==================== rca_mp_add_seq
rca_mp_add_seq/metal_stack.png
(2 px per µm)
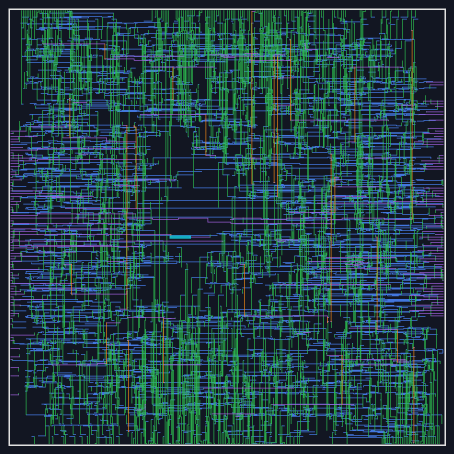

$ cat src/rtl/rca_mp_add_seq.sv
// Multi-precision add sequencer: streams WORDS x 32-bit slices through one shared
// rca_32bit, LS word first. Define RCA_MP_SUB_EN to add the in_sub (A-B) mode.

module rca_32bit (
  input  logic [31:0] a,
  input  logic [31:0] b,
  input  logic        c_in,
  output logic [31:0] s,
  output logic        c_out
);

  logic carry_s;

  // Bit-by-bit ripple; the running carry is a blocking variable so the chain stays acyclic.
  always_comb begin
    carry_s = c_in;
    s       = 32'd0;
    for (int i = 0; i < 32; i++) begin
      s[i]    = a[i] ^ b[i] ^ carry_s;
      carry_s = (a[i] & b[i]) | (carry_s & (a[i] ^ b[i]));
    end
    c_out = carry_s;
  end

endmodule

module rca_mp_add_seq #(
  parameter int WORDS = 4
) (
  input  logic                clk,
  input  logic                rst,
  input  logic                in_valid,
  output logic                in_ready,
  input  logic [32*WORDS-1:0] in_a,
  input  logic [32*WORDS-1:0] in_b,
  input  logic                in_c,
`ifdef RCA_MP_SUB_EN
  input  logic                in_sub,
`endif
  output logic                out_valid,
  input  logic                out_ready,
  output logic [32*WORDS-1:0] out_s,
  output logic                out_c,
  output logic                out_ovf,
  output logic                busy
);

  localparam int W  = 32 * WORDS;
  localparam int IW = $clog2(WORDS) + 1;

  typedef enum logic [1:0] {
    IDLE = 2'd0,
    RUN  = 2'd1,
    DONE = 2'd2
  } state_t;

  state_t          state_r;
  logic [IW-1:0]   idx_r;
  logic            carry_r;
  logic [W-1:0]    a_r;
  logic [W-1:0]    b_r;
`ifdef RCA_MP_SUB_EN
  logic            sub_r;
`endif

  logic [W-1:0]    a_sh_s;
  logic [W-1:0]    b_sh_s;
  logic [31:0]     a_word_s;
  logic [31:0]     b_word_s;
  logic [31:0]     sum_word_s;
  logic            c_out_s;
  logic            last_s;
  logic            ovf_s;

  // Select the current word slice of the latched operands (B inverted when subtracting).
  always_comb begin
    a_sh_s   = a_r >> {idx_r, 5'd0};
    b_sh_s   = b_r >> {idx_r, 5'd0};
    a_word_s = a_sh_s[31:0];
`ifdef RCA_MP_SUB_EN
    b_word_s = sub_r ? ~b_sh_s[31:0] : b_sh_s[31:0];
`else
    b_word_s = b_sh_s[31:0];
`endif
    last_s   = (idx_r == IW'(WORDS - 1));
    ovf_s    = (a_word_s[31] == b_word_s[31]) && (sum_word_s[31] != a_word_s[31]);
  end

  rca_32bit u_rca (
    .a     (a_word_s),
    .b     (b_word_s),
    .c_in  (carry_r),
    .s     (sum_word_s),
    .c_out (c_out_s)
  );

  // Sequencer FSM with all handshake and result outputs registered.
  always_ff @(posedge clk) begin
    if (rst) begin
      state_r   <= IDLE;
      idx_r     <= {IW{1'b0}};
      carry_r   <= 1'b0;
      a_r       <= {W{1'b0}};
      b_r       <= {W{1'b0}};
`ifdef RCA_MP_SUB_EN
      sub_r     <= 1'b0;
`endif
      in_ready  <= 1'b1;
      out_valid <= 1'b0;
      busy      <= 1'b0;
      out_s     <= {W{1'b0}};
      out_c     <= 1'b0;
      out_ovf   <= 1'b0;
    end else begin
      case (state_r)
        IDLE: begin
          if (in_valid && in_ready) begin
            a_r      <= in_a;
            b_r      <= in_b;
            idx_r    <= {IW{1'b0}};
`ifdef RCA_MP_SUB_EN
            sub_r    <= in_sub;
            carry_r  <= in_sub ? 1'b1 : in_c;
`else
            carry_r  <= in_c;
`endif
            in_ready <= 1'b0;
            busy     <= 1'b1;
            state_r  <= RUN;
          end
        end
        RUN: begin
          for (int w = 0; w < WORDS; w++) begin
            if (idx_r == IW'(w)) out_s[w*32 +: 32] <= sum_word_s;
          end
          carry_r <= c_out_s;
          // Index stops at WORDS-1; leaving RUN is what ends the sweep.
          if (last_s) begin
            out_c     <= c_out_s;
            out_ovf   <= ovf_s;
            out_valid <= 1'b1;
            state_r   <= DONE;
          end else begin
            idx_r <= idx_r + IW'(1);
          end
        end
        DONE: begin
          if (out_ready) begin
            out_valid <= 1'b0;
            busy      <= 1'b0;
            in_ready  <= 1'b1;
            state_r   <= IDLE;
          end
        end
        default: begin
          state_r   <= IDLE;
          in_ready  <= 1'b1;
          out_valid <= 1'b0;
          busy      <= 1'b0;
        end
      endcase
    end
  end

endmodule

$ cat config.mk
export PLATFORM = sky130hd
export DESIGN_NAME = rca_mp_add_seq
export DESIGN_NICKNAME = d
export VERILOG_FILES = /design/src/rtl/rca_mp_add_seq.sv
export SDC_FILE = /design/constraint.sdc
export NUM_CORES = 1
export LEC_CHECK = 0
export CORE_UTILIZATION = 35
export DETAILED_ROUTE_END_ITERATION = 10
export PLACE_DENSITY_LB_ADDON = 0.05
export REMOVE_ABC_BUFFERS = 1
export SKIP_CTS_REPAIR_TIMING = 1
export SLEW_MARGIN = 20
export SYNTH_ARGS = -nofsm -noshare
export SYNTH_HDL_FRONTEND = slang
export SYNTH_SLANG_ARGS = --single-unit
export TNS_END_PERCENT = 50
$ cat constraint.sdc
create_clock -name clk -period 31.8 [get_ports clk]
set_input_delay 4.77 -clock clk [delete_from_list [all_inputs] [get_ports clk]]
set_output_delay 4.77 -clock clk [all_outputs]
set_load 0.05 [all_outputs]
==================== alm_mac_accum_flat
--- src/rtl/alm_mac_accum_if.sv ---
// Streaming bus between the approximate-log multiplier and the dot-product
// accumulator.
//   in_valid/in_ready/in_prod      : product stream into the accumulator
//   out_valid/out_ready/out_acc/out_sat : completed dot-product result
// The master modport is the producer/consumer side; the slave modport is the
// accumulator itself.
interface alm_mac_accum_if #(
  parameter int PROD_W = 17,
  parameter int ACC_W  = 24
);
  logic                     in_valid;
  logic                     in_ready;
  logic signed [PROD_W-1:0] in_prod;
  logic                     out_valid;
  logic                     out_ready;
  logic signed [ACC_W-1:0]  out_acc;
  logic                     out_sat;

  modport master (
    output in_valid, in_prod, out_ready,
    input  in_ready, out_valid, out_acc, out_sat
  );

  modport slave (
    input  in_valid, in_prod, out_ready,
    output in_ready, out_valid, out_acc, out_sat
  );
endinterface

--- src/rtl/alm_mac_accum.sv ---
// Saturating dot-product accumulator for approximate-log multiplier products.
// Sums LEN signed products into an ACC_W accumulator that clamps instead of
// wrapping, then presents the result with a sticky saturation flag.
//   clk   : rising-edge clock
//   rst_n : asynchronous active-low reset
//   clr   : synchronous abort, discards partial sum and any pending result
//   bus   : slave side of alm_mac_accum_if (input product stream, result)
module alm_mac_accum #(
  parameter int PROD_W = 17,
  parameter int ACC_W  = 24,
  parameter int LEN    = 16
) (
  input logic             clk,
  input logic             rst_n,
  input logic             clr,
  alm_mac_accum_if.slave  bus
);
  localparam int CW = $clog2(LEN + 1);
  localparam logic signed [ACC_W-1:0] ACC_MAX = {1'b0, {(ACC_W-1){1'b1}}};
  localparam logic signed [ACC_W-1:0] ACC_MIN = {1'b1, {(ACC_W-1){1'b0}}};
  localparam logic [CW-1:0] LAST_CNT = CW'(LEN - 1);

  typedef enum logic [1:0] {IDLE, ACCUM, DONE} state_t;

  state_t                   state;
  logic signed [ACC_W-1:0]  acc;
  logic [CW-1:0]            cnt;
  logic                     sticky;
  logic                     rdy_q;
  logic                     vld_q;
  logic signed [ACC_W-1:0]  res_q;
  logic                     sat_q;

  logic signed [ACC_W:0]    sum;
  logic signed [ACC_W-1:0]  sum_sat;
  logic                     ovf;
  logic                     in_xfer;
  logic                     out_xfer;

  // One guard bit is enough: ACC_W >= PROD_W+1 keeps the true sum inside
  // ACC_W+1 bits, so a guard/sign disagreement is exactly an overflow.
  always_comb begin
    sum      = {acc[ACC_W-1], acc} +
               {{(ACC_W+1-PROD_W){bus.in_prod[PROD_W-1]}}, bus.in_prod};
    ovf      = sum[ACC_W] ^ sum[ACC_W-1];
    sum_sat  = ovf ? (sum[ACC_W] ? ACC_MIN : ACC_MAX) : sum[ACC_W-1:0];
    in_xfer  = bus.in_valid & rdy_q;
    out_xfer = vld_q & bus.out_ready;
  end

  always_ff @(posedge clk or negedge rst_n) begin
    if (!rst_n) begin
      state  <= IDLE;
      acc    <= '0;
      cnt    <= '0;
      sticky <= 1'b0;
      rdy_q  <= 1'b0;
      vld_q  <= 1'b0;
      res_q  <= '0;
      sat_q  <= 1'b0;
    end else if (clr) begin
      state  <= IDLE;
      acc    <= '0;
      cnt    <= '0;
      sticky <= 1'b0;
      rdy_q  <= 1'b1;
      vld_q  <= 1'b0;
    end else begin
      case (state)
        IDLE, ACCUM: begin
          // rdy_q rises here on the first edge after reset release
          rdy_q <= 1'b1;
          if (in_xfer) begin
            if (cnt == LAST_CNT) begin
              res_q  <= sum_sat;
              sat_q  <= sticky | ovf;
              vld_q  <= 1'b1;
              rdy_q  <= 1'b0;
              state  <= DONE;
              acc    <= '0;
              cnt    <= '0;
              sticky <= 1'b0;
            end else begin
              acc    <= sum_sat;
              sticky <= sticky | ovf;
              cnt    <= cnt + 1'b1;
              state  <= ACCUM;
            end
          end
        end
        DONE: begin
          // in_ready stays low through the transfer cycle; the first new
          // product is taken on the following edge
          if (out_xfer) begin
            vld_q <= 1'b0;
            rdy_q <= 1'b1;
            state <= IDLE;
          end
        end
        default: begin
          state <= IDLE;
          rdy_q <= 1'b1;
          vld_q <= 1'b0;
        end
      endcase
    end
  end

  assign bus.in_ready  = rdy_q;
  assign bus.out_valid = vld_q;
  assign bus.out_acc   = res_q;
  assign bus.out_sat   = sat_q;
endmodule

--- src/flat_wrapper.sv ---
// flat-port wrapper written by rule: the top's interface ports become plain ports
module alm_mac_accum_flat 
#(
  parameter int PROD_W = 17,
  parameter int ACC_W  = 24,
  parameter int LEN    = 16
)
  (clk, rst_n, clr, bus_in_valid, bus_in_prod, bus_out_ready, bus_in_ready, bus_out_valid, bus_out_acc, bus_out_sat);
  alm_mac_accum_if #(.PROD_W(PROD_W), .ACC_W(ACC_W)) bus_i ();
  input logic clk;
  input logic rst_n;
  input logic clr;
  input wire logic [$bits(bus_i.in_valid)-1:0] bus_in_valid;
  input wire logic [$bits(bus_i.in_prod)-1:0] bus_in_prod;
  input wire logic [$bits(bus_i.out_ready)-1:0] bus_out_ready;
  output wire logic [$bits(bus_i.in_ready)-1:0] bus_in_ready;
  output wire logic [$bits(bus_i.out_valid)-1:0] bus_out_valid;
  output wire logic [$bits(bus_i.out_acc)-1:0] bus_out_acc;
  output wire logic [$bits(bus_i.out_sat)-1:0] bus_out_sat;
  assign bus_i.in_valid = bus_in_valid;
  assign bus_i.in_prod = bus_in_prod;
  assign bus_i.out_ready = bus_out_ready;
  assign bus_in_ready = bus_i.in_ready;
  assign bus_out_valid = bus_i.out_valid;
  assign bus_out_acc = bus_i.out_acc;
  assign bus_out_sat = bus_i.out_sat;
  alm_mac_accum #(.PROD_W(PROD_W), .ACC_W(ACC_W), .LEN(LEN)) u_core (.clk(clk), .rst_n(rst_n), .clr(clr), .bus(bus_i));
endmodule
--- config.mk ---
export PLATFORM = sky130hd
export DESIGN_NAME = alm_mac_accum_flat
export DESIGN_NICKNAME = d
export VERILOG_FILES = /design/src/rtl/alm_mac_accum_if.sv /design/src/rtl/alm_mac_accum.sv /design/src/flat_wrapper.sv
export SDC_FILE = /design/constraint.sdc
export NUM_CORES = 1
export LEC_CHECK = 0
export CAP_MARGIN = 40
export CORE_AREA = 5 5 130 132
export DETAILED_ROUTE_END_ITERATION = 6
export DIE_AREA = 0 0 135 137
export HOLD_SLACK_MARGIN = 0.03
export PLACE_DENSITY = 0.5
export SETUP_SLACK_MARGIN = 0.05
export SLEW_MARGIN = 20
export SYNTH_ARGS = -nofsm -noshare
export SYNTH_HDL_FRONTEND = slang
export SYNTH_SLANG_ARGS = --single-unit
--- constraint.sdc ---
create_clock -name clk -period 2.5 [get_ports clk]
set_input_delay 0.5 -clock clk [delete_from_list [all_inputs] [get_ports clk]]
set_output_delay 0.5 -clock clk [all_outputs]
set_load 0.05 [all_outputs]
==================== mod_counter
**config.mk**
```make
export PLATFORM = sky130hd
export DESIGN_NAME = mod_counter
export DESIGN_NICKNAME = d
export VERILOG_FILES = /design/src/rtl/mod_counter.sv
export SDC_FILE = /design/constraint.sdc
export NUM_CORES = 1
export LEC_CHECK = 0
export CAP_MARGIN = 20
export CELL_PAD_IN_SITES_DETAIL_PLACEMENT = 0
export CELL_PAD_IN_SITES_GLOBAL_PLACEMENT = 1
export CORE_AREA = 2 2 71 73
export CTS_CLUSTER_DIAMETER = 150
export DETAILED_ROUTE_END_ITERATION = 8
export DIE_AREA = 0 0 73 75
export GPL_ROUTABILITY_DRIVEN = 0
export PLACE_DENSITY_LB_ADDON = 0.08
export SYNTH_ARGS = -nofsm -noshare
export SYNTH_HDL_FRONTEND = slang
export SYNTH_SLANG_ARGS = --single-unit
```
**constraint.sdc**
```tcl
create_clock -name clk -period 3.1 [get_ports clk]
set_clock_uncertainty 0.1 [all_clocks]
set_input_delay 0.93 -clock clk [delete_from_list [all_inputs] [get_ports clk]]
set_output_delay 0.93 -clock clk [all_outputs]
set_load 0.005 [all_outputs]
```
**src/rtl/mod_counter.sv**
```systemverilog
// mod_counter: programmable-modulus up/down counter with prescaler.
//
// Counts over 0..modulus inclusive, advancing once per (prescale+1)
// enabled cycles. Supports a synchronous load (clamped to modulus), a
// registered one-cycle terminal-count pulse and a sticky wrap flag.
//
// Ports:
//   clk        clock, all state changes on the rising edge
//   rst        synchronous reset, active high
//   en         count enable; the prescaler only advances while high
//   up         direction, 1 = increment, 0 = decrement
//   load       synchronous load strobe (beats a tick in the same cycle)
//   load_val   value to load, clamped to modulus
//   modulus    terminal value of the count range
//   prescale   count advances once per (prescale+1) enabled cycles
//   clr_sticky clears wrapped (a same-cycle wrap wins)
//   count      current count (registered)
//   tc         terminal-count pulse, coincident with the wrapped value
//   wrapped    sticky flag, set on any wrap
module mod_counter #(
  parameter int WIDTH      = 8,
  parameter int PRESCALE_W = 4
) (
  input  logic                  clk,
  input  logic                  rst,
  input  logic                  en,
  input  logic                  up,
  input  logic                  load,
  input  logic [WIDTH-1:0]      load_val,
  input  logic [WIDTH-1:0]      modulus,
  input  logic [PRESCALE_W-1:0] prescale,
  input  logic                  clr_sticky,
  output logic [WIDTH-1:0]      count,
  output logic                  tc,
  output logic                  wrapped
);

  localparam logic [WIDTH-1:0]      CNT_ONE = {{(WIDTH-1){1'b0}}, 1'b1};
  localparam logic [PRESCALE_W-1:0] PS_ONE  = {{(PRESCALE_W-1){1'b0}}, 1'b1};

  logic [PRESCALE_W-1:0] pcnt, pcnt_nxt;
  logic [WIDTH-1:0]      count_nxt;
  logic                  tc_nxt, wrapped_nxt, tick;

  always_comb begin
    count_nxt = count;
    pcnt_nxt  = pcnt;
    tc_nxt    = 1'b0;
    tick      = en && (pcnt == prescale);

    // If prescale drops below pcnt, pcnt simply runs on and wraps
    // through all-ones back to zero before the next tick.
    if (en) pcnt_nxt = tick ? '0 : pcnt + PS_ONE;

    if (load) begin
      // Load restarts the prescaler and swallows any coincident tick.
      count_nxt = (load_val > modulus) ? modulus : load_val;
      pcnt_nxt  = '0;
    end else if (tick) begin
      if (up) begin
        // >= also catches a count stranded above a shrunken modulus.
        if (count >= modulus) begin
          count_nxt = '0;
          tc_nxt    = 1'b1;
        end else begin
          count_nxt = count + CNT_ONE;
        end
      end else begin
        if (count == '0) begin
          count_nxt = modulus;
          tc_nxt    = 1'b1;
        end else if (count > modulus) begin
          // Modulus moved below the count: snap down without a wrap.
          count_nxt = modulus;
        end else begin
          count_nxt = count - CNT_ONE;
        end
      end
    end

    // Set wins over a same-cycle clear.
    wrapped_nxt = tc_nxt | (wrapped & ~clr_sticky);
  end

  always_ff @(posedge clk) begin
    if (rst) begin
      count   <= '0;
      pcnt    <= '0;
      tc      <= 1'b0;
      wrapped <= 1'b0;
    end else begin
      count   <= count_nxt;
      pcnt    <= pcnt_nxt;
      tc      <= tc_nxt;
      wrapped <= wrapped_nxt;
    end
  end

endmodule

```
==================== seq_muldiv_unit
**src/rtl/seq_muldiv_unit.sv**
```systemverilog
// seq_muldiv_unit: one-bit-per-cycle shift-add multiplier / restoring divider with start/busy/done handshake.
// Define MULDIV_SIGNED_EN to add the signed_op port and two's-complement operation.
module seq_muldiv_unit #(
    parameter int WIDTH = 8,
    parameter int CNT_W = $clog2(WIDTH + 1)
) (
    input  logic                 clk,
    input  logic                 rst,
    input  logic                 start,
    input  logic                 multiply,
    input  logic [WIDTH-1:0]     operand_a,
    input  logic [WIDTH-1:0]     operand_b,
`ifdef MULDIV_SIGNED_EN
    input  logic                 signed_op,
`endif
    output logic                 busy,
    output logic                 done,
    output logic [2*WIDTH-1:0]   result,
    output logic [WIDTH-1:0]     remainder,
    output logic                 divide_by_zero,
    output logic                 overflow
);
    typedef enum logic [1:0] {IDLE, CALC, DONE} state_t;
    state_t             state_q, state_d;
    logic [CNT_W-1:0]   cnt_q, cnt_d;
    logic               mul_q, mul_d;
    logic [WIDTH-1:0]   a_q, a_d, b_q, b_d;
    logic [2*WIDTH-1:0] acc_q, acc_d;
    logic [WIDTH-1:0]   rem_q, rem_d;
    logic [2*WIDTH-1:0] result_q, result_d;
    logic [WIDTH-1:0]   remainder_q, remainder_d;
    logic               dbz_q, dbz_d, ovf_q, ovf_d;
    logic [WIDTH:0]     mul_sum, shifted, diff;
    logic [2*WIDTH-1:0] acc_step, fin_result;
    logic [WIDTH-1:0]   rem_step, fin_rem, mag_a, mag_b;
    logic               fin_ovf;
`ifdef MULDIV_SIGNED_EN
    logic               sgn_q, sgn_d, neg_a_q, neg_a_d, neg_b_q, neg_b_d;
    logic [2*WIDTH-1:0] sprod;
    logic [WIDTH-1:0]   sq, sr;
    always_comb begin
        sgn_d   = sgn_q;
        neg_a_d = neg_a_q;
        neg_b_d = neg_b_q;
        if (state_q != CALC && start) begin
            sgn_d   = signed_op;
            neg_a_d = signed_op & operand_a[WIDTH-1];
            neg_b_d = signed_op & operand_b[WIDTH-1];
        end
        mag_a = neg_a_d ? -operand_a : operand_a;
        mag_b = neg_b_d ? -operand_b : operand_b;
    end
    always_ff @(posedge clk or posedge rst)
        if (rst) {sgn_q, neg_a_q, neg_b_q} <= '0;
        else {sgn_q, neg_a_q, neg_b_q} <= {sgn_d, neg_a_d, neg_b_d};
    // The unsigned core works on magnitudes; signs are reapplied on the final iteration.
    always_comb begin
        sprod      = (neg_a_q ^ neg_b_q) ? -acc_step : acc_step;
        sq         = (neg_a_q ^ neg_b_q) ? -acc_step[WIDTH-1:0] : acc_step[WIDTH-1:0];
        sr         = neg_a_q ? -rem_step : rem_step;
        fin_result = mul_q ? sprod : {{WIDTH{1'b0}}, sq};
        fin_rem    = mul_q ? '0 : sr;
        fin_ovf    = mul_q ? (sgn_q ? !(&sprod[2*WIDTH-1:WIDTH-1] || ~|sprod[2*WIDTH-1:WIDTH-1])
                                    : |sprod[2*WIDTH-1:WIDTH])
                           : (neg_a_q && neg_b_q && a_q == {1'b1, {(WIDTH-1){1'b0}}} && b_q == WIDTH'(1));
    end
`else
    always_comb begin
        mag_a      = operand_a;
        mag_b      = operand_b;
        fin_result = mul_q ? acc_step : {{WIDTH{1'b0}}, acc_step[WIDTH-1:0]};
        fin_rem    = mul_q ? '0 : rem_step;
        fin_ovf    = mul_q & |acc_step[2*WIDTH-1:WIDTH];
    end
`endif
    // Multiply keeps {sum, multiplier} in acc; divide keeps the quotient in acc's low half.
    always_comb begin
        mul_sum  = {1'b0, acc_q[2*WIDTH-1:WIDTH]} + (acc_q[0] ? {1'b0, a_q} : '0);
        shifted  = {rem_q, acc_q[WIDTH-1]};
        diff     = shifted - {1'b0, b_q};
        acc_step = mul_q ? {mul_sum, acc_q[WIDTH-1:1]}
                         : {acc_q[2*WIDTH-1:WIDTH], acc_q[WIDTH-2:0], ~diff[WIDTH]};
        rem_step = mul_q ? rem_q : (diff[WIDTH] ? shifted[WIDTH-1:0] : diff[WIDTH-1:0]);
    end
    always_comb begin
        state_d     = state_q;
        cnt_d       = cnt_q;
        mul_d       = mul_q;
        a_d         = a_q;
        b_d         = b_q;
        acc_d       = acc_q;
        rem_d       = rem_q;
        result_d    = result_q;
        remainder_d = remainder_q;
        dbz_d       = dbz_q;
        ovf_d       = ovf_q;
        if (state_q != CALC && start) begin
            mul_d = multiply;
            a_d   = mag_a;
            b_d   = mag_b;
            acc_d = {{WIDTH{1'b0}}, multiply ? mag_b : mag_a};
            rem_d = '0;
            cnt_d = '0;
            dbz_d = 1'b0;
            ovf_d = 1'b0;
            state_d = CALC;
            if (!multiply && operand_b == '0) begin
                state_d     = DONE;
                dbz_d       = 1'b1;
                result_d    = {{WIDTH{1'b0}}, {WIDTH{1'b1}}};
                remainder_d = operand_a;
            end
        end else if (state_q == CALC) begin
            acc_d = acc_step;
            rem_d = rem_step;
            cnt_d = cnt_q + 1'b1;
            if (cnt_q == CNT_W'(WIDTH - 1)) begin
                state_d     = DONE;
                result_d    = fin_result;
                remainder_d = fin_rem;
                ovf_d       = fin_ovf;
            end
        end else if (state_q == DONE) begin
            state_d = IDLE;
        end
    end
    always_ff @(posedge clk or posedge rst) begin
        if (rst) begin
            state_q     <= IDLE;
            cnt_q       <= '0;
            mul_q       <= 1'b0;
            a_q         <= '0;
            b_q         <= '0;
            acc_q       <= '0;
            rem_q       <= '0;
            result_q    <= '0;
            remainder_q <= '0;
            dbz_q       <= 1'b0;
            ovf_q       <= 1'b0;
        end else begin
            state_q     <= state_d;
            cnt_q       <= cnt_d;
            mul_q       <= mul_d;
            a_q         <= a_d;
            b_q         <= b_d;
            acc_q       <= acc_d;
            rem_q       <= rem_d;
            result_q    <= result_d;
            remainder_q <= remainder_d;
            dbz_q       <= dbz_d;
            ovf_q       <= ovf_d;
        end
    end
    assign busy           = state_q == CALC;
    assign done           = state_q == DONE;
    assign result         = result_q;
    assign remainder      = remainder_q;
    assign divide_by_zero = dbz_q;
    assign overflow       = ovf_q;
endmodule

```
**config.mk**
```make
export PLATFORM = sky130hd
export DESIGN_NAME = seq_muldiv_unit
export DESIGN_NICKNAME = d
export VERILOG_FILES = /design/src/rtl/seq_muldiv_unit.sv
export SDC_FILE = /design/constraint.sdc
export NUM_CORES = 1
export LEC_CHECK = 0
export CAP_MARGIN = 20
export CORE_ASPECT_RATIO = 0.75
export CORE_MARGIN = 2
export CORE_UTILIZATION = 25
export DETAILED_ROUTE_END_ITERATION = 10
export GPL_TIMING_DRIVEN = 0
export SLEW_MARGIN = 20
export SYNTH_ARGS = -nofsm -noshare
export SYNTH_HDL_FRONTEND = slang
export SYNTH_SLANG_ARGS = --single-unit
```
**constraint.sdc**
```tcl
create_clock -name clk -period 3.1 [get_ports clk]
set_input_delay 0.62 -clock clk [delete_from_list [all_inputs] [get_ports clk]]
set_output_delay 0.62 -clock clk [all_outputs]
set_load 0.01 [all_outputs]
```
seq_muldiv_unit/gate_families.png
(2 px per µm)
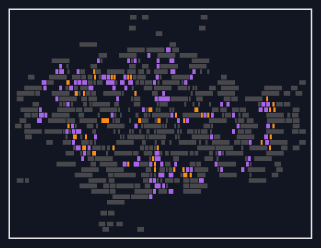
family	colour	cells
NOR gates	orange	42
inverting AOI/OAI gates	purple	102
most frequent logic cell in the layout: dfrtp_1
multi-input combinational area share: 40.1%
fin cells: 705

==> qor.csv, seq_muldiv_unit <==
stage,metric,value,unit
timing,Relative slew margins,52.0,%
clock_tree,CTS Hold Bufs,0,
status,status,completed,
cells_and_area,flop share of the area,35.8,%
yosys,Async SR Flop Fraction,100,%
cells_and_area,Top cells excl fill/tap,"dfrtp_1, nand2_1, o21ai_0",
global_route,antenna violations before repair,0,
power,pwr dens,933,nW/µm²
cells_and_area,Register Area,1830,µm²
cells_and_area,fillers,1615,
floorplanning,die footprint,17100,µm²
cells_and_area,multi-input gates,318,
critical_path,"Max FO, Critical Path",9,
critical_path,worst reg2reg startpoint,acc_q[7]$_DFFE_PP0P_,
clock_tree,H-tree levels,3,
global_route,GRT Total Usage,14.5,%
cells_and_area,Util after Layout,32.1,%
cells_and_area,share of layout cells above drive strength 1,6.67,%
yosys,register bit total from synthesis,73,
clock_tree,Root Driver,clkbuf_16,
power,worst vdd ir,0.379,mV
yosys,main flop type,dfrtp_1,
global_route,largest net degree at the start of global routing,57,
yosys,Synth Area in Compound Gates,19.3,%
power,leakage power,2.25,nW
min_path,hold-critical path depth,2,
critical_path,CP endpoint kind,register,
critical_path,CP Launch Point,acc_q[7]$_DFFE_PP0P_,
floorplanning,core area,15900,µm²
min_path,HP Start,a_q[0]$_DFFE_PP0P_,
cells_and_area,flop count,73,
critical_path,Crit Reg-Reg Endpoint,rem_q[0]$_DFFE_PP0P_,
timing,Final Cycle Share,95.0,%
yosys,Synth top cells by count,"dfrtp_1, nand2_1, o21ai_0, nor2_1, mux2i_1",
timing,f_max,340,MHz
yosys,mux share of post-synthesis cell area,7.29,%
routing,DR vias/cell,4.89,
timing,RSZ-0062 raised after global routing,false,
global_route,first-pass GRT wire length,18.8,mm
cells_and_area,number of non-clock buffers,67,
yosys,Synth Area per Inst,9.34,µm²
==> seq_muldiv_unit: layer usage <==
layer | routed length [µm] | up-vias | track usage [%]
li1 | - | 1633 | -
met1 | 6180 | 1689 | 23.2
met2 | 4640 | 113 | 19.2
met3 | 844 | 12 | 3.64
met4 | 111 | 0 | 2.83
met5 | 0 | - | 0
==> seq_muldiv_unit: power by group <==
group          leakage (nW)  internal [mW]  switching [mW]
Clock                 0.149          0.647           0.418
Sequential            0.868           1.26           0.221
Combinational          1.23          0.907            1.30
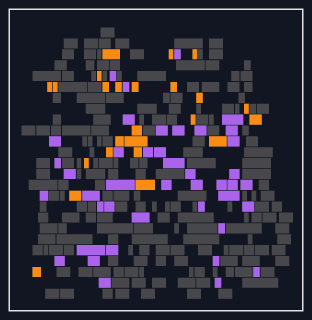
mod_counter/gate_families.png
(4 px per µm)
family	colour	cells
inverting AOI/OAI gates	purple	42
NOR gates	orange	24

==> qor.csv, mod_counter <==
stage,metric,value,unit
routing,DR pass1 iterations,4,
power,Sequential Power Share,29.0,%
cells_and_area,Register Area,280,µm²
cells_and_area,flop share of the area,11.7,%
yosys,post-synthesis sequential area ratio,17.7,%
timing,Setup WS post-layout,80.9,ps
yosys,Synthesized Nets,238,
cells_and_area,most frequent logic cell in the layout,clkdlybuf4s50_1,
status,status,completed,
power,worst vdd ir,0.183,mV
routing,# DRC,0,
timing,Final Cycle Share,97.4,%
timing,Final Hold Fails,0,
critical_path,CP top delay family,AND-OR/OR-AND gates,
routing,wire per inst,16.2,µm
yosys,main flop type,dfxtp_1,
==> mod_counter: registers in the layout (all words and copies together), names as in the netlist <==
register  flops
wrapped       1
tc            1
pcnt          4
count         8
==> mod_counter: logic make-up (layout without fill, tap and decap cells) <==
logic type | after synthesis | in the layout
AOI/OAI and AO/OA | 46 | 47
muxes | 7 | 7
xor gates and xnor gates | 18 | 18
and+or+nand+nor | 65 | 65
adders and majority gates | 20 | 20
buffers and inverters | 22 | 81
DFF | 14 | 14
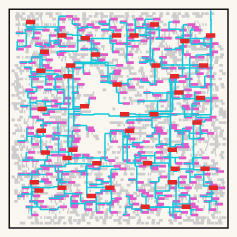
rca_mp_add_seq/clock_map.png
(1 px per µm)
[cells driving clock nets] red | count: 43
[flip-flops] magenta | count: 395
[clock wires] cyan | length: 5330 µm
flops lie	all over the die

rca_mp_add_seq/final_clocks.png
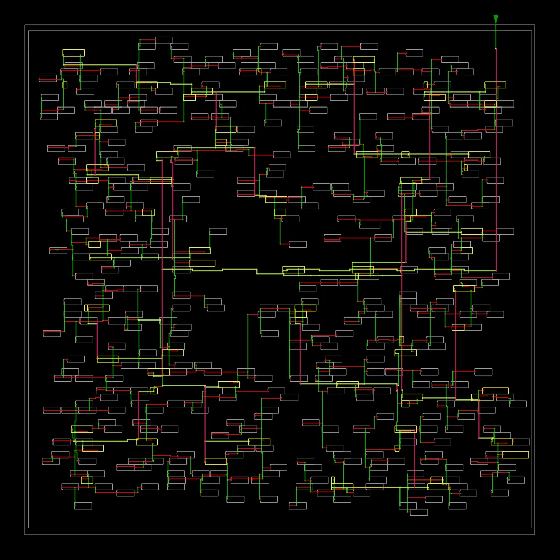
clk pwr: 511 µW
CTS Buf Count: 43
TritonCTS Sinks: 395

Notes on rca_mp_add_seq/metal_stack.png above:
layer	colour	wire length
met4	orange	969 µm
met5	cyan	9.20 µm
met3	purple	3080 µm
met1	blue	22.5 mm
met2	green	24.9 mm

==> qor.csv, rca_mp_add_seq <==
stage,metric,value,unit
status,status,completed,
critical_path,"Max FO, Critical Path",31,
yosys,XOR/XNOR Area Share,0.0540,%
global_route,first-pass GRT wire length,78.4,mm
clock_tree,TritonCTS clock tree,built,
critical_path,Crit Reg-Reg Endpoint,out_ovf$_SDFFE_PP0P_,
yosys,most frequent cell after synthesis,nand2_1,
cells_and_area,Nets,2461,
routing,# DRC,0,
timing,Fin Setup TNS,0,ps
placement,I/O Buffers,393,
critical_path,internal reg-to-reg setup slack,17710,ps
cells_and_area,Final Cell Area,21700,µm²
power,Psw,319,µW
yosys,number of synthesized flops with an enable pin,0,
## rca_mp_add_seq: sequential cells by signal (all words and copies together) (netlist names)
signal and count:
carry_r 1, b_r 128, in_ready 1, out_s 128, a_r 128, out_ovf 1, out_valid 1, busy 1
state_r 2, out_c 1, idx_r 3
## rca_mp_add_seq: metal layers
metal | vias to the layer above | part of all wire, % | global-route usage, %
met2 | 329 | 48 | 36.2
met5 | - | 0.017 | 0
met4 | 2 | 1.9 | 5.77
met3 | 57 | 6.0 | 4.50
li1 | 6791 | - | -
met1 | 6478 | 44 | 28.2
alm_mac_accum_flat/gate_families.png
(2 px per µm)
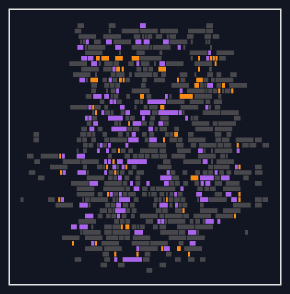
family	colour	cells
NOR gates	orange	56
inverting AOI/OAI gates	purple	114

==> qor.csv, alm_mac_accum_flat <==
stage,metric,value,unit
status,status,"finished, violations left",
status,failing checks,negative setup slack,
timing,Setup WS post-layout,-133,ps
critical_path,Crit Reg-Reg Endpoint,u_core.acc[5]$_DFFE_PN0P_,
critical_path,"slowest stage delay, CP",400,ps
timing,Final Setup Violations,40,
power,leakage power,2.84,nW
clock_tree,TritonCTS clock tree,built,
cells_and_area,final-layout clock-cell area share,4.93,%
yosys,Ys Warns,0,
floorplanning,Rows,46,
global_route,grt met1 use,17.8,%
yosys,Synthesized Nets,473,
placement,I/O Buffers,48,
routing,final WL,12.5,mm
clock_tree,CTS Hold Bufs,0,
yosys,mux share of post-synthesis cell area,0.263,%
floorplanning,IO Pins,49,
yosys,Async SR Flop Fraction,100,%
critical_path,CP top delay family,AND-OR/OR-AND gates,
cells_and_area,inverter count,5,
floorplanning,core area,15600,µm²
routing,met3 WL post-DR,393,µm
critical_path,worst setup path endpoint,u_core.acc[5]$_DFFE_PN0P_,
critical_path,reg2reg path depth,12,
critical_path,Critical Path AT,2840,ps
global_route,GRT Total Usage,14.1,%
routing,max layer used,met4,
critical_path,CP endpoint kind,register,
==> alm_mac_accum_flat: logic make-up after synthesis <==
| kind of cell | after synthesis |
|---|---|
| DFF | 59 |
| buffers and inverters | 26 |
| AOI/OAI and AO/OA | 141 |
| and+or+nand+nor | 152 |
| xor gates and xnor gates | 20 |
| adders and majority gates | 26 |
| muxes | 1 |
==> alm_mac_accum_flat: sequential cells by signal, summed over array words and instances, names as in the netlist <==
name	cells
u_core.acc	24
u_core.bus.in_ready	1
u_core.bus.out_acc	24
u_core.bus.out_sat	1
u_core.bus.out_valid	1
u_core.cnt	5
u_core.state	2
u_core.sticky	1

==================== bcd_seg7_scanner
bcd_seg7_scanner/gate_families.png
(2 px per µm)
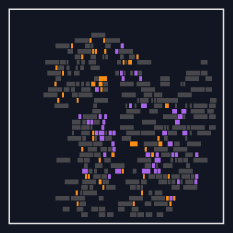

## src/rtl/bcd_seg7_scanner.sv

```systemverilog
// Two-digit multiplexed 7-segment driver for a packed BCD value, with a
// shadow/display double buffer. Optional leading-zero blanking via SEG_LZB_EN.
module bcd_seg7_scanner #(
  parameter int SCAN_DIV = 50000,
  parameter int DEAD_CYC = 2
) (
  input  logic       clk,
  input  logic       reset,
  input  logic [7:0] bcd,
  input  logic       load,
  output logic [6:0] seg,
  output logic [1:0] an,
  output logic       frame_start,
  output logic       bad
);

  localparam int CW = $clog2(SCAN_DIV);

  typedef enum logic [1:0] {BLANK, DIG0, DIG1} state_t;

  state_t        state_q, state_d;
  logic [CW-1:0] cnt_q, cnt_d;
  logic [7:0]    shadow_q, shadow_d;
  logic [7:0]    disp_q, disp_d;
  logic [6:0]    seg_q, seg_d;
  logic [1:0]    an_q, an_d;
  logic          fs_q, fs_d;
  logic          bad_q, bad_d;
  logic          tick;
  logic          boundary;
  logic          dead;

  function automatic logic [6:0] enc(input logic [3:0] n);
    case (n)
      4'd0:    enc = 7'h40;
      4'd1:    enc = 7'h79;
      4'd2:    enc = 7'h24;
      4'd3:    enc = 7'h30;
      4'd4:    enc = 7'h19;
      4'd5:    enc = 7'h12;
      4'd6:    enc = 7'h02;
      4'd7:    enc = 7'h78;
      4'd8:    enc = 7'h00;
      4'd9:    enc = 7'h10;
      default: enc = 7'h06;
    endcase
  endfunction

  always_comb begin
    tick     = (cnt_q == CW'(SCAN_DIV - 1));
    dead     = (int'(cnt_q) < DEAD_CYC);
    cnt_d    = tick ? '0 : cnt_q + 1'b1;
    state_d  = state_q;
    boundary = 1'b0;
    shadow_d = load ? bcd : shadow_q;
    disp_d   = disp_q;
    fs_d     = 1'b0;
    bad_d    = bad_q;
    seg_d    = 7'h7F;
    an_d     = 2'b11;

    if (tick) begin
      case (state_q)
        BLANK:   begin state_d = DIG0; boundary = 1'b1; end
        DIG0:    state_d = DIG1;
        DIG1:    begin state_d = DIG0; boundary = 1'b1; end
        default: state_d = BLANK;
      endcase
    end

    // shadow_d already carries a coincident load, giving the bypass for free
    if (boundary) begin
      disp_d = shadow_d;
      fs_d   = 1'b1;
      bad_d  = (shadow_d[7:4] > 4'd9) || (shadow_d[3:0] > 4'd9);
    end

    case (state_q)
      DIG0: begin
        seg_d = enc(disp_q[3:0]);
        an_d  = 2'b10;
      end
      DIG1: begin
        seg_d = enc(disp_q[7:4]);
        an_d  = 2'b01;
`ifdef SEG_LZB_EN
        if (disp_q[7:4] == 4'd0) an_d = 2'b11;
`endif
      end
      default: ;
    endcase
    if (dead) an_d = 2'b11;
  end

  always_ff @(posedge clk) begin
    if (reset) begin
      state_q  <= BLANK;
      cnt_q    <= '0;
      shadow_q <= '0;
      disp_q   <= '0;
      seg_q    <= 7'h7F;
      an_q     <= 2'b11;
      fs_q     <= 1'b0;
      bad_q    <= 1'b0;
    end else begin
      state_q  <= state_d;
      cnt_q    <= cnt_d;
      shadow_q <= shadow_d;
      disp_q   <= disp_d;
      seg_q    <= seg_d;
      an_q     <= an_d;
      fs_q     <= fs_d;
      bad_q    <= bad_d;
    end
  end

  assign seg         = seg_q;
  assign an          = an_q;
  assign frame_start = fs_q;
  assign bad         = bad_q;

endmodule
```

## config.mk

```make
export PLATFORM = sky130hd
export DESIGN_NAME = bcd_seg7_scanner
export DESIGN_NICKNAME = d
export VERILOG_FILES = /design/src/rtl/bcd_seg7_scanner.sv
export SDC_FILE = /design/constraint.sdc
export NUM_CORES = 1
export LEC_CHECK = 0
export CELL_PAD_IN_SITES_DETAIL_PLACEMENT = 0
export CELL_PAD_IN_SITES_GLOBAL_PLACEMENT = 1
export CORE_MARGIN = 2
export CORE_UTILIZATION = 25
export CTS_CLUSTER_DIAMETER = 40
export DETAILED_ROUTE_END_ITERATION = 8
export GPL_ROUTABILITY_DRIVEN = 0
export PLACE_DENSITY = 0.61
export SYNTH_ARGS = -nofsm -noshare
export SYNTH_HDL_FRONTEND = slang
export SYNTH_SLANG_ARGS = --single-unit
```

## constraint.sdc

```tcl
create_clock -name clk -period 4.21 [get_ports clk]
set_input_delay 0.421 -clock clk [delete_from_list [all_inputs] [get_ports clk]]
set_output_delay 0.421 -clock clk [all_outputs]
set_load 0.02 [all_outputs]
```

==================== noc_seq_table
`src/rtl/noc_seq_table.sv`:
```
// Per-source expected-sequence register file: combinational read, one
// synchronous write port, cleared by the asynchronous reset.
module noc_seq_table #(
  parameter int DEPTH = 4,
  parameter int IDX_W = 2
) (
  input  logic             noc_clk,
  input  logic             noc_rst_n,
  input  logic [IDX_W-1:0] rd_idx,
  output logic [7:0]       rd_data,
  input  logic             wr_en,
  input  logic [IDX_W-1:0] wr_idx,
  input  logic [7:0]       wr_data
);

  logic [7:0] mem [DEPTH];

  assign rd_data = ({1'b0, rd_idx} < (IDX_W+1)'(DEPTH)) ? mem[rd_idx] : 8'h00;

  // NOTE: this storage is reset on purpose: every source must start by
  // expecting seq 0, so it is built from resettable flops, not a RAM macro.
  always_ff @(posedge noc_clk or negedge noc_rst_n) begin
    if (!noc_rst_n) begin
      for (int i = 0; i < DEPTH; i++) mem[i] <= 8'h00;
    end else if (wr_en) begin
      mem[wr_idx] <= wr_data;
    end
  end

endmodule

```
`config.mk`:
```
export PLATFORM = sky130hd
export DESIGN_NAME = noc_seq_table
export DESIGN_NICKNAME = d
export VERILOG_FILES = /design/src/rtl/noc_seq_table.sv
export SDC_FILE = /design/constraint.sdc
export NUM_CORES = 1
export LEC_CHECK = 0
export ABC_CLOCK_PERIOD_IN_PS = 1130
export CORE_MARGIN = 10
export CORE_UTILIZATION = 51
export DETAILED_ROUTE_END_ITERATION = 8
export GPL_ROUTABILITY_DRIVEN = 1
export GPL_TIMING_DRIVEN = 0
export PLACE_DENSITY_LB_ADDON = 0.3
export SLEW_MARGIN = 20
export SYNTH_ARGS = -nofsm -noshare
export SYNTH_HDL_FRONTEND = slang
export SYNTH_SLANG_ARGS = --single-unit
```
`constraint.sdc`:
```
create_clock -name noc_clk -period 1.13 [get_ports noc_clk]
set_input_delay 0.113 -clock noc_clk [delete_from_list [all_inputs] [get_ports noc_clk]]
set_output_delay 0.113 -clock noc_clk [all_outputs]
set_load 0.02 [all_outputs]
```
==================== instr_encoder_issue
[src/rtl/instr_encoder_issue.sv]
// Packs ADD/SLL/LI field requests into 32-bit words, buffers them in a
// DEPTH-entry FIFO and issues them to fetch/decode over valid/ready.
// Ports: clk, rst_n (async, active-low); req_valid/req_ready/req_op/
//   req_rs/req_rt/req_rd/req_shamt/req_imm (request side);
//   instr_valid/instr_ready/instr (issue side); err_illegal (one-cycle
//   pulse on a dropped illegal op); count (FIFO occupancy 0..DEPTH).
// Optional macro INSTR_ENC_BYPASS_EN: zero-latency req->instr path when
//   the FIFO is empty and the consumer is ready.
module instr_encoder_issue #(
    parameter int DEPTH = 4,
    parameter int AW    = 2
) (
    input  logic          clk,
    input  logic          rst_n,
    input  logic          req_valid,
    output logic          req_ready,
    input  logic [1:0]    req_op,
    input  logic [4:0]    req_rs,
    input  logic [4:0]    req_rt,
    input  logic [4:0]    req_rd,
    input  logic [4:0]    req_shamt,
    input  logic [15:0]   req_imm,
    output logic          instr_valid,
    input  logic          instr_ready,
    output logic [31:0]   instr,
    output logic          err_illegal,
    output logic [AW:0]   count
);

    localparam logic [AW:0] FULL = (AW+1)'(DEPTH);

    logic [31:0]   mem_q [DEPTH];
    logic [AW-1:0] wptr_q, wptr_d;
    logic [AW-1:0] rptr_q, rptr_d;
    logic [AW:0]   count_q, count_d;
    logic          err_q, err_d;

    logic [31:0]   enc_word;
    logic          enc_legal;
    logic          empty, full;
    logic          req_fire, push, pop, bypass;

    // Field packing; fields a given op does not use are forced to zero.
    always_comb begin
        enc_word  = 32'h0000_0000;
        enc_legal = 1'b1;
        case (req_op)
            2'b00:   enc_word = {6'b000000, req_rs, req_rt, req_rd,
                                 5'd0, 6'b100000};
            2'b01:   enc_word = {6'b000000, 5'd0, req_rt, req_rd,
                                 req_shamt, 6'b000000};
            2'b10:   enc_word = {6'b111111, 5'd0, req_rt, req_imm};
            default: enc_legal = 1'b0;
        endcase
    end

    assign empty     = (count_q == '0);
    assign full      = (count_q == FULL);
    assign req_ready = !full;
    assign req_fire  = req_valid && req_ready;

`ifdef INSTR_ENC_BYPASS_EN
    // Empty FIFO and a ready consumer: hand the word straight through.
    assign bypass = empty && req_valid && enc_legal && instr_ready;
`else
    assign bypass = 1'b0;
`endif

    // Illegal ops are accepted (handshake completes) but never stored.
    assign push = req_fire && enc_legal && !bypass;
    assign pop  = !empty && instr_ready;

    assign instr_valid = !empty || bypass;
    assign instr       = !empty ? mem_q[rptr_q] :
                         (bypass ? enc_word : 32'h0000_0000);
    assign err_illegal = err_q;
    assign count       = count_q;

    always_comb begin
        wptr_d  = wptr_q;
        rptr_d  = rptr_q;
        count_d = count_q;
        if (push) wptr_d = wptr_q + 1'b1;
        if (pop)  rptr_d = rptr_q + 1'b1;
        case ({push, pop})
            2'b10:   count_d = count_q + 1'b1;
            2'b01:   count_d = count_q - 1'b1;
            default: count_d = count_q;
        endcase
        err_d = req_fire && !enc_legal;
    end

    always_ff @(posedge clk or negedge rst_n) begin
        if (!rst_n) begin
            wptr_q  <= '0;
            rptr_q  <= '0;
            count_q <= '0;
            err_q   <= 1'b0;
        end else begin
            wptr_q  <= wptr_d;
            rptr_q  <= rptr_d;
            count_q <= count_d;
            err_q   <= err_d;
        end
    end

    always_ff @(posedge clk or negedge rst_n) begin
        if (!rst_n) begin
            for (int i = 0; i < DEPTH; i++) mem_q[i] <= 32'h0000_0000;
        end else if (push) begin
            mem_q[wptr_q] <= enc_word;
        end
    end

endmodule

[config.mk]
export PLATFORM = sky130hd
export DESIGN_NAME = instr_encoder_issue
export DESIGN_NICKNAME = d
export VERILOG_FILES = /design/src/rtl/instr_encoder_issue.sv
export SDC_FILE = /design/constraint.sdc
export NUM_CORES = 1
export LEC_CHECK = 0
export ABC_AREA = 1
export CAP_MARGIN = 25
export CORE_UTILIZATION = 40
export CTS_CLUSTER_DIAMETER = 150
export DETAILED_ROUTE_END_ITERATION = 7
export PLACE_DENSITY_LB_ADDON = 0.25
export SKIP_LAST_GASP = 1
export SYNTH_ARGS = -nofsm -noshare
export SYNTH_HDL_FRONTEND = slang
export SYNTH_SLANG_ARGS = --single-unit
[constraint.sdc]
create_clock -name clk -period 6.8 [get_ports clk]
set_clock_uncertainty 0.2 [all_clocks]
set_input_delay 1.02 -clock clk [delete_from_list [all_inputs] [get_ports clk]]
set_output_delay 1.02 -clock clk [all_outputs]
set_load 0.1 [all_outputs]
==================== burst_rd_seq_flat
File: config.mk
export PLATFORM = sky130hd
export DESIGN_NAME = burst_rd_seq_flat
export DESIGN_NICKNAME = d
export VERILOG_FILES = /design/src/rtl/burst_rd_seq_pkg.sv /design/src/rtl/burst_rd_seq_if.sv /design/src/rtl/burst_rd_seq_tmo_cnt.sv /design/src/rtl/burst_rd_seq.sv /design/src/flat_wrapper.sv
export SDC_FILE = /design/constraint.sdc
export NUM_CORES = 1
export LEC_CHECK = 0
export CAP_MARGIN = 30
export CORE_MARGIN = 5
export CORE_UTILIZATION = 50
export DETAILED_ROUTE_END_ITERATION = 8
export GPL_ROUTABILITY_DRIVEN = 0
export HOLD_SLACK_MARGIN = 0.1
export PLACE_DENSITY = 0.88
export SYNTH_ARGS = -nofsm -noshare
export SYNTH_HDL_FRONTEND = slang
export SYNTH_SLANG_ARGS = --single-unit
File: constraint.sdc
create_clock -name clk -period 3.6 [get_ports clk]
set_input_delay 0.54 -clock clk [delete_from_list [all_inputs] [get_ports clk]]
set_output_delay 0.54 -clock clk [all_outputs]
set_load 0.02 [all_outputs]
File: src/rtl/burst_rd_seq_pkg.sv
// Shared types and default widths for the burst read sequencer slice.
// The state encoding is fixed so that WAIT and FIN differ from IDLE/ISSUE in bit 1.
package burst_rd_pkg;

   localparam int AW_DEF  = 8;
   localparam int LW_DEF  = 4;
   localparam int DW_DEF  = 8;
   localparam int TMO_DEF = 15;

   typedef enum logic [1:0] {
      IDLE  = 2'b00,
      ISSUE = 2'b01,
      WAIT  = 2'b11,
      FIN   = 2'b10
   } state_e;

endpackage

File: src/rtl/burst_rd_seq_if.sv
// Request, read-controller and result signals of the burst read sequencer.
// The sequencer itself connects through the slave modport; its driver uses master.
interface burst_rd_seq_if
   import burst_rd_pkg::*;
#(
   parameter int AW = AW_DEF,
   parameter int LW = LW_DEF,
   parameter int DW = DW_DEF
);

   logic          req;
   logic [AW-1:0] req_addr;
   logic [LW-1:0] req_len;
   logic          req_rdy;
   logic          go;
   logic [AW-1:0] addr;
   logic          ds;
   logic [DW-1:0] rd_data;
   logic          beat_vld;
   logic [DW-1:0] beat_data;
   logic          busy;
   logic          cmplt;
   logic          err;

   modport slave (
      input  req, req_addr, req_len, ds, rd_data,
      output req_rdy, go, addr, beat_vld, beat_data, busy, cmplt, err
   );

   modport master (
      output req, req_addr, req_len, ds, rd_data,
      input  req_rdy, go, addr, beat_vld, beat_data, busy, cmplt, err
   );

endinterface

File: src/rtl/burst_rd_seq_tmo_cnt.sv
// Per-beat watchdog: cleared when a beat is issued, counts while waiting for ds.
// expired_o flags the last cycle the sequencer is allowed to wait.
module rd_tmo_cnt #(
   parameter int TMO = 15
) (
   input  logic clk,
   input  logic rst_n,
   input  logic clr_i,
   input  logic en_i,
   output logic expired_o
);

   localparam int CW = $clog2(TMO + 1);

   logic [CW-1:0] cnt_q;

   always_ff @(posedge clk or negedge rst_n) begin
      if (!rst_n) begin
         cnt_q <= '0;
      end else if (clr_i) begin
         cnt_q <= '0;
      end else if (en_i) begin
         cnt_q <= cnt_q + CW'(1);
      end
   end

   assign expired_o = (cnt_q == CW'(TMO - 1));

endmodule

File: src/rtl/burst_rd_seq.sv
// Burst read sequencer: turns one {address, length} request into a chain of
// single-beat go/ds transactions, with a watchdog that aborts a stalled beat.
module burst_rd_seq
   import burst_rd_pkg::*;
#(
   parameter int AW  = AW_DEF,
   parameter int LW  = LW_DEF,
   parameter int DW  = DW_DEF,
   parameter int TMO = TMO_DEF
) (
   input  logic           clk,
   input  logic           rst_n,
   burst_rd_seq_if.slave  bus
);

   state_e        state_q, state_d;
   logic [AW-1:0] addr_q, addr_d;
   logic [LW-1:0] rem_q, rem_d;
   logic [DW-1:0] beatData_q, beatData_d;
   logic          beatVld_q, beatVld_d;
   logic          errFlag_q, errFlag_d;
   logic          tmrClr, tmrEn, tmrExpired;

   rd_tmo_cnt #(.TMO(TMO)) u_tmo (
      .clk       (clk),
      .rst_n     (rst_n),
      .clr_i     (tmrClr),
      .en_i      (tmrEn),
      .expired_o (tmrExpired)
   );

   always_ff @(posedge clk or negedge rst_n) begin
      if (!rst_n) begin
         state_q    <= IDLE;
         addr_q     <= '0;
         rem_q      <= '0;
         beatData_q <= '0;
         beatVld_q  <= 1'b0;
         errFlag_q  <= 1'b0;
      end else begin
         state_q    <= state_d;
         addr_q     <= addr_d;
         rem_q      <= rem_d;
         beatData_q <= beatData_d;
         beatVld_q  <= beatVld_d;
         errFlag_q  <= errFlag_d;
      end
   end

   always_comb begin
      state_d    = state_q;
      addr_d     = addr_q;
      rem_d      = rem_q;
      beatData_d = beatData_q;
      beatVld_d  = 1'b0;
      errFlag_d  = errFlag_q;
      tmrClr     = 1'b0;
      tmrEn      = 1'b0;
      case (state_q)
         IDLE: begin
            if (bus.req) begin
               addr_d  = bus.req_addr;
               rem_d   = bus.req_len;
               state_d = (bus.req_len == '0) ? FIN : ISSUE;
            end
         end
         ISSUE: begin
            tmrClr  = 1'b1;
            state_d = WAIT;
         end
         WAIT: begin
            tmrEn = 1'b1;
            // ds is checked first so a strobe on the expiry cycle still counts
            if (bus.ds) begin
               beatData_d = bus.rd_data;
               beatVld_d  = 1'b1;
               addr_d     = addr_q + AW'(1);
               rem_d      = rem_q - LW'(1);
               state_d    = (rem_q == LW'(1)) ? FIN : ISSUE;
            end else if (tmrExpired) begin
               errFlag_d = 1'b1;
               state_d   = FIN;
            end
         end
         FIN: begin
            errFlag_d = 1'b0;
            state_d   = IDLE;
         end
         default: state_d = IDLE;
      endcase
   end

   assign bus.req_rdy   = (state_q == IDLE);
   assign bus.go        = (state_q == ISSUE);
   assign bus.busy      = (state_q != IDLE);
   assign bus.cmplt     = (state_q == FIN);
   assign bus.err       = (state_q == FIN) && errFlag_q;
   assign bus.addr      = addr_q;
   assign bus.beat_vld  = beatVld_q;
   assign bus.beat_data = beatData_q;

endmodule

File: src/flat_wrapper.sv
// flat-port wrapper written by rule: the top's interface ports become plain ports
module burst_rd_seq_flat import burst_rd_pkg::*;
#(
   parameter int AW  = AW_DEF,
   parameter int LW  = LW_DEF,
   parameter int DW  = DW_DEF,
   parameter int TMO = TMO_DEF
)
  (clk, rst_n, bus_req, bus_req_addr, bus_req_len, bus_ds, bus_rd_data, bus_req_rdy, bus_go, bus_addr, bus_beat_vld, bus_beat_data, bus_busy, bus_cmplt, bus_err);
  burst_rd_seq_if #(.AW(AW), .LW(LW), .DW(DW)) bus_i ();
  input  logic clk;
  input  logic rst_n;
  input wire logic [$bits(bus_i.req)-1:0] bus_req;
  input wire logic [$bits(bus_i.req_addr)-1:0] bus_req_addr;
  input wire logic [$bits(bus_i.req_len)-1:0] bus_req_len;
  input wire logic [$bits(bus_i.ds)-1:0] bus_ds;
  input wire logic [$bits(bus_i.rd_data)-1:0] bus_rd_data;
  output wire logic [$bits(bus_i.req_rdy)-1:0] bus_req_rdy;
  output wire logic [$bits(bus_i.go)-1:0] bus_go;
  output wire logic [$bits(bus_i.addr)-1:0] bus_addr;
  output wire logic [$bits(bus_i.beat_vld)-1:0] bus_beat_vld;
  output wire logic [$bits(bus_i.beat_data)-1:0] bus_beat_data;
  output wire logic [$bits(bus_i.busy)-1:0] bus_busy;
  output wire logic [$bits(bus_i.cmplt)-1:0] bus_cmplt;
  output wire logic [$bits(bus_i.err)-1:0] bus_err;
  assign bus_i.req = bus_req;
  assign bus_i.req_addr = bus_req_addr;
  assign bus_i.req_len = bus_req_len;
  assign bus_i.ds = bus_ds;
  assign bus_i.rd_data = bus_rd_data;
  assign bus_req_rdy = bus_i.req_rdy;
  assign bus_go = bus_i.go;
  assign bus_addr = bus_i.addr;
  assign bus_beat_vld = bus_i.beat_vld;
  assign bus_beat_data = bus_i.beat_data;
  assign bus_busy = bus_i.busy;
  assign bus_cmplt = bus_i.cmplt;
  assign bus_err = bus_i.err;
  burst_rd_seq #(.AW(AW), .LW(LW), .DW(DW), .TMO(TMO)) u_core (.clk(clk), .rst_n(rst_n), .bus(bus_i));
endmodule
==================== pwm_fade_sequencer_flat
===== src/rtl/pwm_fade_sequencer_if.sv =====
// Decoded register-write bus from the SPI front end into the PWM fade sequencer.
interface pwm_fade_sequencer_if;
  logic       wr_valid;
  logic [6:0] wr_addr;
  logic [7:0] wr_data;

  modport master (output wr_valid, output wr_addr, output wr_data);
  modport slave  (input  wr_valid, input  wr_addr, input  wr_data);
endinterface


===== src/rtl/pwm_fade_sequencer.sv =====
// PWM configuration register bank with an autonomous duty-cycle fade engine.
// Host writes to the duty register always take priority over the fade engine.
module pwm_fade_sequencer #(
  parameter int unsigned PRESCALE = 256
) (
  input  logic                        clk,
  input  logic                        rst_n,
  pwm_fade_sequencer_if.slave         wr_bus,
  output logic [7:0]                  en_reg_out_7_0,
  output logic [7:0]                  en_reg_out_15_8,
  output logic [7:0]                  en_reg_pwm_7_0,
  output logic [7:0]                  en_reg_pwm_15_8,
  output logic [7:0]                  pwm_duty_cycle,
  output logic                        fade_busy,
  output logic                        fade_done
);

  localparam int unsigned PW = (PRESCALE > 2) ? $clog2(PRESCALE) : 1;

  typedef enum logic {IDLE, RUN} state_t;

  state_t         state_q, state_d;
  logic [7:0]     en_out_lo_q, en_out_lo_d;
  logic [7:0]     en_out_hi_q, en_out_hi_d;
  logic [7:0]     en_pwm_lo_q, en_pwm_lo_d;
  logic [7:0]     en_pwm_hi_q, en_pwm_hi_d;
  logic [7:0]     duty_q, duty_d;
  logic [7:0]     target_q, target_d;
  logic [7:0]     step_q, step_d;
  logic [7:0]     period_q, period_d;
  logic [7:0]     origin_q, origin_d;
  logic           loop_q, loop_d;
  logic [PW-1:0]  presc_q, presc_d;
  logic [7:0]     per_q, per_d;
  logic           busy_q, busy_d;
  logic           done_q, done_d;

  logic           presc_wrap;
  logic           step_evt;
  logic           dir_up;
  logic [8:0]     tgt9, dut9, diff9, step9, next9;

  assign presc_wrap = (presc_q == PW'(PRESCALE - 1));
  // >= keeps the period counter from running off if fade_period shrinks mid-run
  assign step_evt   = (state_q == RUN) && presc_wrap && (per_q >= period_q);

  assign tgt9   = {1'b0, target_q};
  assign dut9   = {1'b0, duty_q};
  assign dir_up = (tgt9 >= dut9);
  assign diff9  = dir_up ? (tgt9 - dut9) : (dut9 - tgt9);
  assign step9  = (step_q == 8'd0) ? 9'd1 : {1'b0, step_q};
  assign next9  = dir_up ? (dut9 + step9) : (dut9 - step9);

  always_comb begin
    state_d     = state_q;
    en_out_lo_d = en_out_lo_q;
    en_out_hi_d = en_out_hi_q;
    en_pwm_lo_d = en_pwm_lo_q;
    en_pwm_hi_d = en_pwm_hi_q;
    duty_d      = duty_q;
    target_d    = target_q;
    step_d      = step_q;
    period_d    = period_q;
    origin_d    = origin_q;
    loop_d      = loop_q;
    presc_d     = presc_q;
    per_d       = per_q;
    done_d      = 1'b0;

    if (state_q == RUN) begin
      presc_d = presc_wrap ? '0 : presc_q + 1'b1;
      if (presc_wrap) begin
        per_d = (per_q >= period_q) ? '0 : per_q + 1'b1;
      end
    end

    if (step_evt) begin
      if (diff9 <= step9) begin
        duty_d = target_q;
        done_d = 1'b1;
        if (loop_q) begin
          target_d = origin_q;
          origin_d = target_q;
        end else begin
          state_d = IDLE;
          presc_d = '0;
          per_d   = '0;
        end
      end else begin
        duty_d = next9[7:0];
      end
    end

    // Host writes are applied last so they override any coincident step result
    if (wr_bus.wr_valid) begin
      case (wr_bus.wr_addr)
        7'h00: en_out_lo_d = wr_bus.wr_data;
        7'h01: en_out_hi_d = wr_bus.wr_data;
        7'h02: en_pwm_lo_d = wr_bus.wr_data;
        7'h03: en_pwm_hi_d = wr_bus.wr_data;
        7'h04: begin
          duty_d   = wr_bus.wr_data;
          target_d = target_q;
          origin_d = origin_q;
          state_d  = IDLE;
          done_d   = 1'b0;
          presc_d  = '0;
          per_d    = '0;
        end
        7'h05: target_d = wr_bus.wr_data;
        7'h06: step_d   = wr_bus.wr_data;
        7'h07: period_d = wr_bus.wr_data;
        7'h08: begin
          duty_d   = duty_q;
          target_d = target_q;
          done_d   = 1'b0;
          presc_d  = '0;
          per_d    = '0;
          if (wr_bus.wr_data[0]) begin
            state_d  = RUN;
            origin_d = duty_q;
            loop_d   = wr_bus.wr_data[1];
          end else begin
            state_d  = IDLE;
            origin_d = origin_q;
          end
        end
        default: ;
      endcase
    end

    busy_d = (state_d == RUN);
  end

  always_ff @(posedge clk or negedge rst_n) begin
    if (!rst_n) begin
      state_q     <= IDLE;
      en_out_lo_q <= '0;
      en_out_hi_q <= '0;
      en_pwm_lo_q <= '0;
      en_pwm_hi_q <= '0;
      duty_q      <= '0;
      target_q    <= '0;
      step_q      <= '0;
      period_q    <= '0;
      origin_q    <= '0;
      loop_q      <= 1'b0;
      presc_q     <= '0;
      per_q       <= '0;
      busy_q      <= 1'b0;
      done_q      <= 1'b0;
    end else begin
      state_q     <= state_d;
      en_out_lo_q <= en_out_lo_d;
      en_out_hi_q <= en_out_hi_d;
      en_pwm_lo_q <= en_pwm_lo_d;
      en_pwm_hi_q <= en_pwm_hi_d;
      duty_q      <= duty_d;
      target_q    <= target_d;
      step_q      <= step_d;
      period_q    <= period_d;
      origin_q    <= origin_d;
      loop_q      <= loop_d;
      presc_q     <= presc_d;
      per_q       <= per_d;
      busy_q      <= busy_d;
      done_q      <= done_d;
    end
  end

  assign en_reg_out_7_0  = en_out_lo_q;
  assign en_reg_out_15_8 = en_out_hi_q;
  assign en_reg_pwm_7_0  = en_pwm_lo_q;
  assign en_reg_pwm_15_8 = en_pwm_hi_q;
  assign pwm_duty_cycle  = duty_q;
  assign fade_busy       = busy_q;
  assign fade_done       = done_q;

endmodule


===== src/flat_wrapper.sv =====
// flat-port wrapper written by rule: the top's interface ports become plain ports
module pwm_fade_sequencer_flat 
#(
  parameter int unsigned PRESCALE = 256
)
  (clk, rst_n, en_reg_out_7_0, en_reg_out_15_8, en_reg_pwm_7_0, en_reg_pwm_15_8, pwm_duty_cycle, fade_busy, fade_done, wr_bus_wr_valid, wr_bus_wr_addr, wr_bus_wr_data);
  pwm_fade_sequencer_if wr_bus_i ();
  input  logic clk;
  input  logic rst_n;
  output logic [7:0] en_reg_out_7_0;
  output logic [7:0] en_reg_out_15_8;
  output logic [7:0] en_reg_pwm_7_0;
  output logic [7:0] en_reg_pwm_15_8;
  output logic [7:0] pwm_duty_cycle;
  output logic fade_busy;
  output logic fade_done;
  input wire logic [$bits(wr_bus_i.wr_valid)-1:0] wr_bus_wr_valid;
  input wire logic [$bits(wr_bus_i.wr_addr)-1:0] wr_bus_wr_addr;
  input wire logic [$bits(wr_bus_i.wr_data)-1:0] wr_bus_wr_data;
  assign wr_bus_i.wr_valid = wr_bus_wr_valid;
  assign wr_bus_i.wr_addr = wr_bus_wr_addr;
  assign wr_bus_i.wr_data = wr_bus_wr_data;
  pwm_fade_sequencer #(.PRESCALE(PRESCALE)) u_core (.clk(clk), .rst_n(rst_n), .wr_bus(wr_bus_i), .en_reg_out_7_0(en_reg_out_7_0), .en_reg_out_15_8(en_reg_out_15_8), .en_reg_pwm_7_0(en_reg_pwm_7_0), .en_reg_pwm_15_8(en_reg_pwm_15_8), .pwm_duty_cycle(pwm_duty_cycle), .fade_busy(fade_busy), .fade_done(fade_done));
endmodule

===== config.mk =====
export PLATFORM = sky130hd
export DESIGN_NAME = pwm_fade_sequencer_flat
export DESIGN_NICKNAME = d
export VERILOG_FILES = /design/src/rtl/pwm_fade_sequencer_if.sv /design/src/rtl/pwm_fade_sequencer.sv /design/src/flat_wrapper.sv
export SDC_FILE = /design/constraint.sdc
export NUM_CORES = 1
export LEC_CHECK = 0
export CAP_MARGIN = 20
export CORE_ASPECT_RATIO = 0.5
export CORE_MARGIN = 3
export CORE_UTILIZATION = 60
export DETAILED_ROUTE_END_ITERATION = 12
export GPL_ROUTABILITY_DRIVEN = 1
export PLACE_DENSITY = 0.84
export SLEW_MARGIN = 25
export SYNTH_ARGS = -nofsm -noshare
export SYNTH_HDL_FRONTEND = slang
export SYNTH_SLANG_ARGS = --single-unit

===== constraint.sdc =====
create_clock -name clk -period 8.5 [get_ports clk]
set_input_delay 1.275 -clock clk [delete_from_list [all_inputs] [get_ports clk]]
set_output_delay 1.275 -clock clk [all_outputs]
set_load 0.05 [all_outputs]

burst_rd_seq_flat/gate_families.png
(4 px per µm)
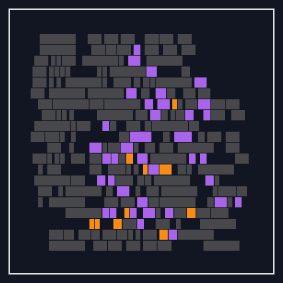
family	colour	cells
NOR gates	orange	10
inverting AOI/OAI gates	purple	37
multi-input combinational area share: 37.1%
fin cells: 252
most frequent logic cell in the layout: clkdlybuf4s50_1

==> qor.csv, burst_rd_seq_flat <==
stage,metric,value,unit
floorplanning,IO Pins,46,
cells_and_area,inverter count,11,
routing,DR pass1 iterations,4,
cells_and_area,Final Cell Area,2040,µm²
yosys,ys cells,168,
cells_and_area,Top cells excl fill/tap,"clkdlybuf4s50_1, nand2_1, dfrtp_1",
placement,DP Area,2020,µm²
cells_and_area,number of non-clock buffers,47,
yosys,post-synthesis sequential area ratio,45.1,%
cells_and_area,Util after Layout,67.4,%
status,status,completed,
cells_and_area,top cell category,multi-input combinational cells,
global_route,met3 usage,6.84,%
critical_path,Critical Path AT,2210,ps
critical_path,CP top delay family,buffers and inverters,
clock_tree,CTS Buf Count,3,
placement,dpl ws,1260,ps
clock_tree,Post-CTS Setup Repair Bufs,0,
global_route,GRT Total Usage,19.5,%
global_route,first-pass GRT wire length,6.49,mm
yosys,Cells after Synth,168,
placement,dpl hpwl,2.93,mm
critical_path,reg2reg path depth,5,
cells_and_area,flop count,28,
timing,Final Cycle Share,76.3,%
[burst_rd_seq_flat: sequential cells by signal, indices dropped and copies added (netlist names)]
register,count
u_core.state_q,2
u_core.u_tmo.cnt_q,4
u_core.bus.beat_vld,1
u_core.bus.beat_data,8
u_core.rem_q,4
u_core.bus.addr,8
u_core.errFlag_q,1
[burst_rd_seq_flat: logic make-up (layout without fill, tap and decap cells)]
group           after synthesis  after routing  synth area share, %
mux                           3              3                 1.93
flops                        28             28                 45.1
compound gates               45             45                 21.6
buf+inv                      21             61                 6.12
fa+ha+maj                     5              5                 4.03
simple gates                 66             66                 21.2
instr_encoder_issue/final_clocks.png
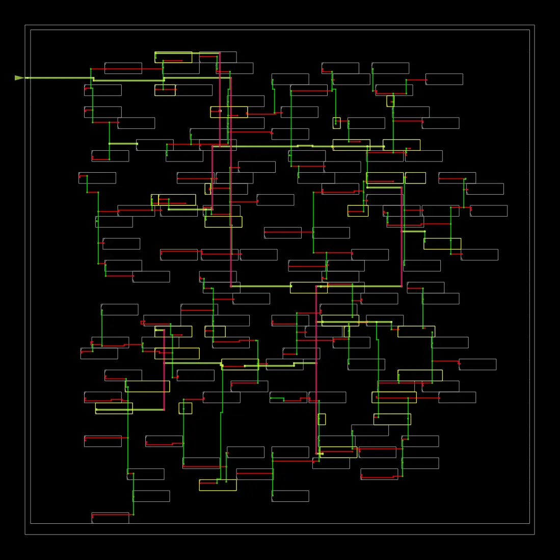
# clk buffers: 23
flop count: 116

==> qor.csv, instr_encoder_issue <==
stage,metric,value,unit
min_path,hold-critical path depth,2,
yosys,mux share of post-synthesis cell area,0,%
floorplanning,FP Core Util,40.8,%
cells_and_area,multi-input combinational area share,37.0,%
yosys,Cell Type Count,25,
critical_path,Startpoint Class,register,
floorplanning,IO Pins,80,
clock_tree,TritonCTS clock tree,built,
cells_and_area,flop share of the area,38.4,%
status,status,completed,
cells_and_area,fin cells,1044,
critical_path,"Slowest-stage cell, CP",clkdlybuf4s50_1,
routing,met2 wire length,8.06,mm
floorplanning,die width,126,µm
clock_tree,CTS resizes,0,
cells_and_area,most frequent logic cell in the layout,nand2_1,
critical_path,Critical Path RT,5580,ps
critical_path,Crit Reg-Reg Endpoint,count[2]$_DFFE_PN0P_,
cells_and_area,Register Area,2900,µm²
timing,Relative slew margins,29.9,%
clock_tree,CTS Buf Count,17,
cells_and_area,P&R area growth vs syn,22.2,%
critical_path,critical path buffer and inverter count,2,
critical_path,reg2reg path depth,10,
cells_and_area,top cell category,registers,
timing,Final Setup Violations,0,
yosys,Synth Area in Compound Gates,7.14,%
floorplanning,Rows,45,
placement,Post-Place Cells,1011,
timing,Worst-Margin Slew,1050,ps
routing,DRT iter0 DRCs,653,
cells_and_area,final-layout clock-cell area share,8.43,%
yosys,Ys Warns,0,
critical_path,Critical Path AT,3260,ps
instr_encoder_issue: per-stage QoR:
step	setup WS (ps)	cell area, µm²
floorplan	857	6180
global placement	2830	6890
detailed placement	2760	6890
CTS	2310	7530
global route	2100	7560
finish	2320	7560
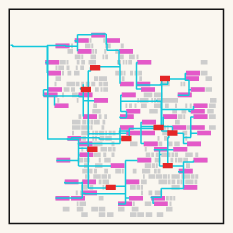
bcd_seg7_scanner/clock_map.png
(2 px per µm)
[clock wires] cyan | length: 884 µm
[cells driving clock nets] red | count: 9
[flip-flops] magenta | count: 59
flops lie	all over the die
routed clock nets	10
Skew-Pair Late Insertion Delay: 340 ps
final clock skew: 8.50 ps

bcd_seg7_scanner/pdn.png
(4 px per µm) Pins as bars on the die edge.
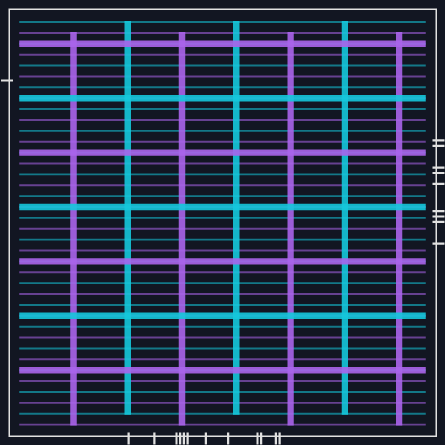
net	colour
VSS	purple
VDD	cyan
signal pins	22
met1 rails	38
rows	37
met4 straps	7

About bcd_seg7_scanner/gate_families.png:
family	colour	cells
NOR gates	orange	45
inverting AOI/OAI gates	purple	48
fin cells: 446
most frequent logic cell in the layout: dfxtp_1
multi-input combinational area share: 42.7%

==> qor.csv, bcd_seg7_scanner <==
stage,metric,value,unit
status,status,completed,
timing,Final Hold Fails,0,
routing,final WL,5.83,mm
timing,Relative slew margins,60.7,%
min_path,Min-Delay Endpoint,cnt_q[0]$_SDFF_PP0_,
critical_path,"Max FO, Critical Path",10,
yosys,Basic Gates by Area,20.0,%
cells_and_area,comb. cell area,1350,µm²
cells_and_area,Top cells excl fill/tap,"dfxtp_1, nor2_1, clkdlybuf4s50_1",
floorplanning,Rows,37,
clock_tree,CTS Buf Count,9,
global_route,Most Crowded Layer GR,met2,
yosys,XOR/XNOR Area Share,3.68,%
cells_and_area,fillers,1053,
yosys,Synth Area per Inst,9.23,µm²
yosys,largest area contributor in the netlist,dfxtp_1,
yosys,Ys Warns,0,
timing,Final Setup Violations,0,
yosys,most frequent cell after synthesis,dfxtp_1,
yosys,Async SR Flop Fraction,0,%
## bcd_seg7_scanner: stage by stage
step                      hold slack, ps  util, %
after global placement               430     29.0
after detailed placement             438     29.0
final                                444     31.0
after CTS                            453     31.0
after floorplan                      413        -
after global routing                 465     31.0
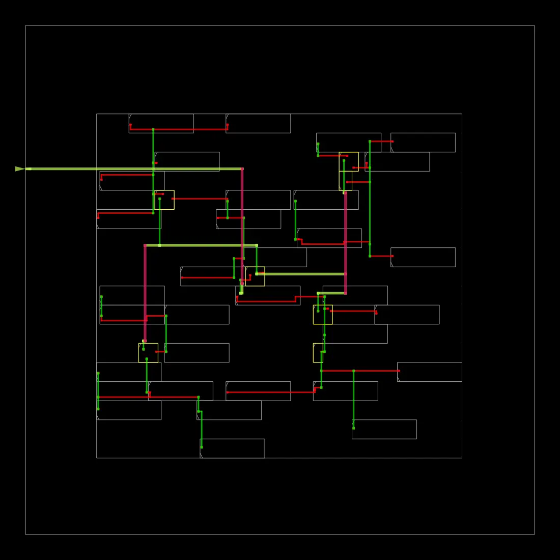
noc_seq_table/final_clocks.png
final clock skew: 0 ps
TritonCTS Sinks: 32
# clk buffers: 6

==> qor.csv, noc_seq_table <==
stage,metric,value,unit
timing,Setup WS post-layout,-320,ps
cells_and_area,share of layout cells above drive strength 1,58.2,%
critical_path,worst reg2reg startpoint,mem[29]$_DFFE_PN0P_,
status,status,"finished, violations left",
status,failing checks,negative setup slack,
run,max cap viols,0,
yosys,post-synthesis sequential area ratio,57.1,%
yosys,main flop type,dfrtp_1,
yosys,register bit total from synthesis,32,
cells_and_area,Nets,125,
timing,Final Setup Violations,8,
timing,count of pins over their slew limit,0,
## noc_seq_table: area by class of cell
cell class | count | area, µm² | area share (%)
clock buffer | 6 | 41.3 | 2.37
timing repair buffer | 25 | 241 | 13.9
multi-input combinational | 44 | 608 | 34.9
sequential | 32 | 801 | 45.9
clock inverter | 1 | 5.00 | 0.287
tap | 30 | 37.5 | 2.15
buffer | 2 | 8.76 | 0.503
## noc_seq_table: critical path, delay by kind of cell, from the launching register on
kind                   cells  cell delay, ps
flip-flops                 1             390
multiplexers               1             470
buffers and inverters      1             150
pwm_fade_sequencer_flat/gate_families.png
(2 px per µm)
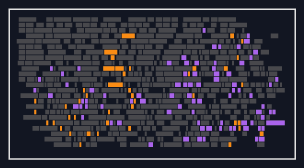
family	colour	cells
NOR gates	orange	43
inverting AOI/OAI gates	purple	83

pwm_fade_sequencer_flat/pdn.png
(3 px per µm) Pins as bars on the die edge.
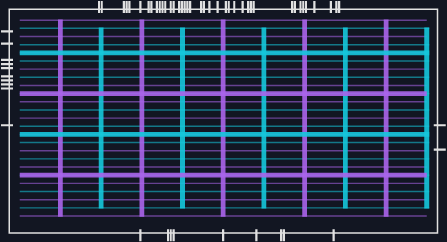
net	colour
VSS	purple
VDD	cyan
rows	24
met4 straps	10
met1 rails	25
met5 straps	4
signal pins	60

==> qor.csv, pwm_fade_sequencer_flat <==
stage,metric,value,unit
run,Log Warnings,34,
routing,M1 WL,6.31,mm
min_path,Hold Path Class,register to register,
cells_and_area,non-clock buffer area fraction after layout,9.52,%
cells_and_area,final-layout clock-cell area share,4.22,%
clock_tree,TritonCTS clock tree,built,
global_route,first-pass GRT wire length,22.7,mm
critical_path,"Slowest-stage cell, CP",dfrtp_1,
timing,RSZ-0062 raised after global routing,false,
routing,max layer used,met4,
floorplanning,die footprint,10500,µm²
status,status,completed,
critical_path,reg2reg path depth,17,
yosys,mux share of post-synthesis cell area,10.7,%
timing,final clock skew,4.65,ps
yosys,Basic Gates by Area,15.0,%

==> notes/layouts.md <==
Pictures saved along the way, in no particular order.

Signal wires by layer.
image #1
(8 px per µm)
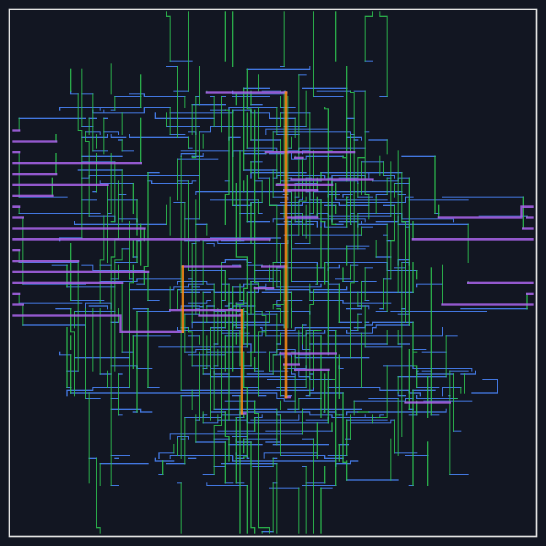
image #2
(4 px per µm)
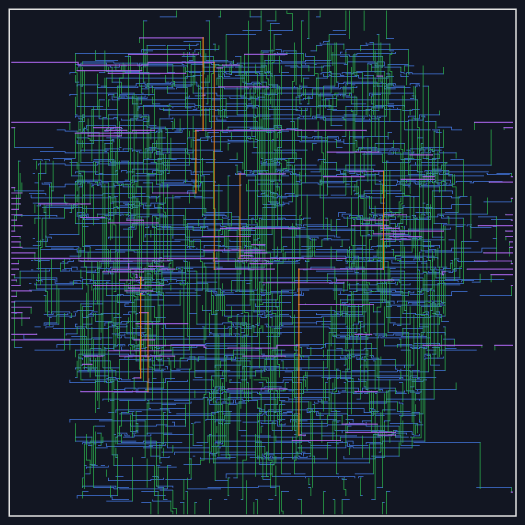
image #3
(6 px per µm)
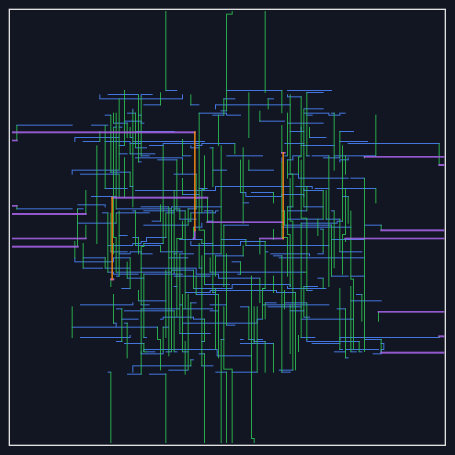
image #4
(4 px per µm)
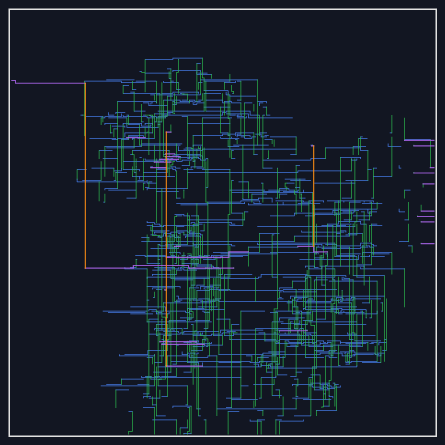
image #5
(4 px per µm)
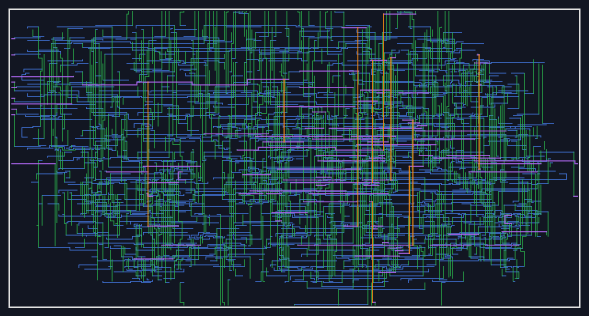
Of these, largest die: image #2
Of these, most wire: image #2
bcd_seg7_scanner is image #4.
instr_encoder_issue is image #2.
burst_rd_seq_flat is image #1.
noc_seq_table is image #3.
pwm_fade_sequencer_flat is image #5.

Key to image #4:
layer	colour	wire length
met2	green	2470 µm
met3	purple	184 µm
met4	orange	130 µm
met1	blue	3050 µm


==================== cc_deserializer_flat
`src/rtl/cc_pkg.sv`:
```
// Shared cache-controller types for the memory-side fill path.
// Holds the beat and line geometry, the line/FIFO-entry types the serializer
// also uses, and the deserializer FSM state encoding.
package cc_pkg;

    localparam int unsigned BEAT_W = 64;
    localparam int unsigned BEATS  = 8;
    localparam int unsigned LINE_W = BEAT_W * BEATS;
    localparam int unsigned OFS_W  = 6;
    localparam int unsigned FIFO_W = OFS_W + LINE_W;

    typedef logic [LINE_W-1:0] line_t;

    // The offset sits in the top bits, so the packed entry is {offset, line}.
    typedef struct packed {
        logic [OFS_W-1:0] offset;
        line_t            line;
    } fifo_entry_t;

    typedef enum logic [1:0] {
        StIdle,
        StFill,
        StPush
    } state_e;

endpackage

```
`src/rtl/cc_deserializer_if.sv`:
```
// Bundles the handshake and data signals of the line deserializer.
//   request : req_valid_i, req_offset_i -> req_ready_o
//   memory  : mem_rdata_i, mem_rlast_i, mem_rvalid_i -> mem_rready_o
//   fill    : fill_valid_o, fill_data_o (data-array write)
//   fifo    : fifo_full_i -> fifo_wren_o, fifo_wdata_o
//   status  : protocol_err_o
// The slave modport is the deserializer; master is its environment.
interface cc_deserializer_if;
    import cc_pkg::*;

    logic             req_valid_i;
    logic [OFS_W-1:0] req_offset_i;
    logic             req_ready_o;

    logic [BEAT_W-1:0] mem_rdata_i;
    logic              mem_rlast_i;
    logic              mem_rvalid_i;
    logic              mem_rready_o;

    logic  fill_valid_o;
    line_t fill_data_o;

    logic        fifo_full_i;
    logic        fifo_wren_o;
    fifo_entry_t fifo_wdata_o;

    logic protocol_err_o;

    modport slave (
        input  req_valid_i, req_offset_i, mem_rdata_i, mem_rlast_i, mem_rvalid_i, fifo_full_i,
        output req_ready_o, mem_rready_o, fill_valid_o, fill_data_o, fifo_wren_o,
               fifo_wdata_o, protocol_err_o
    );

    modport master (
        output req_valid_i, req_offset_i, mem_rdata_i, mem_rlast_i, mem_rvalid_i, fifo_full_i,
        input  req_ready_o, mem_rready_o, fill_valid_o, fill_data_o, fifo_wren_o,
               fifo_wdata_o, protocol_err_o
    );

endinterface

```
`src/rtl/cc_deserializer.sv`:
```
// Memory-side fill stage: gathers the eight 64-bit beats of a wrapping,
// critical-word-first burst into a 512-bit line, then pushes {offset, line}
// into the line FIFO while strobing the same line to the data array.
// Ports:
//   clk - clock
//   rst - synchronous active-high reset
//   bus - cc_deserializer_if.slave (request, memory read, fill, FIFO, status)
module cc_deserializer
    import cc_pkg::*;
(
    input logic              clk,
    input logic              rst,
    cc_deserializer_if.slave bus
);

    state_e r_state;
    state_e w_state_next;

    logic [2:0]                    r_cnt;
    logic [2:0]                    r_start;
    logic [OFS_W-1:0]              r_offset;
    logic [BEATS-1:0][BEAT_W-1:0]  r_words;
    logic                          r_perr;

    logic       w_req_hs;
    logic       w_beat_hs;
    logic       w_last_beat;
    logic [2:0] w_widx;

    assign w_req_hs    = (r_state == StIdle) && bus.req_valid_i;
    assign w_beat_hs   = (r_state == StFill) && bus.mem_rvalid_i;
    assign w_last_beat = (r_cnt == 3'(BEATS - 1));
    // Wrapping burst: beat n lands in word (start + n) mod 8 via 3-bit overflow.
    assign w_widx      = r_start + r_cnt;

    always_ff @(posedge clk) begin
        if (rst) begin
            r_state  <= StIdle;
            r_cnt    <= 3'd0;
            r_start  <= 3'd0;
            r_offset <= '0;
            r_perr   <= 1'b0;
        end else begin
            r_state <= w_state_next;
            // rlast is only checked, never used to end the burst.
            r_perr  <= w_beat_hs && (bus.mem_rlast_i != w_last_beat);
            if (w_req_hs) begin
                r_offset <= bus.req_offset_i;
                r_start  <= bus.req_offset_i[OFS_W-1:3];
                r_cnt    <= 3'd0;
            end else if (w_beat_hs) begin
                r_cnt <= r_cnt + 3'd1;
            end
        end
    end

    // Line buffer carries no reset; its contents only matter once all beats land.
    always_ff @(posedge clk) begin
        if (w_beat_hs) begin
            r_words[w_widx] <= bus.mem_rdata_i;
        end
    end

    always_comb begin
        w_state_next = r_state;
        unique case (r_state)
            StIdle: if (bus.req_valid_i) w_state_next = StFill;
            StFill: if (bus.mem_rvalid_i && w_last_beat) w_state_next = StPush;
            StPush: if (!bus.fifo_full_i) w_state_next = StIdle;
            default: w_state_next = StIdle;
        endcase
    end

    always_comb begin
        bus.req_ready_o         = (r_state == StIdle);
        bus.mem_rready_o        = (r_state == StFill);
        bus.fifo_wren_o         = (r_state == StPush) && !bus.fifo_full_i;
        bus.fill_valid_o        = (r_state == StPush) && !bus.fifo_full_i;
        bus.fill_data_o         = r_words;
        bus.fifo_wdata_o.offset = r_offset;
        bus.fifo_wdata_o.line   = r_words;
        bus.protocol_err_o      = r_perr;
    end

endmodule

```
`src/flat_wrapper.sv`:
```
// flat-port wrapper written by rule: the top's interface ports become plain ports
module cc_deserializer_flat import cc_pkg::*;
  (clk, rst, bus_req_valid_i, bus_req_offset_i, bus_mem_rdata_i, bus_mem_rlast_i, bus_mem_rvalid_i, bus_fifo_full_i, bus_req_ready_o, bus_mem_rready_o, bus_fill_valid_o, bus_fill_data_o, bus_fifo_wren_o, bus_fifo_wdata_o, bus_protocol_err_o);
  cc_deserializer_if bus_i ();
  input logic clk;
  input logic rst;
  input wire logic [$bits(bus_i.req_valid_i)-1:0] bus_req_valid_i;
  input wire logic [$bits(bus_i.req_offset_i)-1:0] bus_req_offset_i;
  input wire logic [$bits(bus_i.mem_rdata_i)-1:0] bus_mem_rdata_i;
  input wire logic [$bits(bus_i.mem_rlast_i)-1:0] bus_mem_rlast_i;
  input wire logic [$bits(bus_i.mem_rvalid_i)-1:0] bus_mem_rvalid_i;
  input wire logic [$bits(bus_i.fifo_full_i)-1:0] bus_fifo_full_i;
  output wire logic [$bits(bus_i.req_ready_o)-1:0] bus_req_ready_o;
  output wire logic [$bits(bus_i.mem_rready_o)-1:0] bus_mem_rready_o;
  output wire logic [$bits(bus_i.fill_valid_o)-1:0] bus_fill_valid_o;
  output wire logic [$bits(bus_i.fill_data_o)-1:0] bus_fill_data_o;
  output wire logic [$bits(bus_i.fifo_wren_o)-1:0] bus_fifo_wren_o;
  output wire logic [$bits(bus_i.fifo_wdata_o)-1:0] bus_fifo_wdata_o;
  output wire logic [$bits(bus_i.protocol_err_o)-1:0] bus_protocol_err_o;
  assign bus_i.req_valid_i = bus_req_valid_i;
  assign bus_i.req_offset_i = bus_req_offset_i;
  assign bus_i.mem_rdata_i = bus_mem_rdata_i;
  assign bus_i.mem_rlast_i = bus_mem_rlast_i;
  assign bus_i.mem_rvalid_i = bus_mem_rvalid_i;
  assign bus_i.fifo_full_i = bus_fifo_full_i;
  assign bus_req_ready_o = bus_i.req_ready_o;
  assign bus_mem_rready_o = bus_i.mem_rready_o;
  assign bus_fill_valid_o = bus_i.fill_valid_o;
  assign bus_fill_data_o = bus_i.fill_data_o;
  assign bus_fifo_wren_o = bus_i.fifo_wren_o;
  assign bus_fifo_wdata_o = bus_i.fifo_wdata_o;
  assign bus_protocol_err_o = bus_i.protocol_err_o;
  cc_deserializer u_core (.clk(clk), .rst(rst), .bus(bus_i));
endmodule
```
`config.mk`:
```
export PLATFORM = sky130hd
export DESIGN_NAME = cc_deserializer_flat
export DESIGN_NICKNAME = d
export VERILOG_FILES = /design/src/rtl/cc_pkg.sv /design/src/rtl/cc_deserializer_if.sv /design/src/rtl/cc_deserializer.sv /design/src/flat_wrapper.sv
export SDC_FILE = /design/constraint.sdc
export NUM_CORES = 1
export LEC_CHECK = 0
export ABC_AREA = 1
export CORE_AREA = 3 3 437 439
export CTS_BUF_LIST = sky130_fd_sc_hd__clkbuf_16
export CTS_CLUSTER_SIZE = 8
export DETAILED_ROUTE_END_ITERATION = 12
export DIE_AREA = 0 0 440 442
export REMOVE_ABC_BUFFERS = 1
export SLEW_MARGIN = 30
export SYNTH_ARGS = -nofsm -noshare
export SYNTH_HDL_FRONTEND = slang
export SYNTH_SLANG_ARGS = --single-unit
export TNS_END_PERCENT = 20
```
`constraint.sdc`:
```
create_clock -name clk -period 4.9 [get_ports clk]
set_input_delay 0.49 -clock clk [delete_from_list [all_inputs] [get_ports clk]]
set_output_delay 0.49 -clock clk [all_outputs]
set_load 0.02 [all_outputs]
```
==================== mem_port_arbiter
==> src/rtl/mem_port_arbiter.sv <==
// -----------------------------------------------------------------------------
// mem_port_arbiter
//
// Shares one single-ported, variable-latency unified memory between the IF
// stage (instruction fetch, read-only) and the MEM stage (load/store) of a
// 5-stage pipeline. Each stage access is sequenced through the memory
// request/ack handshake and its result is held until the pipeline advances.
// A single global stall freezes the pipeline until every pending stage access
// has completed.
//
// Handshake contract (memory side):
//   mem_req_o is held high, with mem_we_o/mem_addr_o/mem_wdata_o stable, for
//   the whole BUSY phase. The memory answers with a one-cycle mem_ack_i pulse,
//   with mem_rdata_i valid in that same cycle. The request drops on the edge
//   that samples the ack. An ack seen while no request is outstanding is
//   ignored. Stage side: a stage request is "pending" while it is asserted and
//   its valid flag is clear; stall_o is high while anything is pending or the
//   memory is busy, and the stage holds address/data stable while stalled.
//
// Ports:
//   clk_i, rst_i              clock (rising edge), synchronous active-low reset
//   if_req_i, if_addr_i       fetch request / PC
//   if_rdata_o, if_valid_o    fetched instruction, held for current cycle
//   dm_rd_i, dm_wr_i          load / store request (both high = store)
//   dm_addr_i, dm_wdata_i     data address / store data
//   dm_rdata_o, dm_valid_o    load data (0 on stores), held for current cycle
//   stall_o                   global pipeline stall (combinational)
//   mem_req_o, mem_we_o       memory request / write enable
//   mem_addr_o, mem_wdata_o   memory address / write data
//   mem_ack_i, mem_rdata_i    memory completion pulse / read data
//   err_o                     sticky watchdog timeout flag
//   dbg_state_o               current FSM state (0 IDLE, 1 BUSY_I, 2 BUSY_D)
// -----------------------------------------------------------------------------
module mem_port_arbiter #(
  parameter int AW      = 32,
  parameter int DW      = 32,
  parameter int TIMEOUT = 16
) (
  input  logic          clk_i,
  input  logic          rst_i,
  // IF stage
  input  logic          if_req_i,
  input  logic [AW-1:0] if_addr_i,
  output logic [DW-1:0] if_rdata_o,
  output logic          if_valid_o,
  // MEM stage
  input  logic          dm_rd_i,
  input  logic          dm_wr_i,
  input  logic [AW-1:0] dm_addr_i,
  input  logic [DW-1:0] dm_wdata_i,
  output logic [DW-1:0] dm_rdata_o,
  output logic          dm_valid_o,
  // pipeline control
  output logic          stall_o,
  // unified memory
  output logic          mem_req_o,
  output logic          mem_we_o,
  output logic [AW-1:0] mem_addr_o,
  output logic [DW-1:0] mem_wdata_o,
  input  logic          mem_ack_i,
  input  logic [DW-1:0] mem_rdata_i,
  // status / debug
  output logic          err_o,
  output logic [1:0]    dbg_state_o
);

  typedef enum logic [1:0] {
    ST_IDLE   = 2'd0,
    ST_BUSY_I = 2'd1,
    ST_BUSY_D = 2'd2
  } state_t;

  // Watchdog: the counter holds the number of BUSY cycles already spent
  // without an ack, so the transaction is cut on the TIMEOUT-th BUSY cycle.
  localparam bit          LP_WD_EN   = (TIMEOUT > 0);
  localparam logic [15:0] LP_TO_LAST = LP_WD_EN ? 16'(TIMEOUT - 1) : 16'd0;

  state_t        r_state;
  logic [15:0]   r_to_cnt;
  logic          r_mem_req;
  logic          r_mem_we;
  logic [AW-1:0] r_mem_addr;
  logic [DW-1:0] r_mem_wdata;
  logic [DW-1:0] r_if_rdata;
  logic          r_if_valid;
  logic [DW-1:0] r_dm_rdata;
  logic          r_dm_valid;
  logic          r_err;

  logic          w_dm_acc;
  logic          w_if_pend;
  logic          w_dm_pend;
  logic          w_stall;
  logic          w_busy;
  logic          w_timeout;
  logic          w_cpl;
  logic [DW-1:0] w_cpl_data;

  assign w_dm_acc  = dm_rd_i | dm_wr_i;
  // A stage whose result is already held is not pending: this is what
  // prevents a completed access from being issued a second time.
  assign w_if_pend = if_req_i & ~r_if_valid;
  assign w_dm_pend = w_dm_acc & ~r_dm_valid;
  assign w_busy    = (r_state != ST_IDLE);
  assign w_stall   = w_if_pend | w_dm_pend | w_busy;

  // An ack in the timeout cycle wins: normal completion with real data.
  assign w_timeout  = LP_WD_EN & (r_to_cnt == LP_TO_LAST);
  assign w_cpl      = mem_ack_i | w_timeout;
  assign w_cpl_data = mem_ack_i ? mem_rdata_i : '0;

  always_ff @(posedge clk_i) begin
    if (!rst_i) begin
      r_state     <= ST_IDLE;
      r_to_cnt    <= '0;
      r_mem_req   <= 1'b0;
      r_mem_we    <= 1'b0;
      r_mem_addr  <= '0;
      r_mem_wdata <= '0;
      r_if_rdata  <= '0;
      r_if_valid  <= 1'b0;
      r_dm_rdata  <= '0;
      r_dm_valid  <= 1'b0;
      r_err       <= 1'b0;
    end else begin
      // Pipeline advances on a non-stall edge: held results are consumed.
      // While stalled they persist, so a finished fetch survives a slow load.
      if (!w_stall) begin
        r_if_valid <= 1'b0;
        r_dm_valid <= 1'b0;
      end

      case (r_state)
        ST_IDLE: begin
          r_to_cnt <= '0;
          // Data first: the MEM-stage instruction is older than the fetch.
          if (w_dm_pend) begin
            r_mem_req   <= 1'b1;
            r_mem_we    <= dm_wr_i;
            r_mem_addr  <= dm_addr_i;
            r_mem_wdata <= dm_wdata_i;
            r_state     <= ST_BUSY_D;
          end else if (w_if_pend) begin
            r_mem_req   <= 1'b1;
            r_mem_we    <= 1'b0;
            r_mem_addr  <= if_addr_i;
            r_mem_wdata <= '0;
            r_state     <= ST_BUSY_I;
          end
        end

        ST_BUSY_I, ST_BUSY_D: begin
          if (w_cpl) begin
            if (r_state == ST_BUSY_I) begin
              r_if_rdata <= w_cpl_data;
              r_if_valid <= 1'b1;
            end else begin
              // Stores return no data; keep the load result at zero.
              r_dm_rdata <= r_mem_we ? '0 : w_cpl_data;
              r_dm_valid <= 1'b1;
            end
            if (!mem_ack_i) begin
              r_err <= 1'b1;
            end
            r_mem_req <= 1'b0;
            r_to_cnt  <= '0;
            r_state   <= ST_IDLE;
          end else begin
            r_to_cnt <= r_to_cnt + 16'd1;
          end
        end

        default: begin
          r_mem_req <= 1'b0;
          r_to_cnt  <= '0;
          r_state   <= ST_IDLE;
        end
      endcase
    end
  end

  assign stall_o     = w_stall;
  assign mem_req_o   = r_mem_req;
  assign mem_we_o    = r_mem_we;
  assign mem_addr_o  = r_mem_addr;
  assign mem_wdata_o = r_mem_wdata;
  assign if_rdata_o  = r_if_rdata;
  assign if_valid_o  = r_if_valid;
  assign dm_rdata_o  = r_dm_rdata;
  assign dm_valid_o  = r_dm_valid;
  assign err_o       = r_err;
  assign dbg_state_o = r_state;

endmodule
==> config.mk <==
export PLATFORM = sky130hd
export DESIGN_NAME = mem_port_arbiter
export DESIGN_NICKNAME = d
export VERILOG_FILES = /design/src/rtl/mem_port_arbiter.sv
export SDC_FILE = /design/constraint.sdc
export NUM_CORES = 1
export LEC_CHECK = 0
export ABC_AREA = 0
export CAP_MARGIN = 20
export CELL_PAD_IN_SITES_DETAIL_PLACEMENT = 1
export CELL_PAD_IN_SITES_GLOBAL_PLACEMENT = 2
export CORE_ASPECT_RATIO = 0.75
export CORE_MARGIN = 2
export CORE_UTILIZATION = 23
export DETAILED_ROUTE_END_ITERATION = 8
export HOLD_SLACK_MARGIN = 0.05
export PLACE_DENSITY = 0.87
export REMOVE_ABC_BUFFERS = 1
export SLEW_MARGIN = 5
export SYNTH_ARGS = -nofsm -noshare
export SYNTH_HDL_FRONTEND = slang
export SYNTH_SLANG_ARGS = --single-unit
export TNS_END_PERCENT = 30
==> constraint.sdc <==
create_clock -name clk_i -period 2.4 [get_ports clk_i]
set_input_delay 0.72 -clock clk_i [delete_from_list [all_inputs] [get_ports clk_i]]
set_output_delay 0.72 -clock clk_i [all_outputs]
set_load 0.02 [all_outputs]
==================== mux_scan_ctrl
--- config.mk ---
export PLATFORM = sky130hd
export DESIGN_NAME = mux_scan_ctrl
export DESIGN_NICKNAME = d
export VERILOG_FILES = /design/src/rtl/mux_scan_ctrl.sv
export SDC_FILE = /design/constraint.sdc
export NUM_CORES = 1
export LEC_CHECK = 0
export ABC_AREA = 0
export CORE_ASPECT_RATIO = 0.6
export CORE_MARGIN = 2
export CORE_UTILIZATION = 49
export DETAILED_ROUTE_END_ITERATION = 12
export HOLD_SLACK_MARGIN = 0.06
export PLACE_DENSITY = 0.75
export RECOVER_POWER = 100
export SYNTH_ARGS = -nofsm -noshare
export SYNTH_HDL_FRONTEND = slang
export SYNTH_SLANG_ARGS = --single-unit
--- constraint.sdc ---
create_clock -name clk -period 2.54 [get_ports clk]
set_input_delay 0.508 -clock clk [delete_from_list [all_inputs] [get_ports clk]]
set_output_delay 0.508 -clock clk [all_outputs]
set_load 0.1 [all_outputs]
--- src/rtl/mux_scan_ctrl.sv ---
// mux_scan_ctrl: sequencer driving the select of a combinational 8:1 x 4-bit
// word mux. It steps sel through channels 0..7 and dwells SETTLE+1 cycles on
// each one. On the last cycle of each dwell it samples the mux output. The
// masked channels are reduced to a sum (mode=0) or a maximum (mode=1), and the
// reduction is reported with a start/busy/done handshake.
//
// Ports
//   clk       rising-edge clock
//   rst       synchronous, active-high reset
//   start     begin a scan (accepted only in IDLE)
//   mask[7:0] channel include mask, latched on start
//   mode      0 = sum, 1 = max, latched on start
//   mux_data  mux output for the channel currently on sel
//   sel[2:0]  registered mux select
//   busy      scan in progress
//   done      one-cycle pulse: result/max_idx/count valid
//   result    sum (0..120) or zero-extended max
//   max_idx   lowest included channel index holding the max
//   count     number of included channels
module mux_scan_ctrl #(
  parameter int unsigned SETTLE = 0
) (
  input  logic       clk,
  input  logic       rst,
  input  logic       start,
  input  logic [7:0] mask,
  input  logic       mode,
  input  logic [3:0] mux_data,
  output logic [2:0] sel,
  output logic       busy,
  output logic       done,
  output logic [6:0] result,
  output logic [2:0] max_idx,
  output logic [3:0] count
);

  typedef enum logic [1:0] {S_IDLE, S_SCAN, S_DONE} state_t;

  localparam logic [3:0] DWELL_LAST = 4'(SETTLE);

  state_t     state_q, state_d;
  logic [2:0] sel_q, sel_d;
  logic [3:0] dwell_q, dwell_d;
  logic [7:0] mask_q, mask_d;
  logic       mode_q, mode_d;
  logic [6:0] sum_q, sum_d;
  logic [3:0] cnt_q, cnt_d;
  logic [3:0] max_q, max_d;
  logic [2:0] midx_q, midx_d;
  logic       busy_q, busy_d;
  logic       done_q, done_d;
  logic [6:0] result_q, result_d;
  logic [2:0] max_idx_q, max_idx_d;
  logic [3:0] count_q, count_d;

  // Accumulator values after folding in the channel currently on sel.
  logic       incl;
  logic [6:0] nsum;
  logic [3:0] ncnt;
  logic [3:0] nmax;
  logic [2:0] nidx;

  always_comb begin
    incl = mask_q[sel_q];
    nsum = sum_q + (incl ? {3'b000, mux_data} : 7'd0);
    ncnt = cnt_q + {3'b000, incl};
    nmax = max_q;
    nidx = midx_q;
    // Strict compare keeps the lower index on ties.
    if (incl && (mux_data > max_q)) begin
      nmax = mux_data;
      nidx = sel_q;
    end
  end

  always_comb begin
    state_d   = state_q;
    sel_d     = sel_q;
    dwell_d   = dwell_q;
    mask_d    = mask_q;
    mode_d    = mode_q;
    sum_d     = sum_q;
    cnt_d     = cnt_q;
    max_d     = max_q;
    midx_d    = midx_q;
    busy_d    = busy_q;
    done_d    = done_q;
    result_d  = result_q;
    max_idx_d = max_idx_q;
    count_d   = count_q;

    unique case (state_q)
      S_IDLE: begin
        if (start) begin
          mask_d  = mask;
          mode_d  = mode;
          sum_d   = '0;
          cnt_d   = '0;
          max_d   = '0;
          midx_d  = '0;
          sel_d   = '0;
          dwell_d = '0;
          busy_d  = 1'b1;
          state_d = S_SCAN;
        end
      end
      S_SCAN: begin
        if (dwell_q != DWELL_LAST) begin
          dwell_d = dwell_q + 4'd1;
        end else begin
          dwell_d = '0;
          sum_d   = nsum;
          cnt_d   = ncnt;
          max_d   = nmax;
          midx_d  = nidx;
          if (sel_q == 3'd7) begin
            result_d  = mode_q ? {3'b000, nmax} : nsum;
            max_idx_d = nidx;
            count_d   = ncnt;
            sel_d     = '0;
            busy_d    = 1'b0;
            done_d    = 1'b1;
            state_d   = S_DONE;
          end else begin
            sel_d = sel_q + 3'd1;
          end
        end
      end
      S_DONE: begin
        done_d  = 1'b0;
        state_d = S_IDLE;
      end
      default: state_d = S_IDLE;
    endcase
  end

  always_ff @(posedge clk) begin
    if (rst) begin
      state_q   <= S_IDLE;
      sel_q     <= '0;
      dwell_q   <= '0;
      mask_q    <= '0;
      mode_q    <= 1'b0;
      sum_q     <= '0;
      cnt_q     <= '0;
      max_q     <= '0;
      midx_q    <= '0;
      busy_q    <= 1'b0;
      done_q    <= 1'b0;
      result_q  <= '0;
      max_idx_q <= '0;
      count_q   <= '0;
    end else begin
      state_q   <= state_d;
      sel_q     <= sel_d;
      dwell_q   <= dwell_d;
      mask_q    <= mask_d;
      mode_q    <= mode_d;
      sum_q     <= sum_d;
      cnt_q     <= cnt_d;
      max_q     <= max_d;
      midx_q    <= midx_d;
      busy_q    <= busy_d;
      done_q    <= done_d;
      result_q  <= result_d;
      max_idx_q <= max_idx_d;
      count_q   <= count_d;
    end
  end

  assign sel     = sel_q;
  assign busy    = busy_q;
  assign done    = done_q;
  assign result  = result_q;
  assign max_idx = max_idx_q;
  assign count   = count_q;

endmodule

==================== mux_2x1
## config.mk

```make
export PLATFORM = sky130hd
export DESIGN_NAME = mux_2x1
export DESIGN_NICKNAME = d
export VERILOG_FILES = /design/src/rtl/mux_2x1_pkg.sv /design/src/rtl/mux_2x1_core.sv /design/src/rtl/mux_2x1.sv
export SDC_FILE = /design/constraint.sdc
export NUM_CORES = 1
export LEC_CHECK = 0
export CAP_MARGIN = 10
export CORE_MARGIN = 8
export CORE_UTILIZATION = 24
export DETAILED_ROUTE_END_ITERATION = 10
export PLACE_DENSITY = 0.91
export SYNTH_ARGS = -nofsm -noshare
export SYNTH_HDL_FRONTEND = slang
export SYNTH_SLANG_ARGS = --single-unit
```

## constraint.sdc

```tcl
create_clock -name vclk -period 2.58
set_input_delay 0.387 -clock vclk [all_inputs]
set_output_delay 0.387 -clock vclk [all_outputs]
set_load 0.02 [all_outputs]
```

## src/rtl/mux_2x1_pkg.sv

```systemverilog
// Shared definitions for the 2:1 word selector and its users in the datapath
// control unit. Build option elsewhere: MUX_2X1_OUT_REG_EN.
package mux_2x1_pkg;

    // Default datapath word width
    localparam int MUX_2X1_WIDTH = 32;

    // Select encoding shared with the control unit (PC source, ALU B, write-back)
    typedef enum logic {
        SEL_IN0 = 1'b0,
        SEL_IN1 = 1'b1
    } sel_e;

endpackage : mux_2x1_pkg

```

## src/rtl/mux_2x1_core.sv

```systemverilog
// Pure combinational WIDTH-generic 2:1 selector. A plain ternary is used so
// that an unknown select merges in0/in1 bit by bit in simulation.
module mux_2x1_core
    import mux_2x1_pkg::*;
#(
    parameter int WIDTH = MUX_2X1_WIDTH
) (
    input  logic [WIDTH-1:0] in0,
    input  logic [WIDTH-1:0] in1,
    input  logic             sel,
    output logic [WIDTH-1:0] out
);

    // Per-bit selection; each bit is an independent 2:1 mux
    for (genvar gi = 0; gi < WIDTH; gi++) begin : g_bit
        assign out[gi] = (sel == SEL_IN1) ? in1[gi] : in0[gi];
    end

endmodule : mux_2x1_core

```

## src/rtl/mux_2x1.sv

```systemverilog
// Top-level 2:1 word selector with an optional registered output copy.
// Define MUX_2X1_OUT_REG_EN to flop out_q (async active-low reset to zero);
// otherwise out_q is a wire copy of out and clk/rst_n are unused.
module mux_2x1
    import mux_2x1_pkg::*;
#(
    parameter int WIDTH = MUX_2X1_WIDTH
) (
    input  logic             clk,
    input  logic             rst_n,
    input  logic [WIDTH-1:0] in0,
    input  logic [WIDTH-1:0] in1,
    input  logic             sel,
    output logic [WIDTH-1:0] out,
    output logic [WIDTH-1:0] out_q
);

    // Single selector instance feeds both the combinational and registered outputs
    mux_2x1_core #(
        .WIDTH (WIDTH)
    ) u_core (
        .in0 (in0),
        .in1 (in1),
        .sel (sel),
        .out (out)
    );

`ifdef MUX_2X1_OUT_REG_EN
    logic [WIDTH-1:0] out_d;

    // Next value of the output register is simply the current mux result
    always_comb begin
        out_d = out;
    end

    // Output register; reset clears it immediately, independent of clk
    always_ff @(posedge clk or negedge rst_n) begin
        if (!rst_n) begin
            out_q <= '0;
        end else begin
            out_q <= out_d;
        end
    end
`else
    // Zero-latency build: out_q mirrors out; clk and rst_n are kept as ports only
    assign out_q = out;

    logic unused_clk_rst;
    assign unused_clk_rst = &{1'b0, clk, rst_n};
`endif

endmodule : mux_2x1

```

mux_scan_ctrl/metal_stack.png
(6 px per µm)
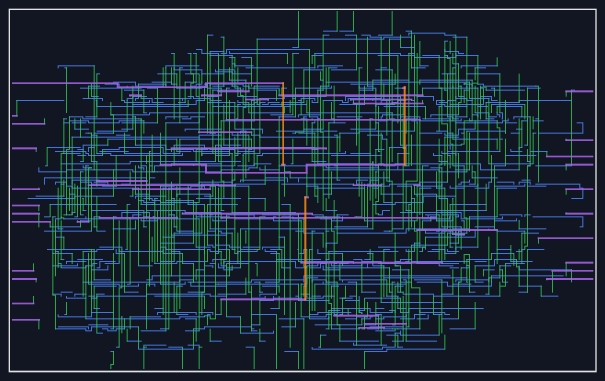
layer	colour	wire length
met2	green	2860 µm
met4	orange	43.5 µm
met3	purple	513 µm
met1	blue	3170 µm
final WL: 6.58 mm
GRT Total Usage: 23.1%
vias: 2419
wire per inst: 15.3 µm

==> qor.csv, mux_scan_ctrl <==
stage,metric,value,unit
timing,Setup WS post-layout,-138,ps
timing,Final Cycle Share,105,%
cells_and_area,Register Area,1050,µm²
status,status,"finished, violations left",
clock_tree,Post-CTS Setup Repair Bufs,7,
critical_path,"Slowest-stage cell, CP",mux4_2,
clock_tree,TritonCTS clock tree,built,
yosys,Top cell area share,40.5,%
critical_path,CP endpoint kind,register,
floorplanning,IO Pins,35,
yosys,largest area contributor in the netlist,dfxtp_1,
critical_path,crit-path cells,"mux4_2, mux2i_4, inv_2, and2_4, ha_4, nor2b_4, o21a_1, or3_1, a32oi_1, nor2_1",
clock_tree,Root Driver,clkbuf_8,
global_route,met2 GRT Util,38.7,%
cells_and_area,P&R area growth vs syn,26.2,%
timing,Final Setup Violations,6,
status,failing checks,negative setup slack,
power,leakage power,1.19,nW
cells_and_area,multi-input combinational area share,46.6,%
timing,Final Hold Fails,0,
-- mux_scan_ctrl: path summary, 6_finish.rpt --
kind / cells past startpoint / end / startpoint / slack, ps
hold / removal: 2 / result[6]$_SDFFE_PP0P_ / result[6]$_SDFFE_PP0P_ / 460
hold reg to reg: 2 / result[6]$_SDFFE_PP0P_ / result[6]$_SDFFE_PP0P_ / 460
setup reg to reg: 10 / result[4]$_SDFFE_PP0P_ / sel[0]$_SDFFE_PP0P_ / -140
setup / recovery: 10 / result[4]$_SDFFE_PP0P_ / sel[0]$_SDFFE_PP0P_ / -140
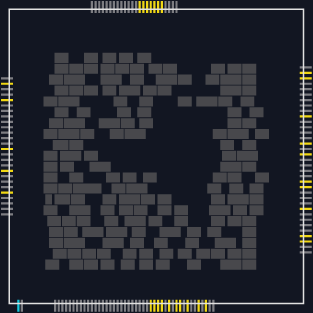
mux_2x1/pins.png
(4 px per µm) Pins as bars across the die edge, other pins in grey.
port	colour	pins	direction	edge
`out_q`	yellow	32	output	10 right, 10 bottom, 7 top, 5 left
`clk`	cyan	1	input	bottom
all pins by edge	46 bottom, 35 right, 26 left, 24 top

mux_2x1/pdn.png
(4 px per µm) Pins as bars on the die edge.
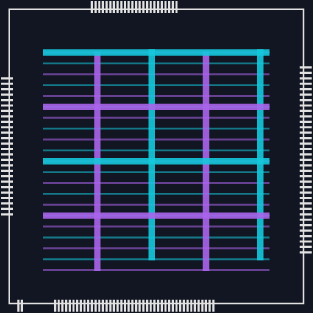
net	colour
VSS	purple
VDD	cyan
rows	20
signal pins	131
met1 rails	21
met4 straps	4
met5 straps	4
die height: 73.2 µm
die width: 73.2 µm
worst vdd ir: 0.138 mV
core area: 3080 µm²

==> qor.csv, mux_2x1 <==
stage,metric,value,unit
clock_tree,Post-CTS Setup Repair Bufs,0,
clock_tree,CTS resizes,0,
timing,Worst-Margin Slew,250,ps
yosys,Basic Gates by Area,0,%
power,pwr dens,248,nW/µm²
critical_path,Critical Path RT,2190,ps
global_route,largest net degree at the start of global routing,33,
power,Sequential Power Share,0,%
yosys,ys cells,68,
yosys,post-synthesis sequential area ratio,0,%
critical_path,Crit. path cell count,4,
critical_path,CP Launch Point,sel,
yosys,XOR/XNOR Area Share,0,%
cells_and_area,Final Cell Area,1830,µm²
global_route,antenna violations before repair,0,
yosys,most frequent cell after synthesis,buf_4,
power,"Power, Total",455,µW
timing,f_max,487,MHz
critical_path,"Max FO, Critical Path",32,
timing,count of pins over their slew limit,0,
placement,I/O Buffers,129,
cells_and_area,P&R area growth vs syn,134,%
floorplanning,Rows,20,
global_route,GRT Total Usage,12.4,%
run,max cap viols,0,
yosys,Ys Warns,0,
power,leakage power,0.768,nW
power,Pint,272,µW
yosys,Synthesized Nets,135,
timing,Final Setup Violations,0,
yosys,Mapped Area,785,µm²
yosys,Top logic family,multiplexers,
cells_and_area,most frequent logic cell in the layout,clkdlybuf4s50_1,
min_path,Hold Path Class,primary input to output port,
routing,wire per inst,17.6,µm
power,clk pwr,0,µW
status,status,completed,
placement,DP Area,1830,µm²
routing,met2 wire length,2.03,mm
min_path,HP Start,sel,
clock_tree,CTS Hold Bufs,0,
critical_path,"Slowest-stage cell, CP",clkdlybuf4s50_1,
[mux_2x1: per-stage QoR]
step | std cells | setup slack (ps) | utilization [%]
6_report | 206 | 528 | 59.6
5_1_grt | 206 | 480 | 59.6
4_1_cts | 206 | 513 | 59.6
3_5_place_dp | 206 | 515 | 59.6
3_3_place_gp | 206 | 536 | 59.6
2_1_floorplan | 68 | 1040 | -
[mux_2x1: area by class of cell]
cell class / count / area (µm²) / area share (%)
Multi-Input combinational cell: 32 / 473 / 25.8
Timing Repair Buffer: 130 / 1310 / 71.2
Tap cell: 44 / 55.1 / 3.00
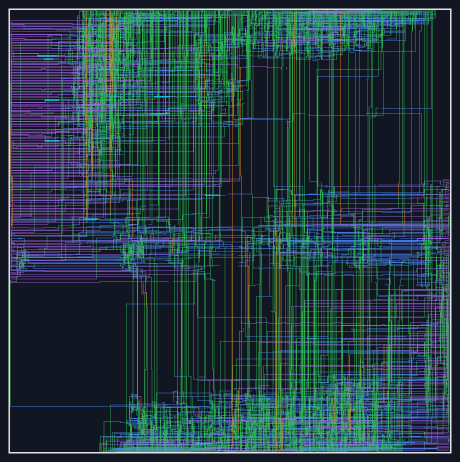
cc_deserializer_flat/metal_stack.png
(1 px per µm)
layer	colour	wire length
met4	orange	4410 µm
met5	cyan	140 µm
met1	blue	54.5 mm
met2	green	79.4 mm
met3	purple	29.1 mm
vias: 12600
GRT Total Usage: 16.6%
wire per inst: 38.5 µm
final WL: 168 mm

cc_deserializer_flat/clock_map.png
(1 px per µm)
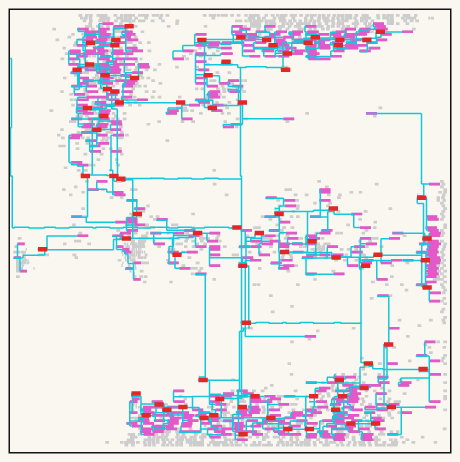
[flip-flops] magenta | count: 524
[clock wires] cyan | length: 9500 µm
[cells driving clock nets] red | count: 80
routed clock nets	81
flops lie	all over the die

==> qor.csv, cc_deserializer_flat <==
stage,metric,value,unit
placement,I/O Buffers,1110,
power,comb pwr,661,µW
min_path,Min-Delay Endpoint,u_core.bus.fifo_wdata_o[74]$_DFFE_PP_,
yosys,main flop type,edfxtp_1,
status,status,completed,
yosys,fa+ha+maj area frac,0.290,%
yosys,Cell Type Count,19,
routing,M1 WL,54.5,mm
cells_and_area,flop share of the area,47.5,%
power,Psw,2.65,mW
cells_and_area,share of layout cells above drive strength 1,6.70,%
power,worst vdd ir,0.229,mV
cells_and_area,n_diodes,6,
critical_path,"Max FO, Critical Path",28,
floorplanning,Rows,159,
critical_path,Crit. path cell count,7,
power,Pint,8.29,mW
placement,dpl hpwl,144,mm
power,clk pwr,5.23,mW
critical_path,Crit Reg-Reg Endpoint,u_core.bus.fifo_wdata_o[332]$_DFFE_PP_,
critical_path,Critical Path AT,3080,ps
timing,crit path time final,2770,ps
routing,DR vias/cell,2.90,
yosys,Synth Area in Compound Gates,0.290,%
timing,final clock skew,38.5,ps
global_route,met3 usage,13.0,%
yosys,Basic Gates by Area,1.09,%
placement,Final GP Congestion,0.951,
power,Logic pwr share,6.0,%
power,leakage power,10.6,nW
placement,DP Area,30500,µm²
yosys,Ys Warns,0,
cells_and_area,Top cells excl fill/tap,"clkdlybuf4s50_1, edfxtp_1, clkbuf_16",
[cc_deserializer_flat: sequential cells by signal (all words and copies together) (netlist names)]
| register | flops |
|---|---|
| u_core.bus.fifo_wdata_o | 512 |
| u_core.bus.protocol_err_o | 1 |
| u_core.r_cnt | 3 |
| u_core.r_offset | 6 |
| u_core.r_state | 2 |
[cc_deserializer_flat: metrics by stage]
step / hold slack (ps) / cells / power [mW]
floorplan: 455 / 604 / 5.29
global placement: 479 / 4225 / 5.80
detailed placement: 490 / 4226 / 5.80
CTS: 297 / 4345 / 11.1
global route: 288 / 4348 / 11.3
finish: 335 / 4352 / 10.9
mem_port_arbiter/gate_families.png
(1.5 px per µm)
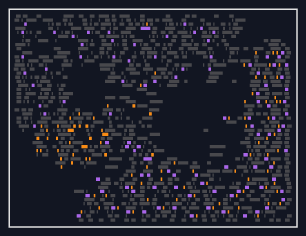
family	colour	cells
inverting AOI/OAI gates	purple	105
NOR gates	orange	99
most frequent logic cell in the layout: clkdlybuf4s50_1
fin cells: 1306
multi-input combinational area share: 27.3%

mem_port_arbiter/pdn.png
(2 px per µm) Pins as bars on the die edge.
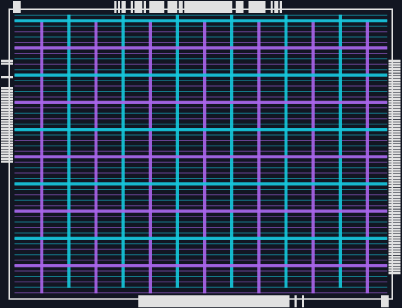
net	colour
VDD	cyan
VSS	purple
signal pins	270
met5 straps	10
met1 rails	52
rows	51
met4 straps	13
worst vdd ir: 0.513 mV
core area: 25800 µm²

==> qor.csv, mem_port_arbiter <==
stage,metric,value,unit
floorplanning,FP Core Util,23.3,%
placement,Post-Place Cells,1273,
yosys,main flop type,dfxtp_1,
routing,wire per inst,16.9,µm
yosys,Cells after Synth,694,
yosys,Synth Area per Inst,8.67,µm²
power,Psw,3.23,mW
yosys,Async SR Flop Fraction,0,%
global_route,grt total ovfl,0,
timing,Final Hold Fails,0,
floorplanning,IO Pins,270,
floorplanning,die footprint,27500,µm²
power,clk pwr,2.93,mW
cells_and_area,final-layout clock-cell area share,6.44,%
timing,RSZ-0062 raised after global routing,false,
status,status,completed,
routing,final WL,22.1,mm
min_path,HP Start,r_to_cnt[0]$_SDFF_PP0_,
timing,Fin Hold WS,458,ps
cells_and_area,number of non-clock buffers,295,
floorplanning,Rows,51,
clock_tree,CTS Hold Bufs,0,
cells_and_area,inverter count,8,
critical_path,reg2reg path depth,7,
-- mem_port_arbiter: state kept, by name (all words and copies together), names as in the netlist --
signal       count
dm_rdata_o      32
r_to_cnt        16
mem_wdata_o     32
if_valid_o       1
mem_addr_o      32
mem_req_o        1
dm_valid_o       1
if_rdata_o      32
mem_we_o         1
err_o            1
dbg_state_o      2
-- mem_port_arbiter: layer usage --
| layer | routed length (µm) | vias up |
|---|---|---|
| met4 | 211 | 0 |
| met2 | 10500 | 137 |
| met5 | 0 | - |
| met3 | 1620 | 16 |
| li1 | - | 2899 |
| met1 | 9750 | 2880 |

## Gallery

The clock network.
shot_01.png
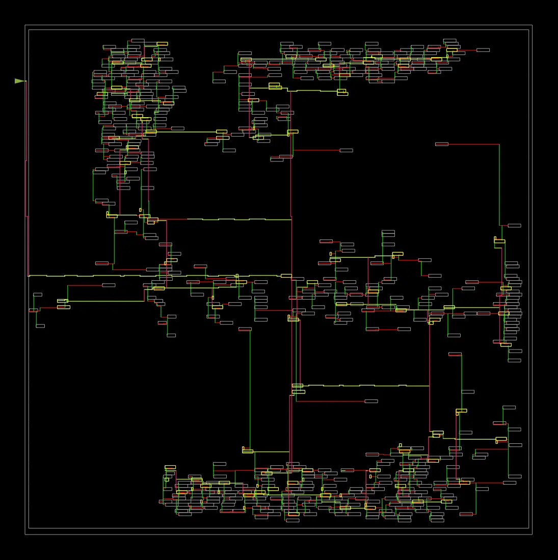
shot_02.png
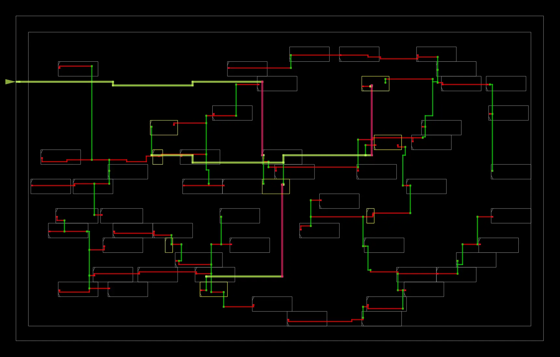
shot_03.png
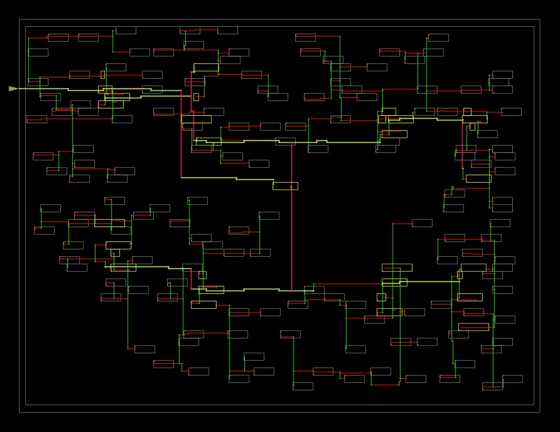
shot_01.png comes from cc_deserializer_flat.
shot_03.png comes from mem_port_arbiter.
shot_02.png comes from mux_scan_ctrl.
- most clock buffers: shot_01.png
- fewest sequential cells: shot_02.png



==> gallery <==
Clock distribution.
(a)
(2 px per µm)
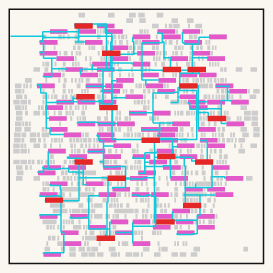
(b)
(4 px per µm)
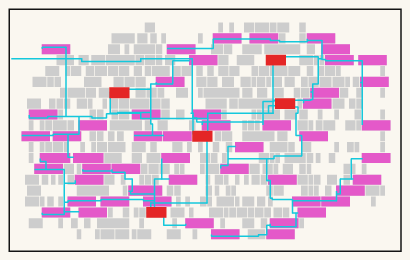
(c)
(4 px per µm)
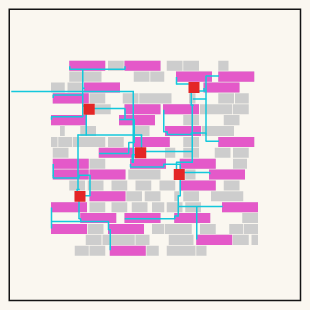
(d)
(4 px per µm)
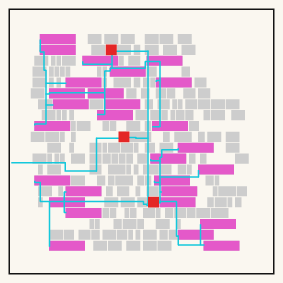
(e)
(2 px per µm)
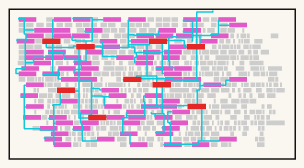
(f)
(2 px per µm)
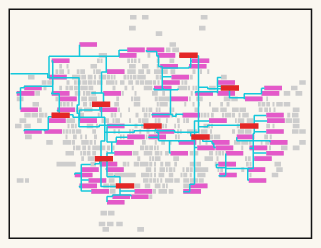
For seq_muldiv_unit, see (f).
For mux_scan_ctrl, see (b).
For pwm_fade_sequencer_flat, see (e).
For burst_rd_seq_flat, see (d).
For instr_encoder_issue, see (a).
For noc_seq_table, see (c).
- most sequential cells: (a)
- smallest die: (d)


==> notes/layouts.md <==
Pictures saved along the way, in no particular order.

PDN straps and rails.
panel A
(3 px per µm) Pins as bars on the die edge.
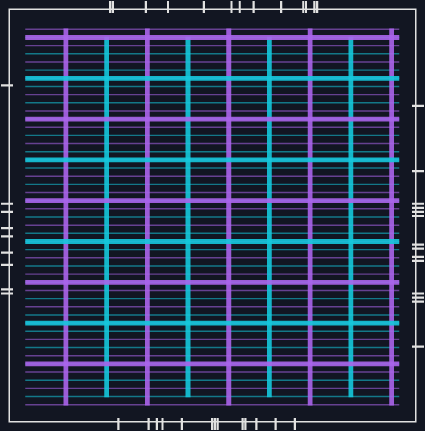
panel B
(4 px per µm) Pins as bars on the die edge.
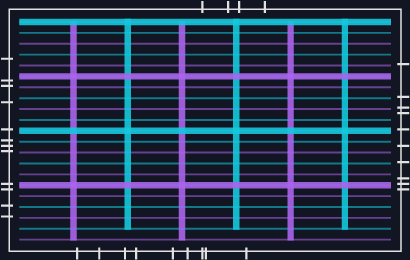
panel C
(4 px per µm) Pins as bars on the die edge.
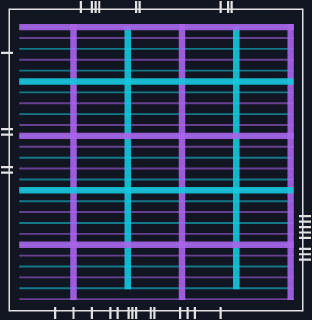
panel D
(2 px per µm) Pins as bars on the die edge.
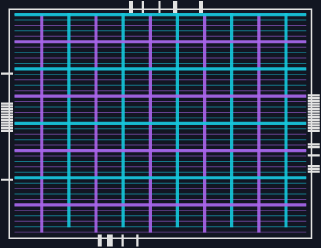
panel E
(1.5 px per µm) Pins as bars on the die edge.
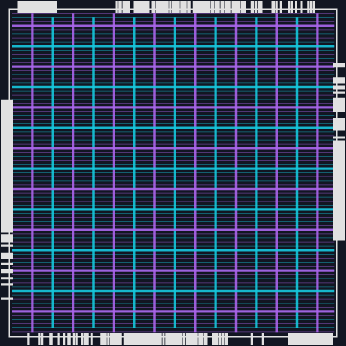
panel F
(3 px per µm) Pins as bars on the die edge.
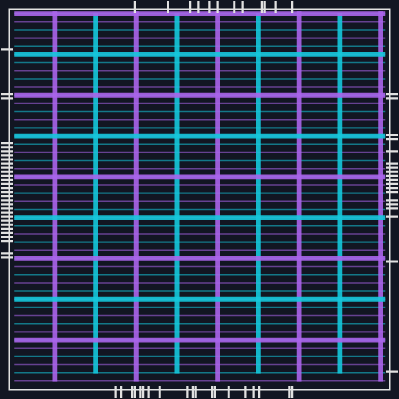
panel C: mod_counter
panel D: seq_muldiv_unit
panel A: alm_mac_accum_flat
panel E: rca_mp_add_seq
panel B: mux_scan_ctrl
panel F: instr_encoder_issue

Power and IR drop assume default switching activity.
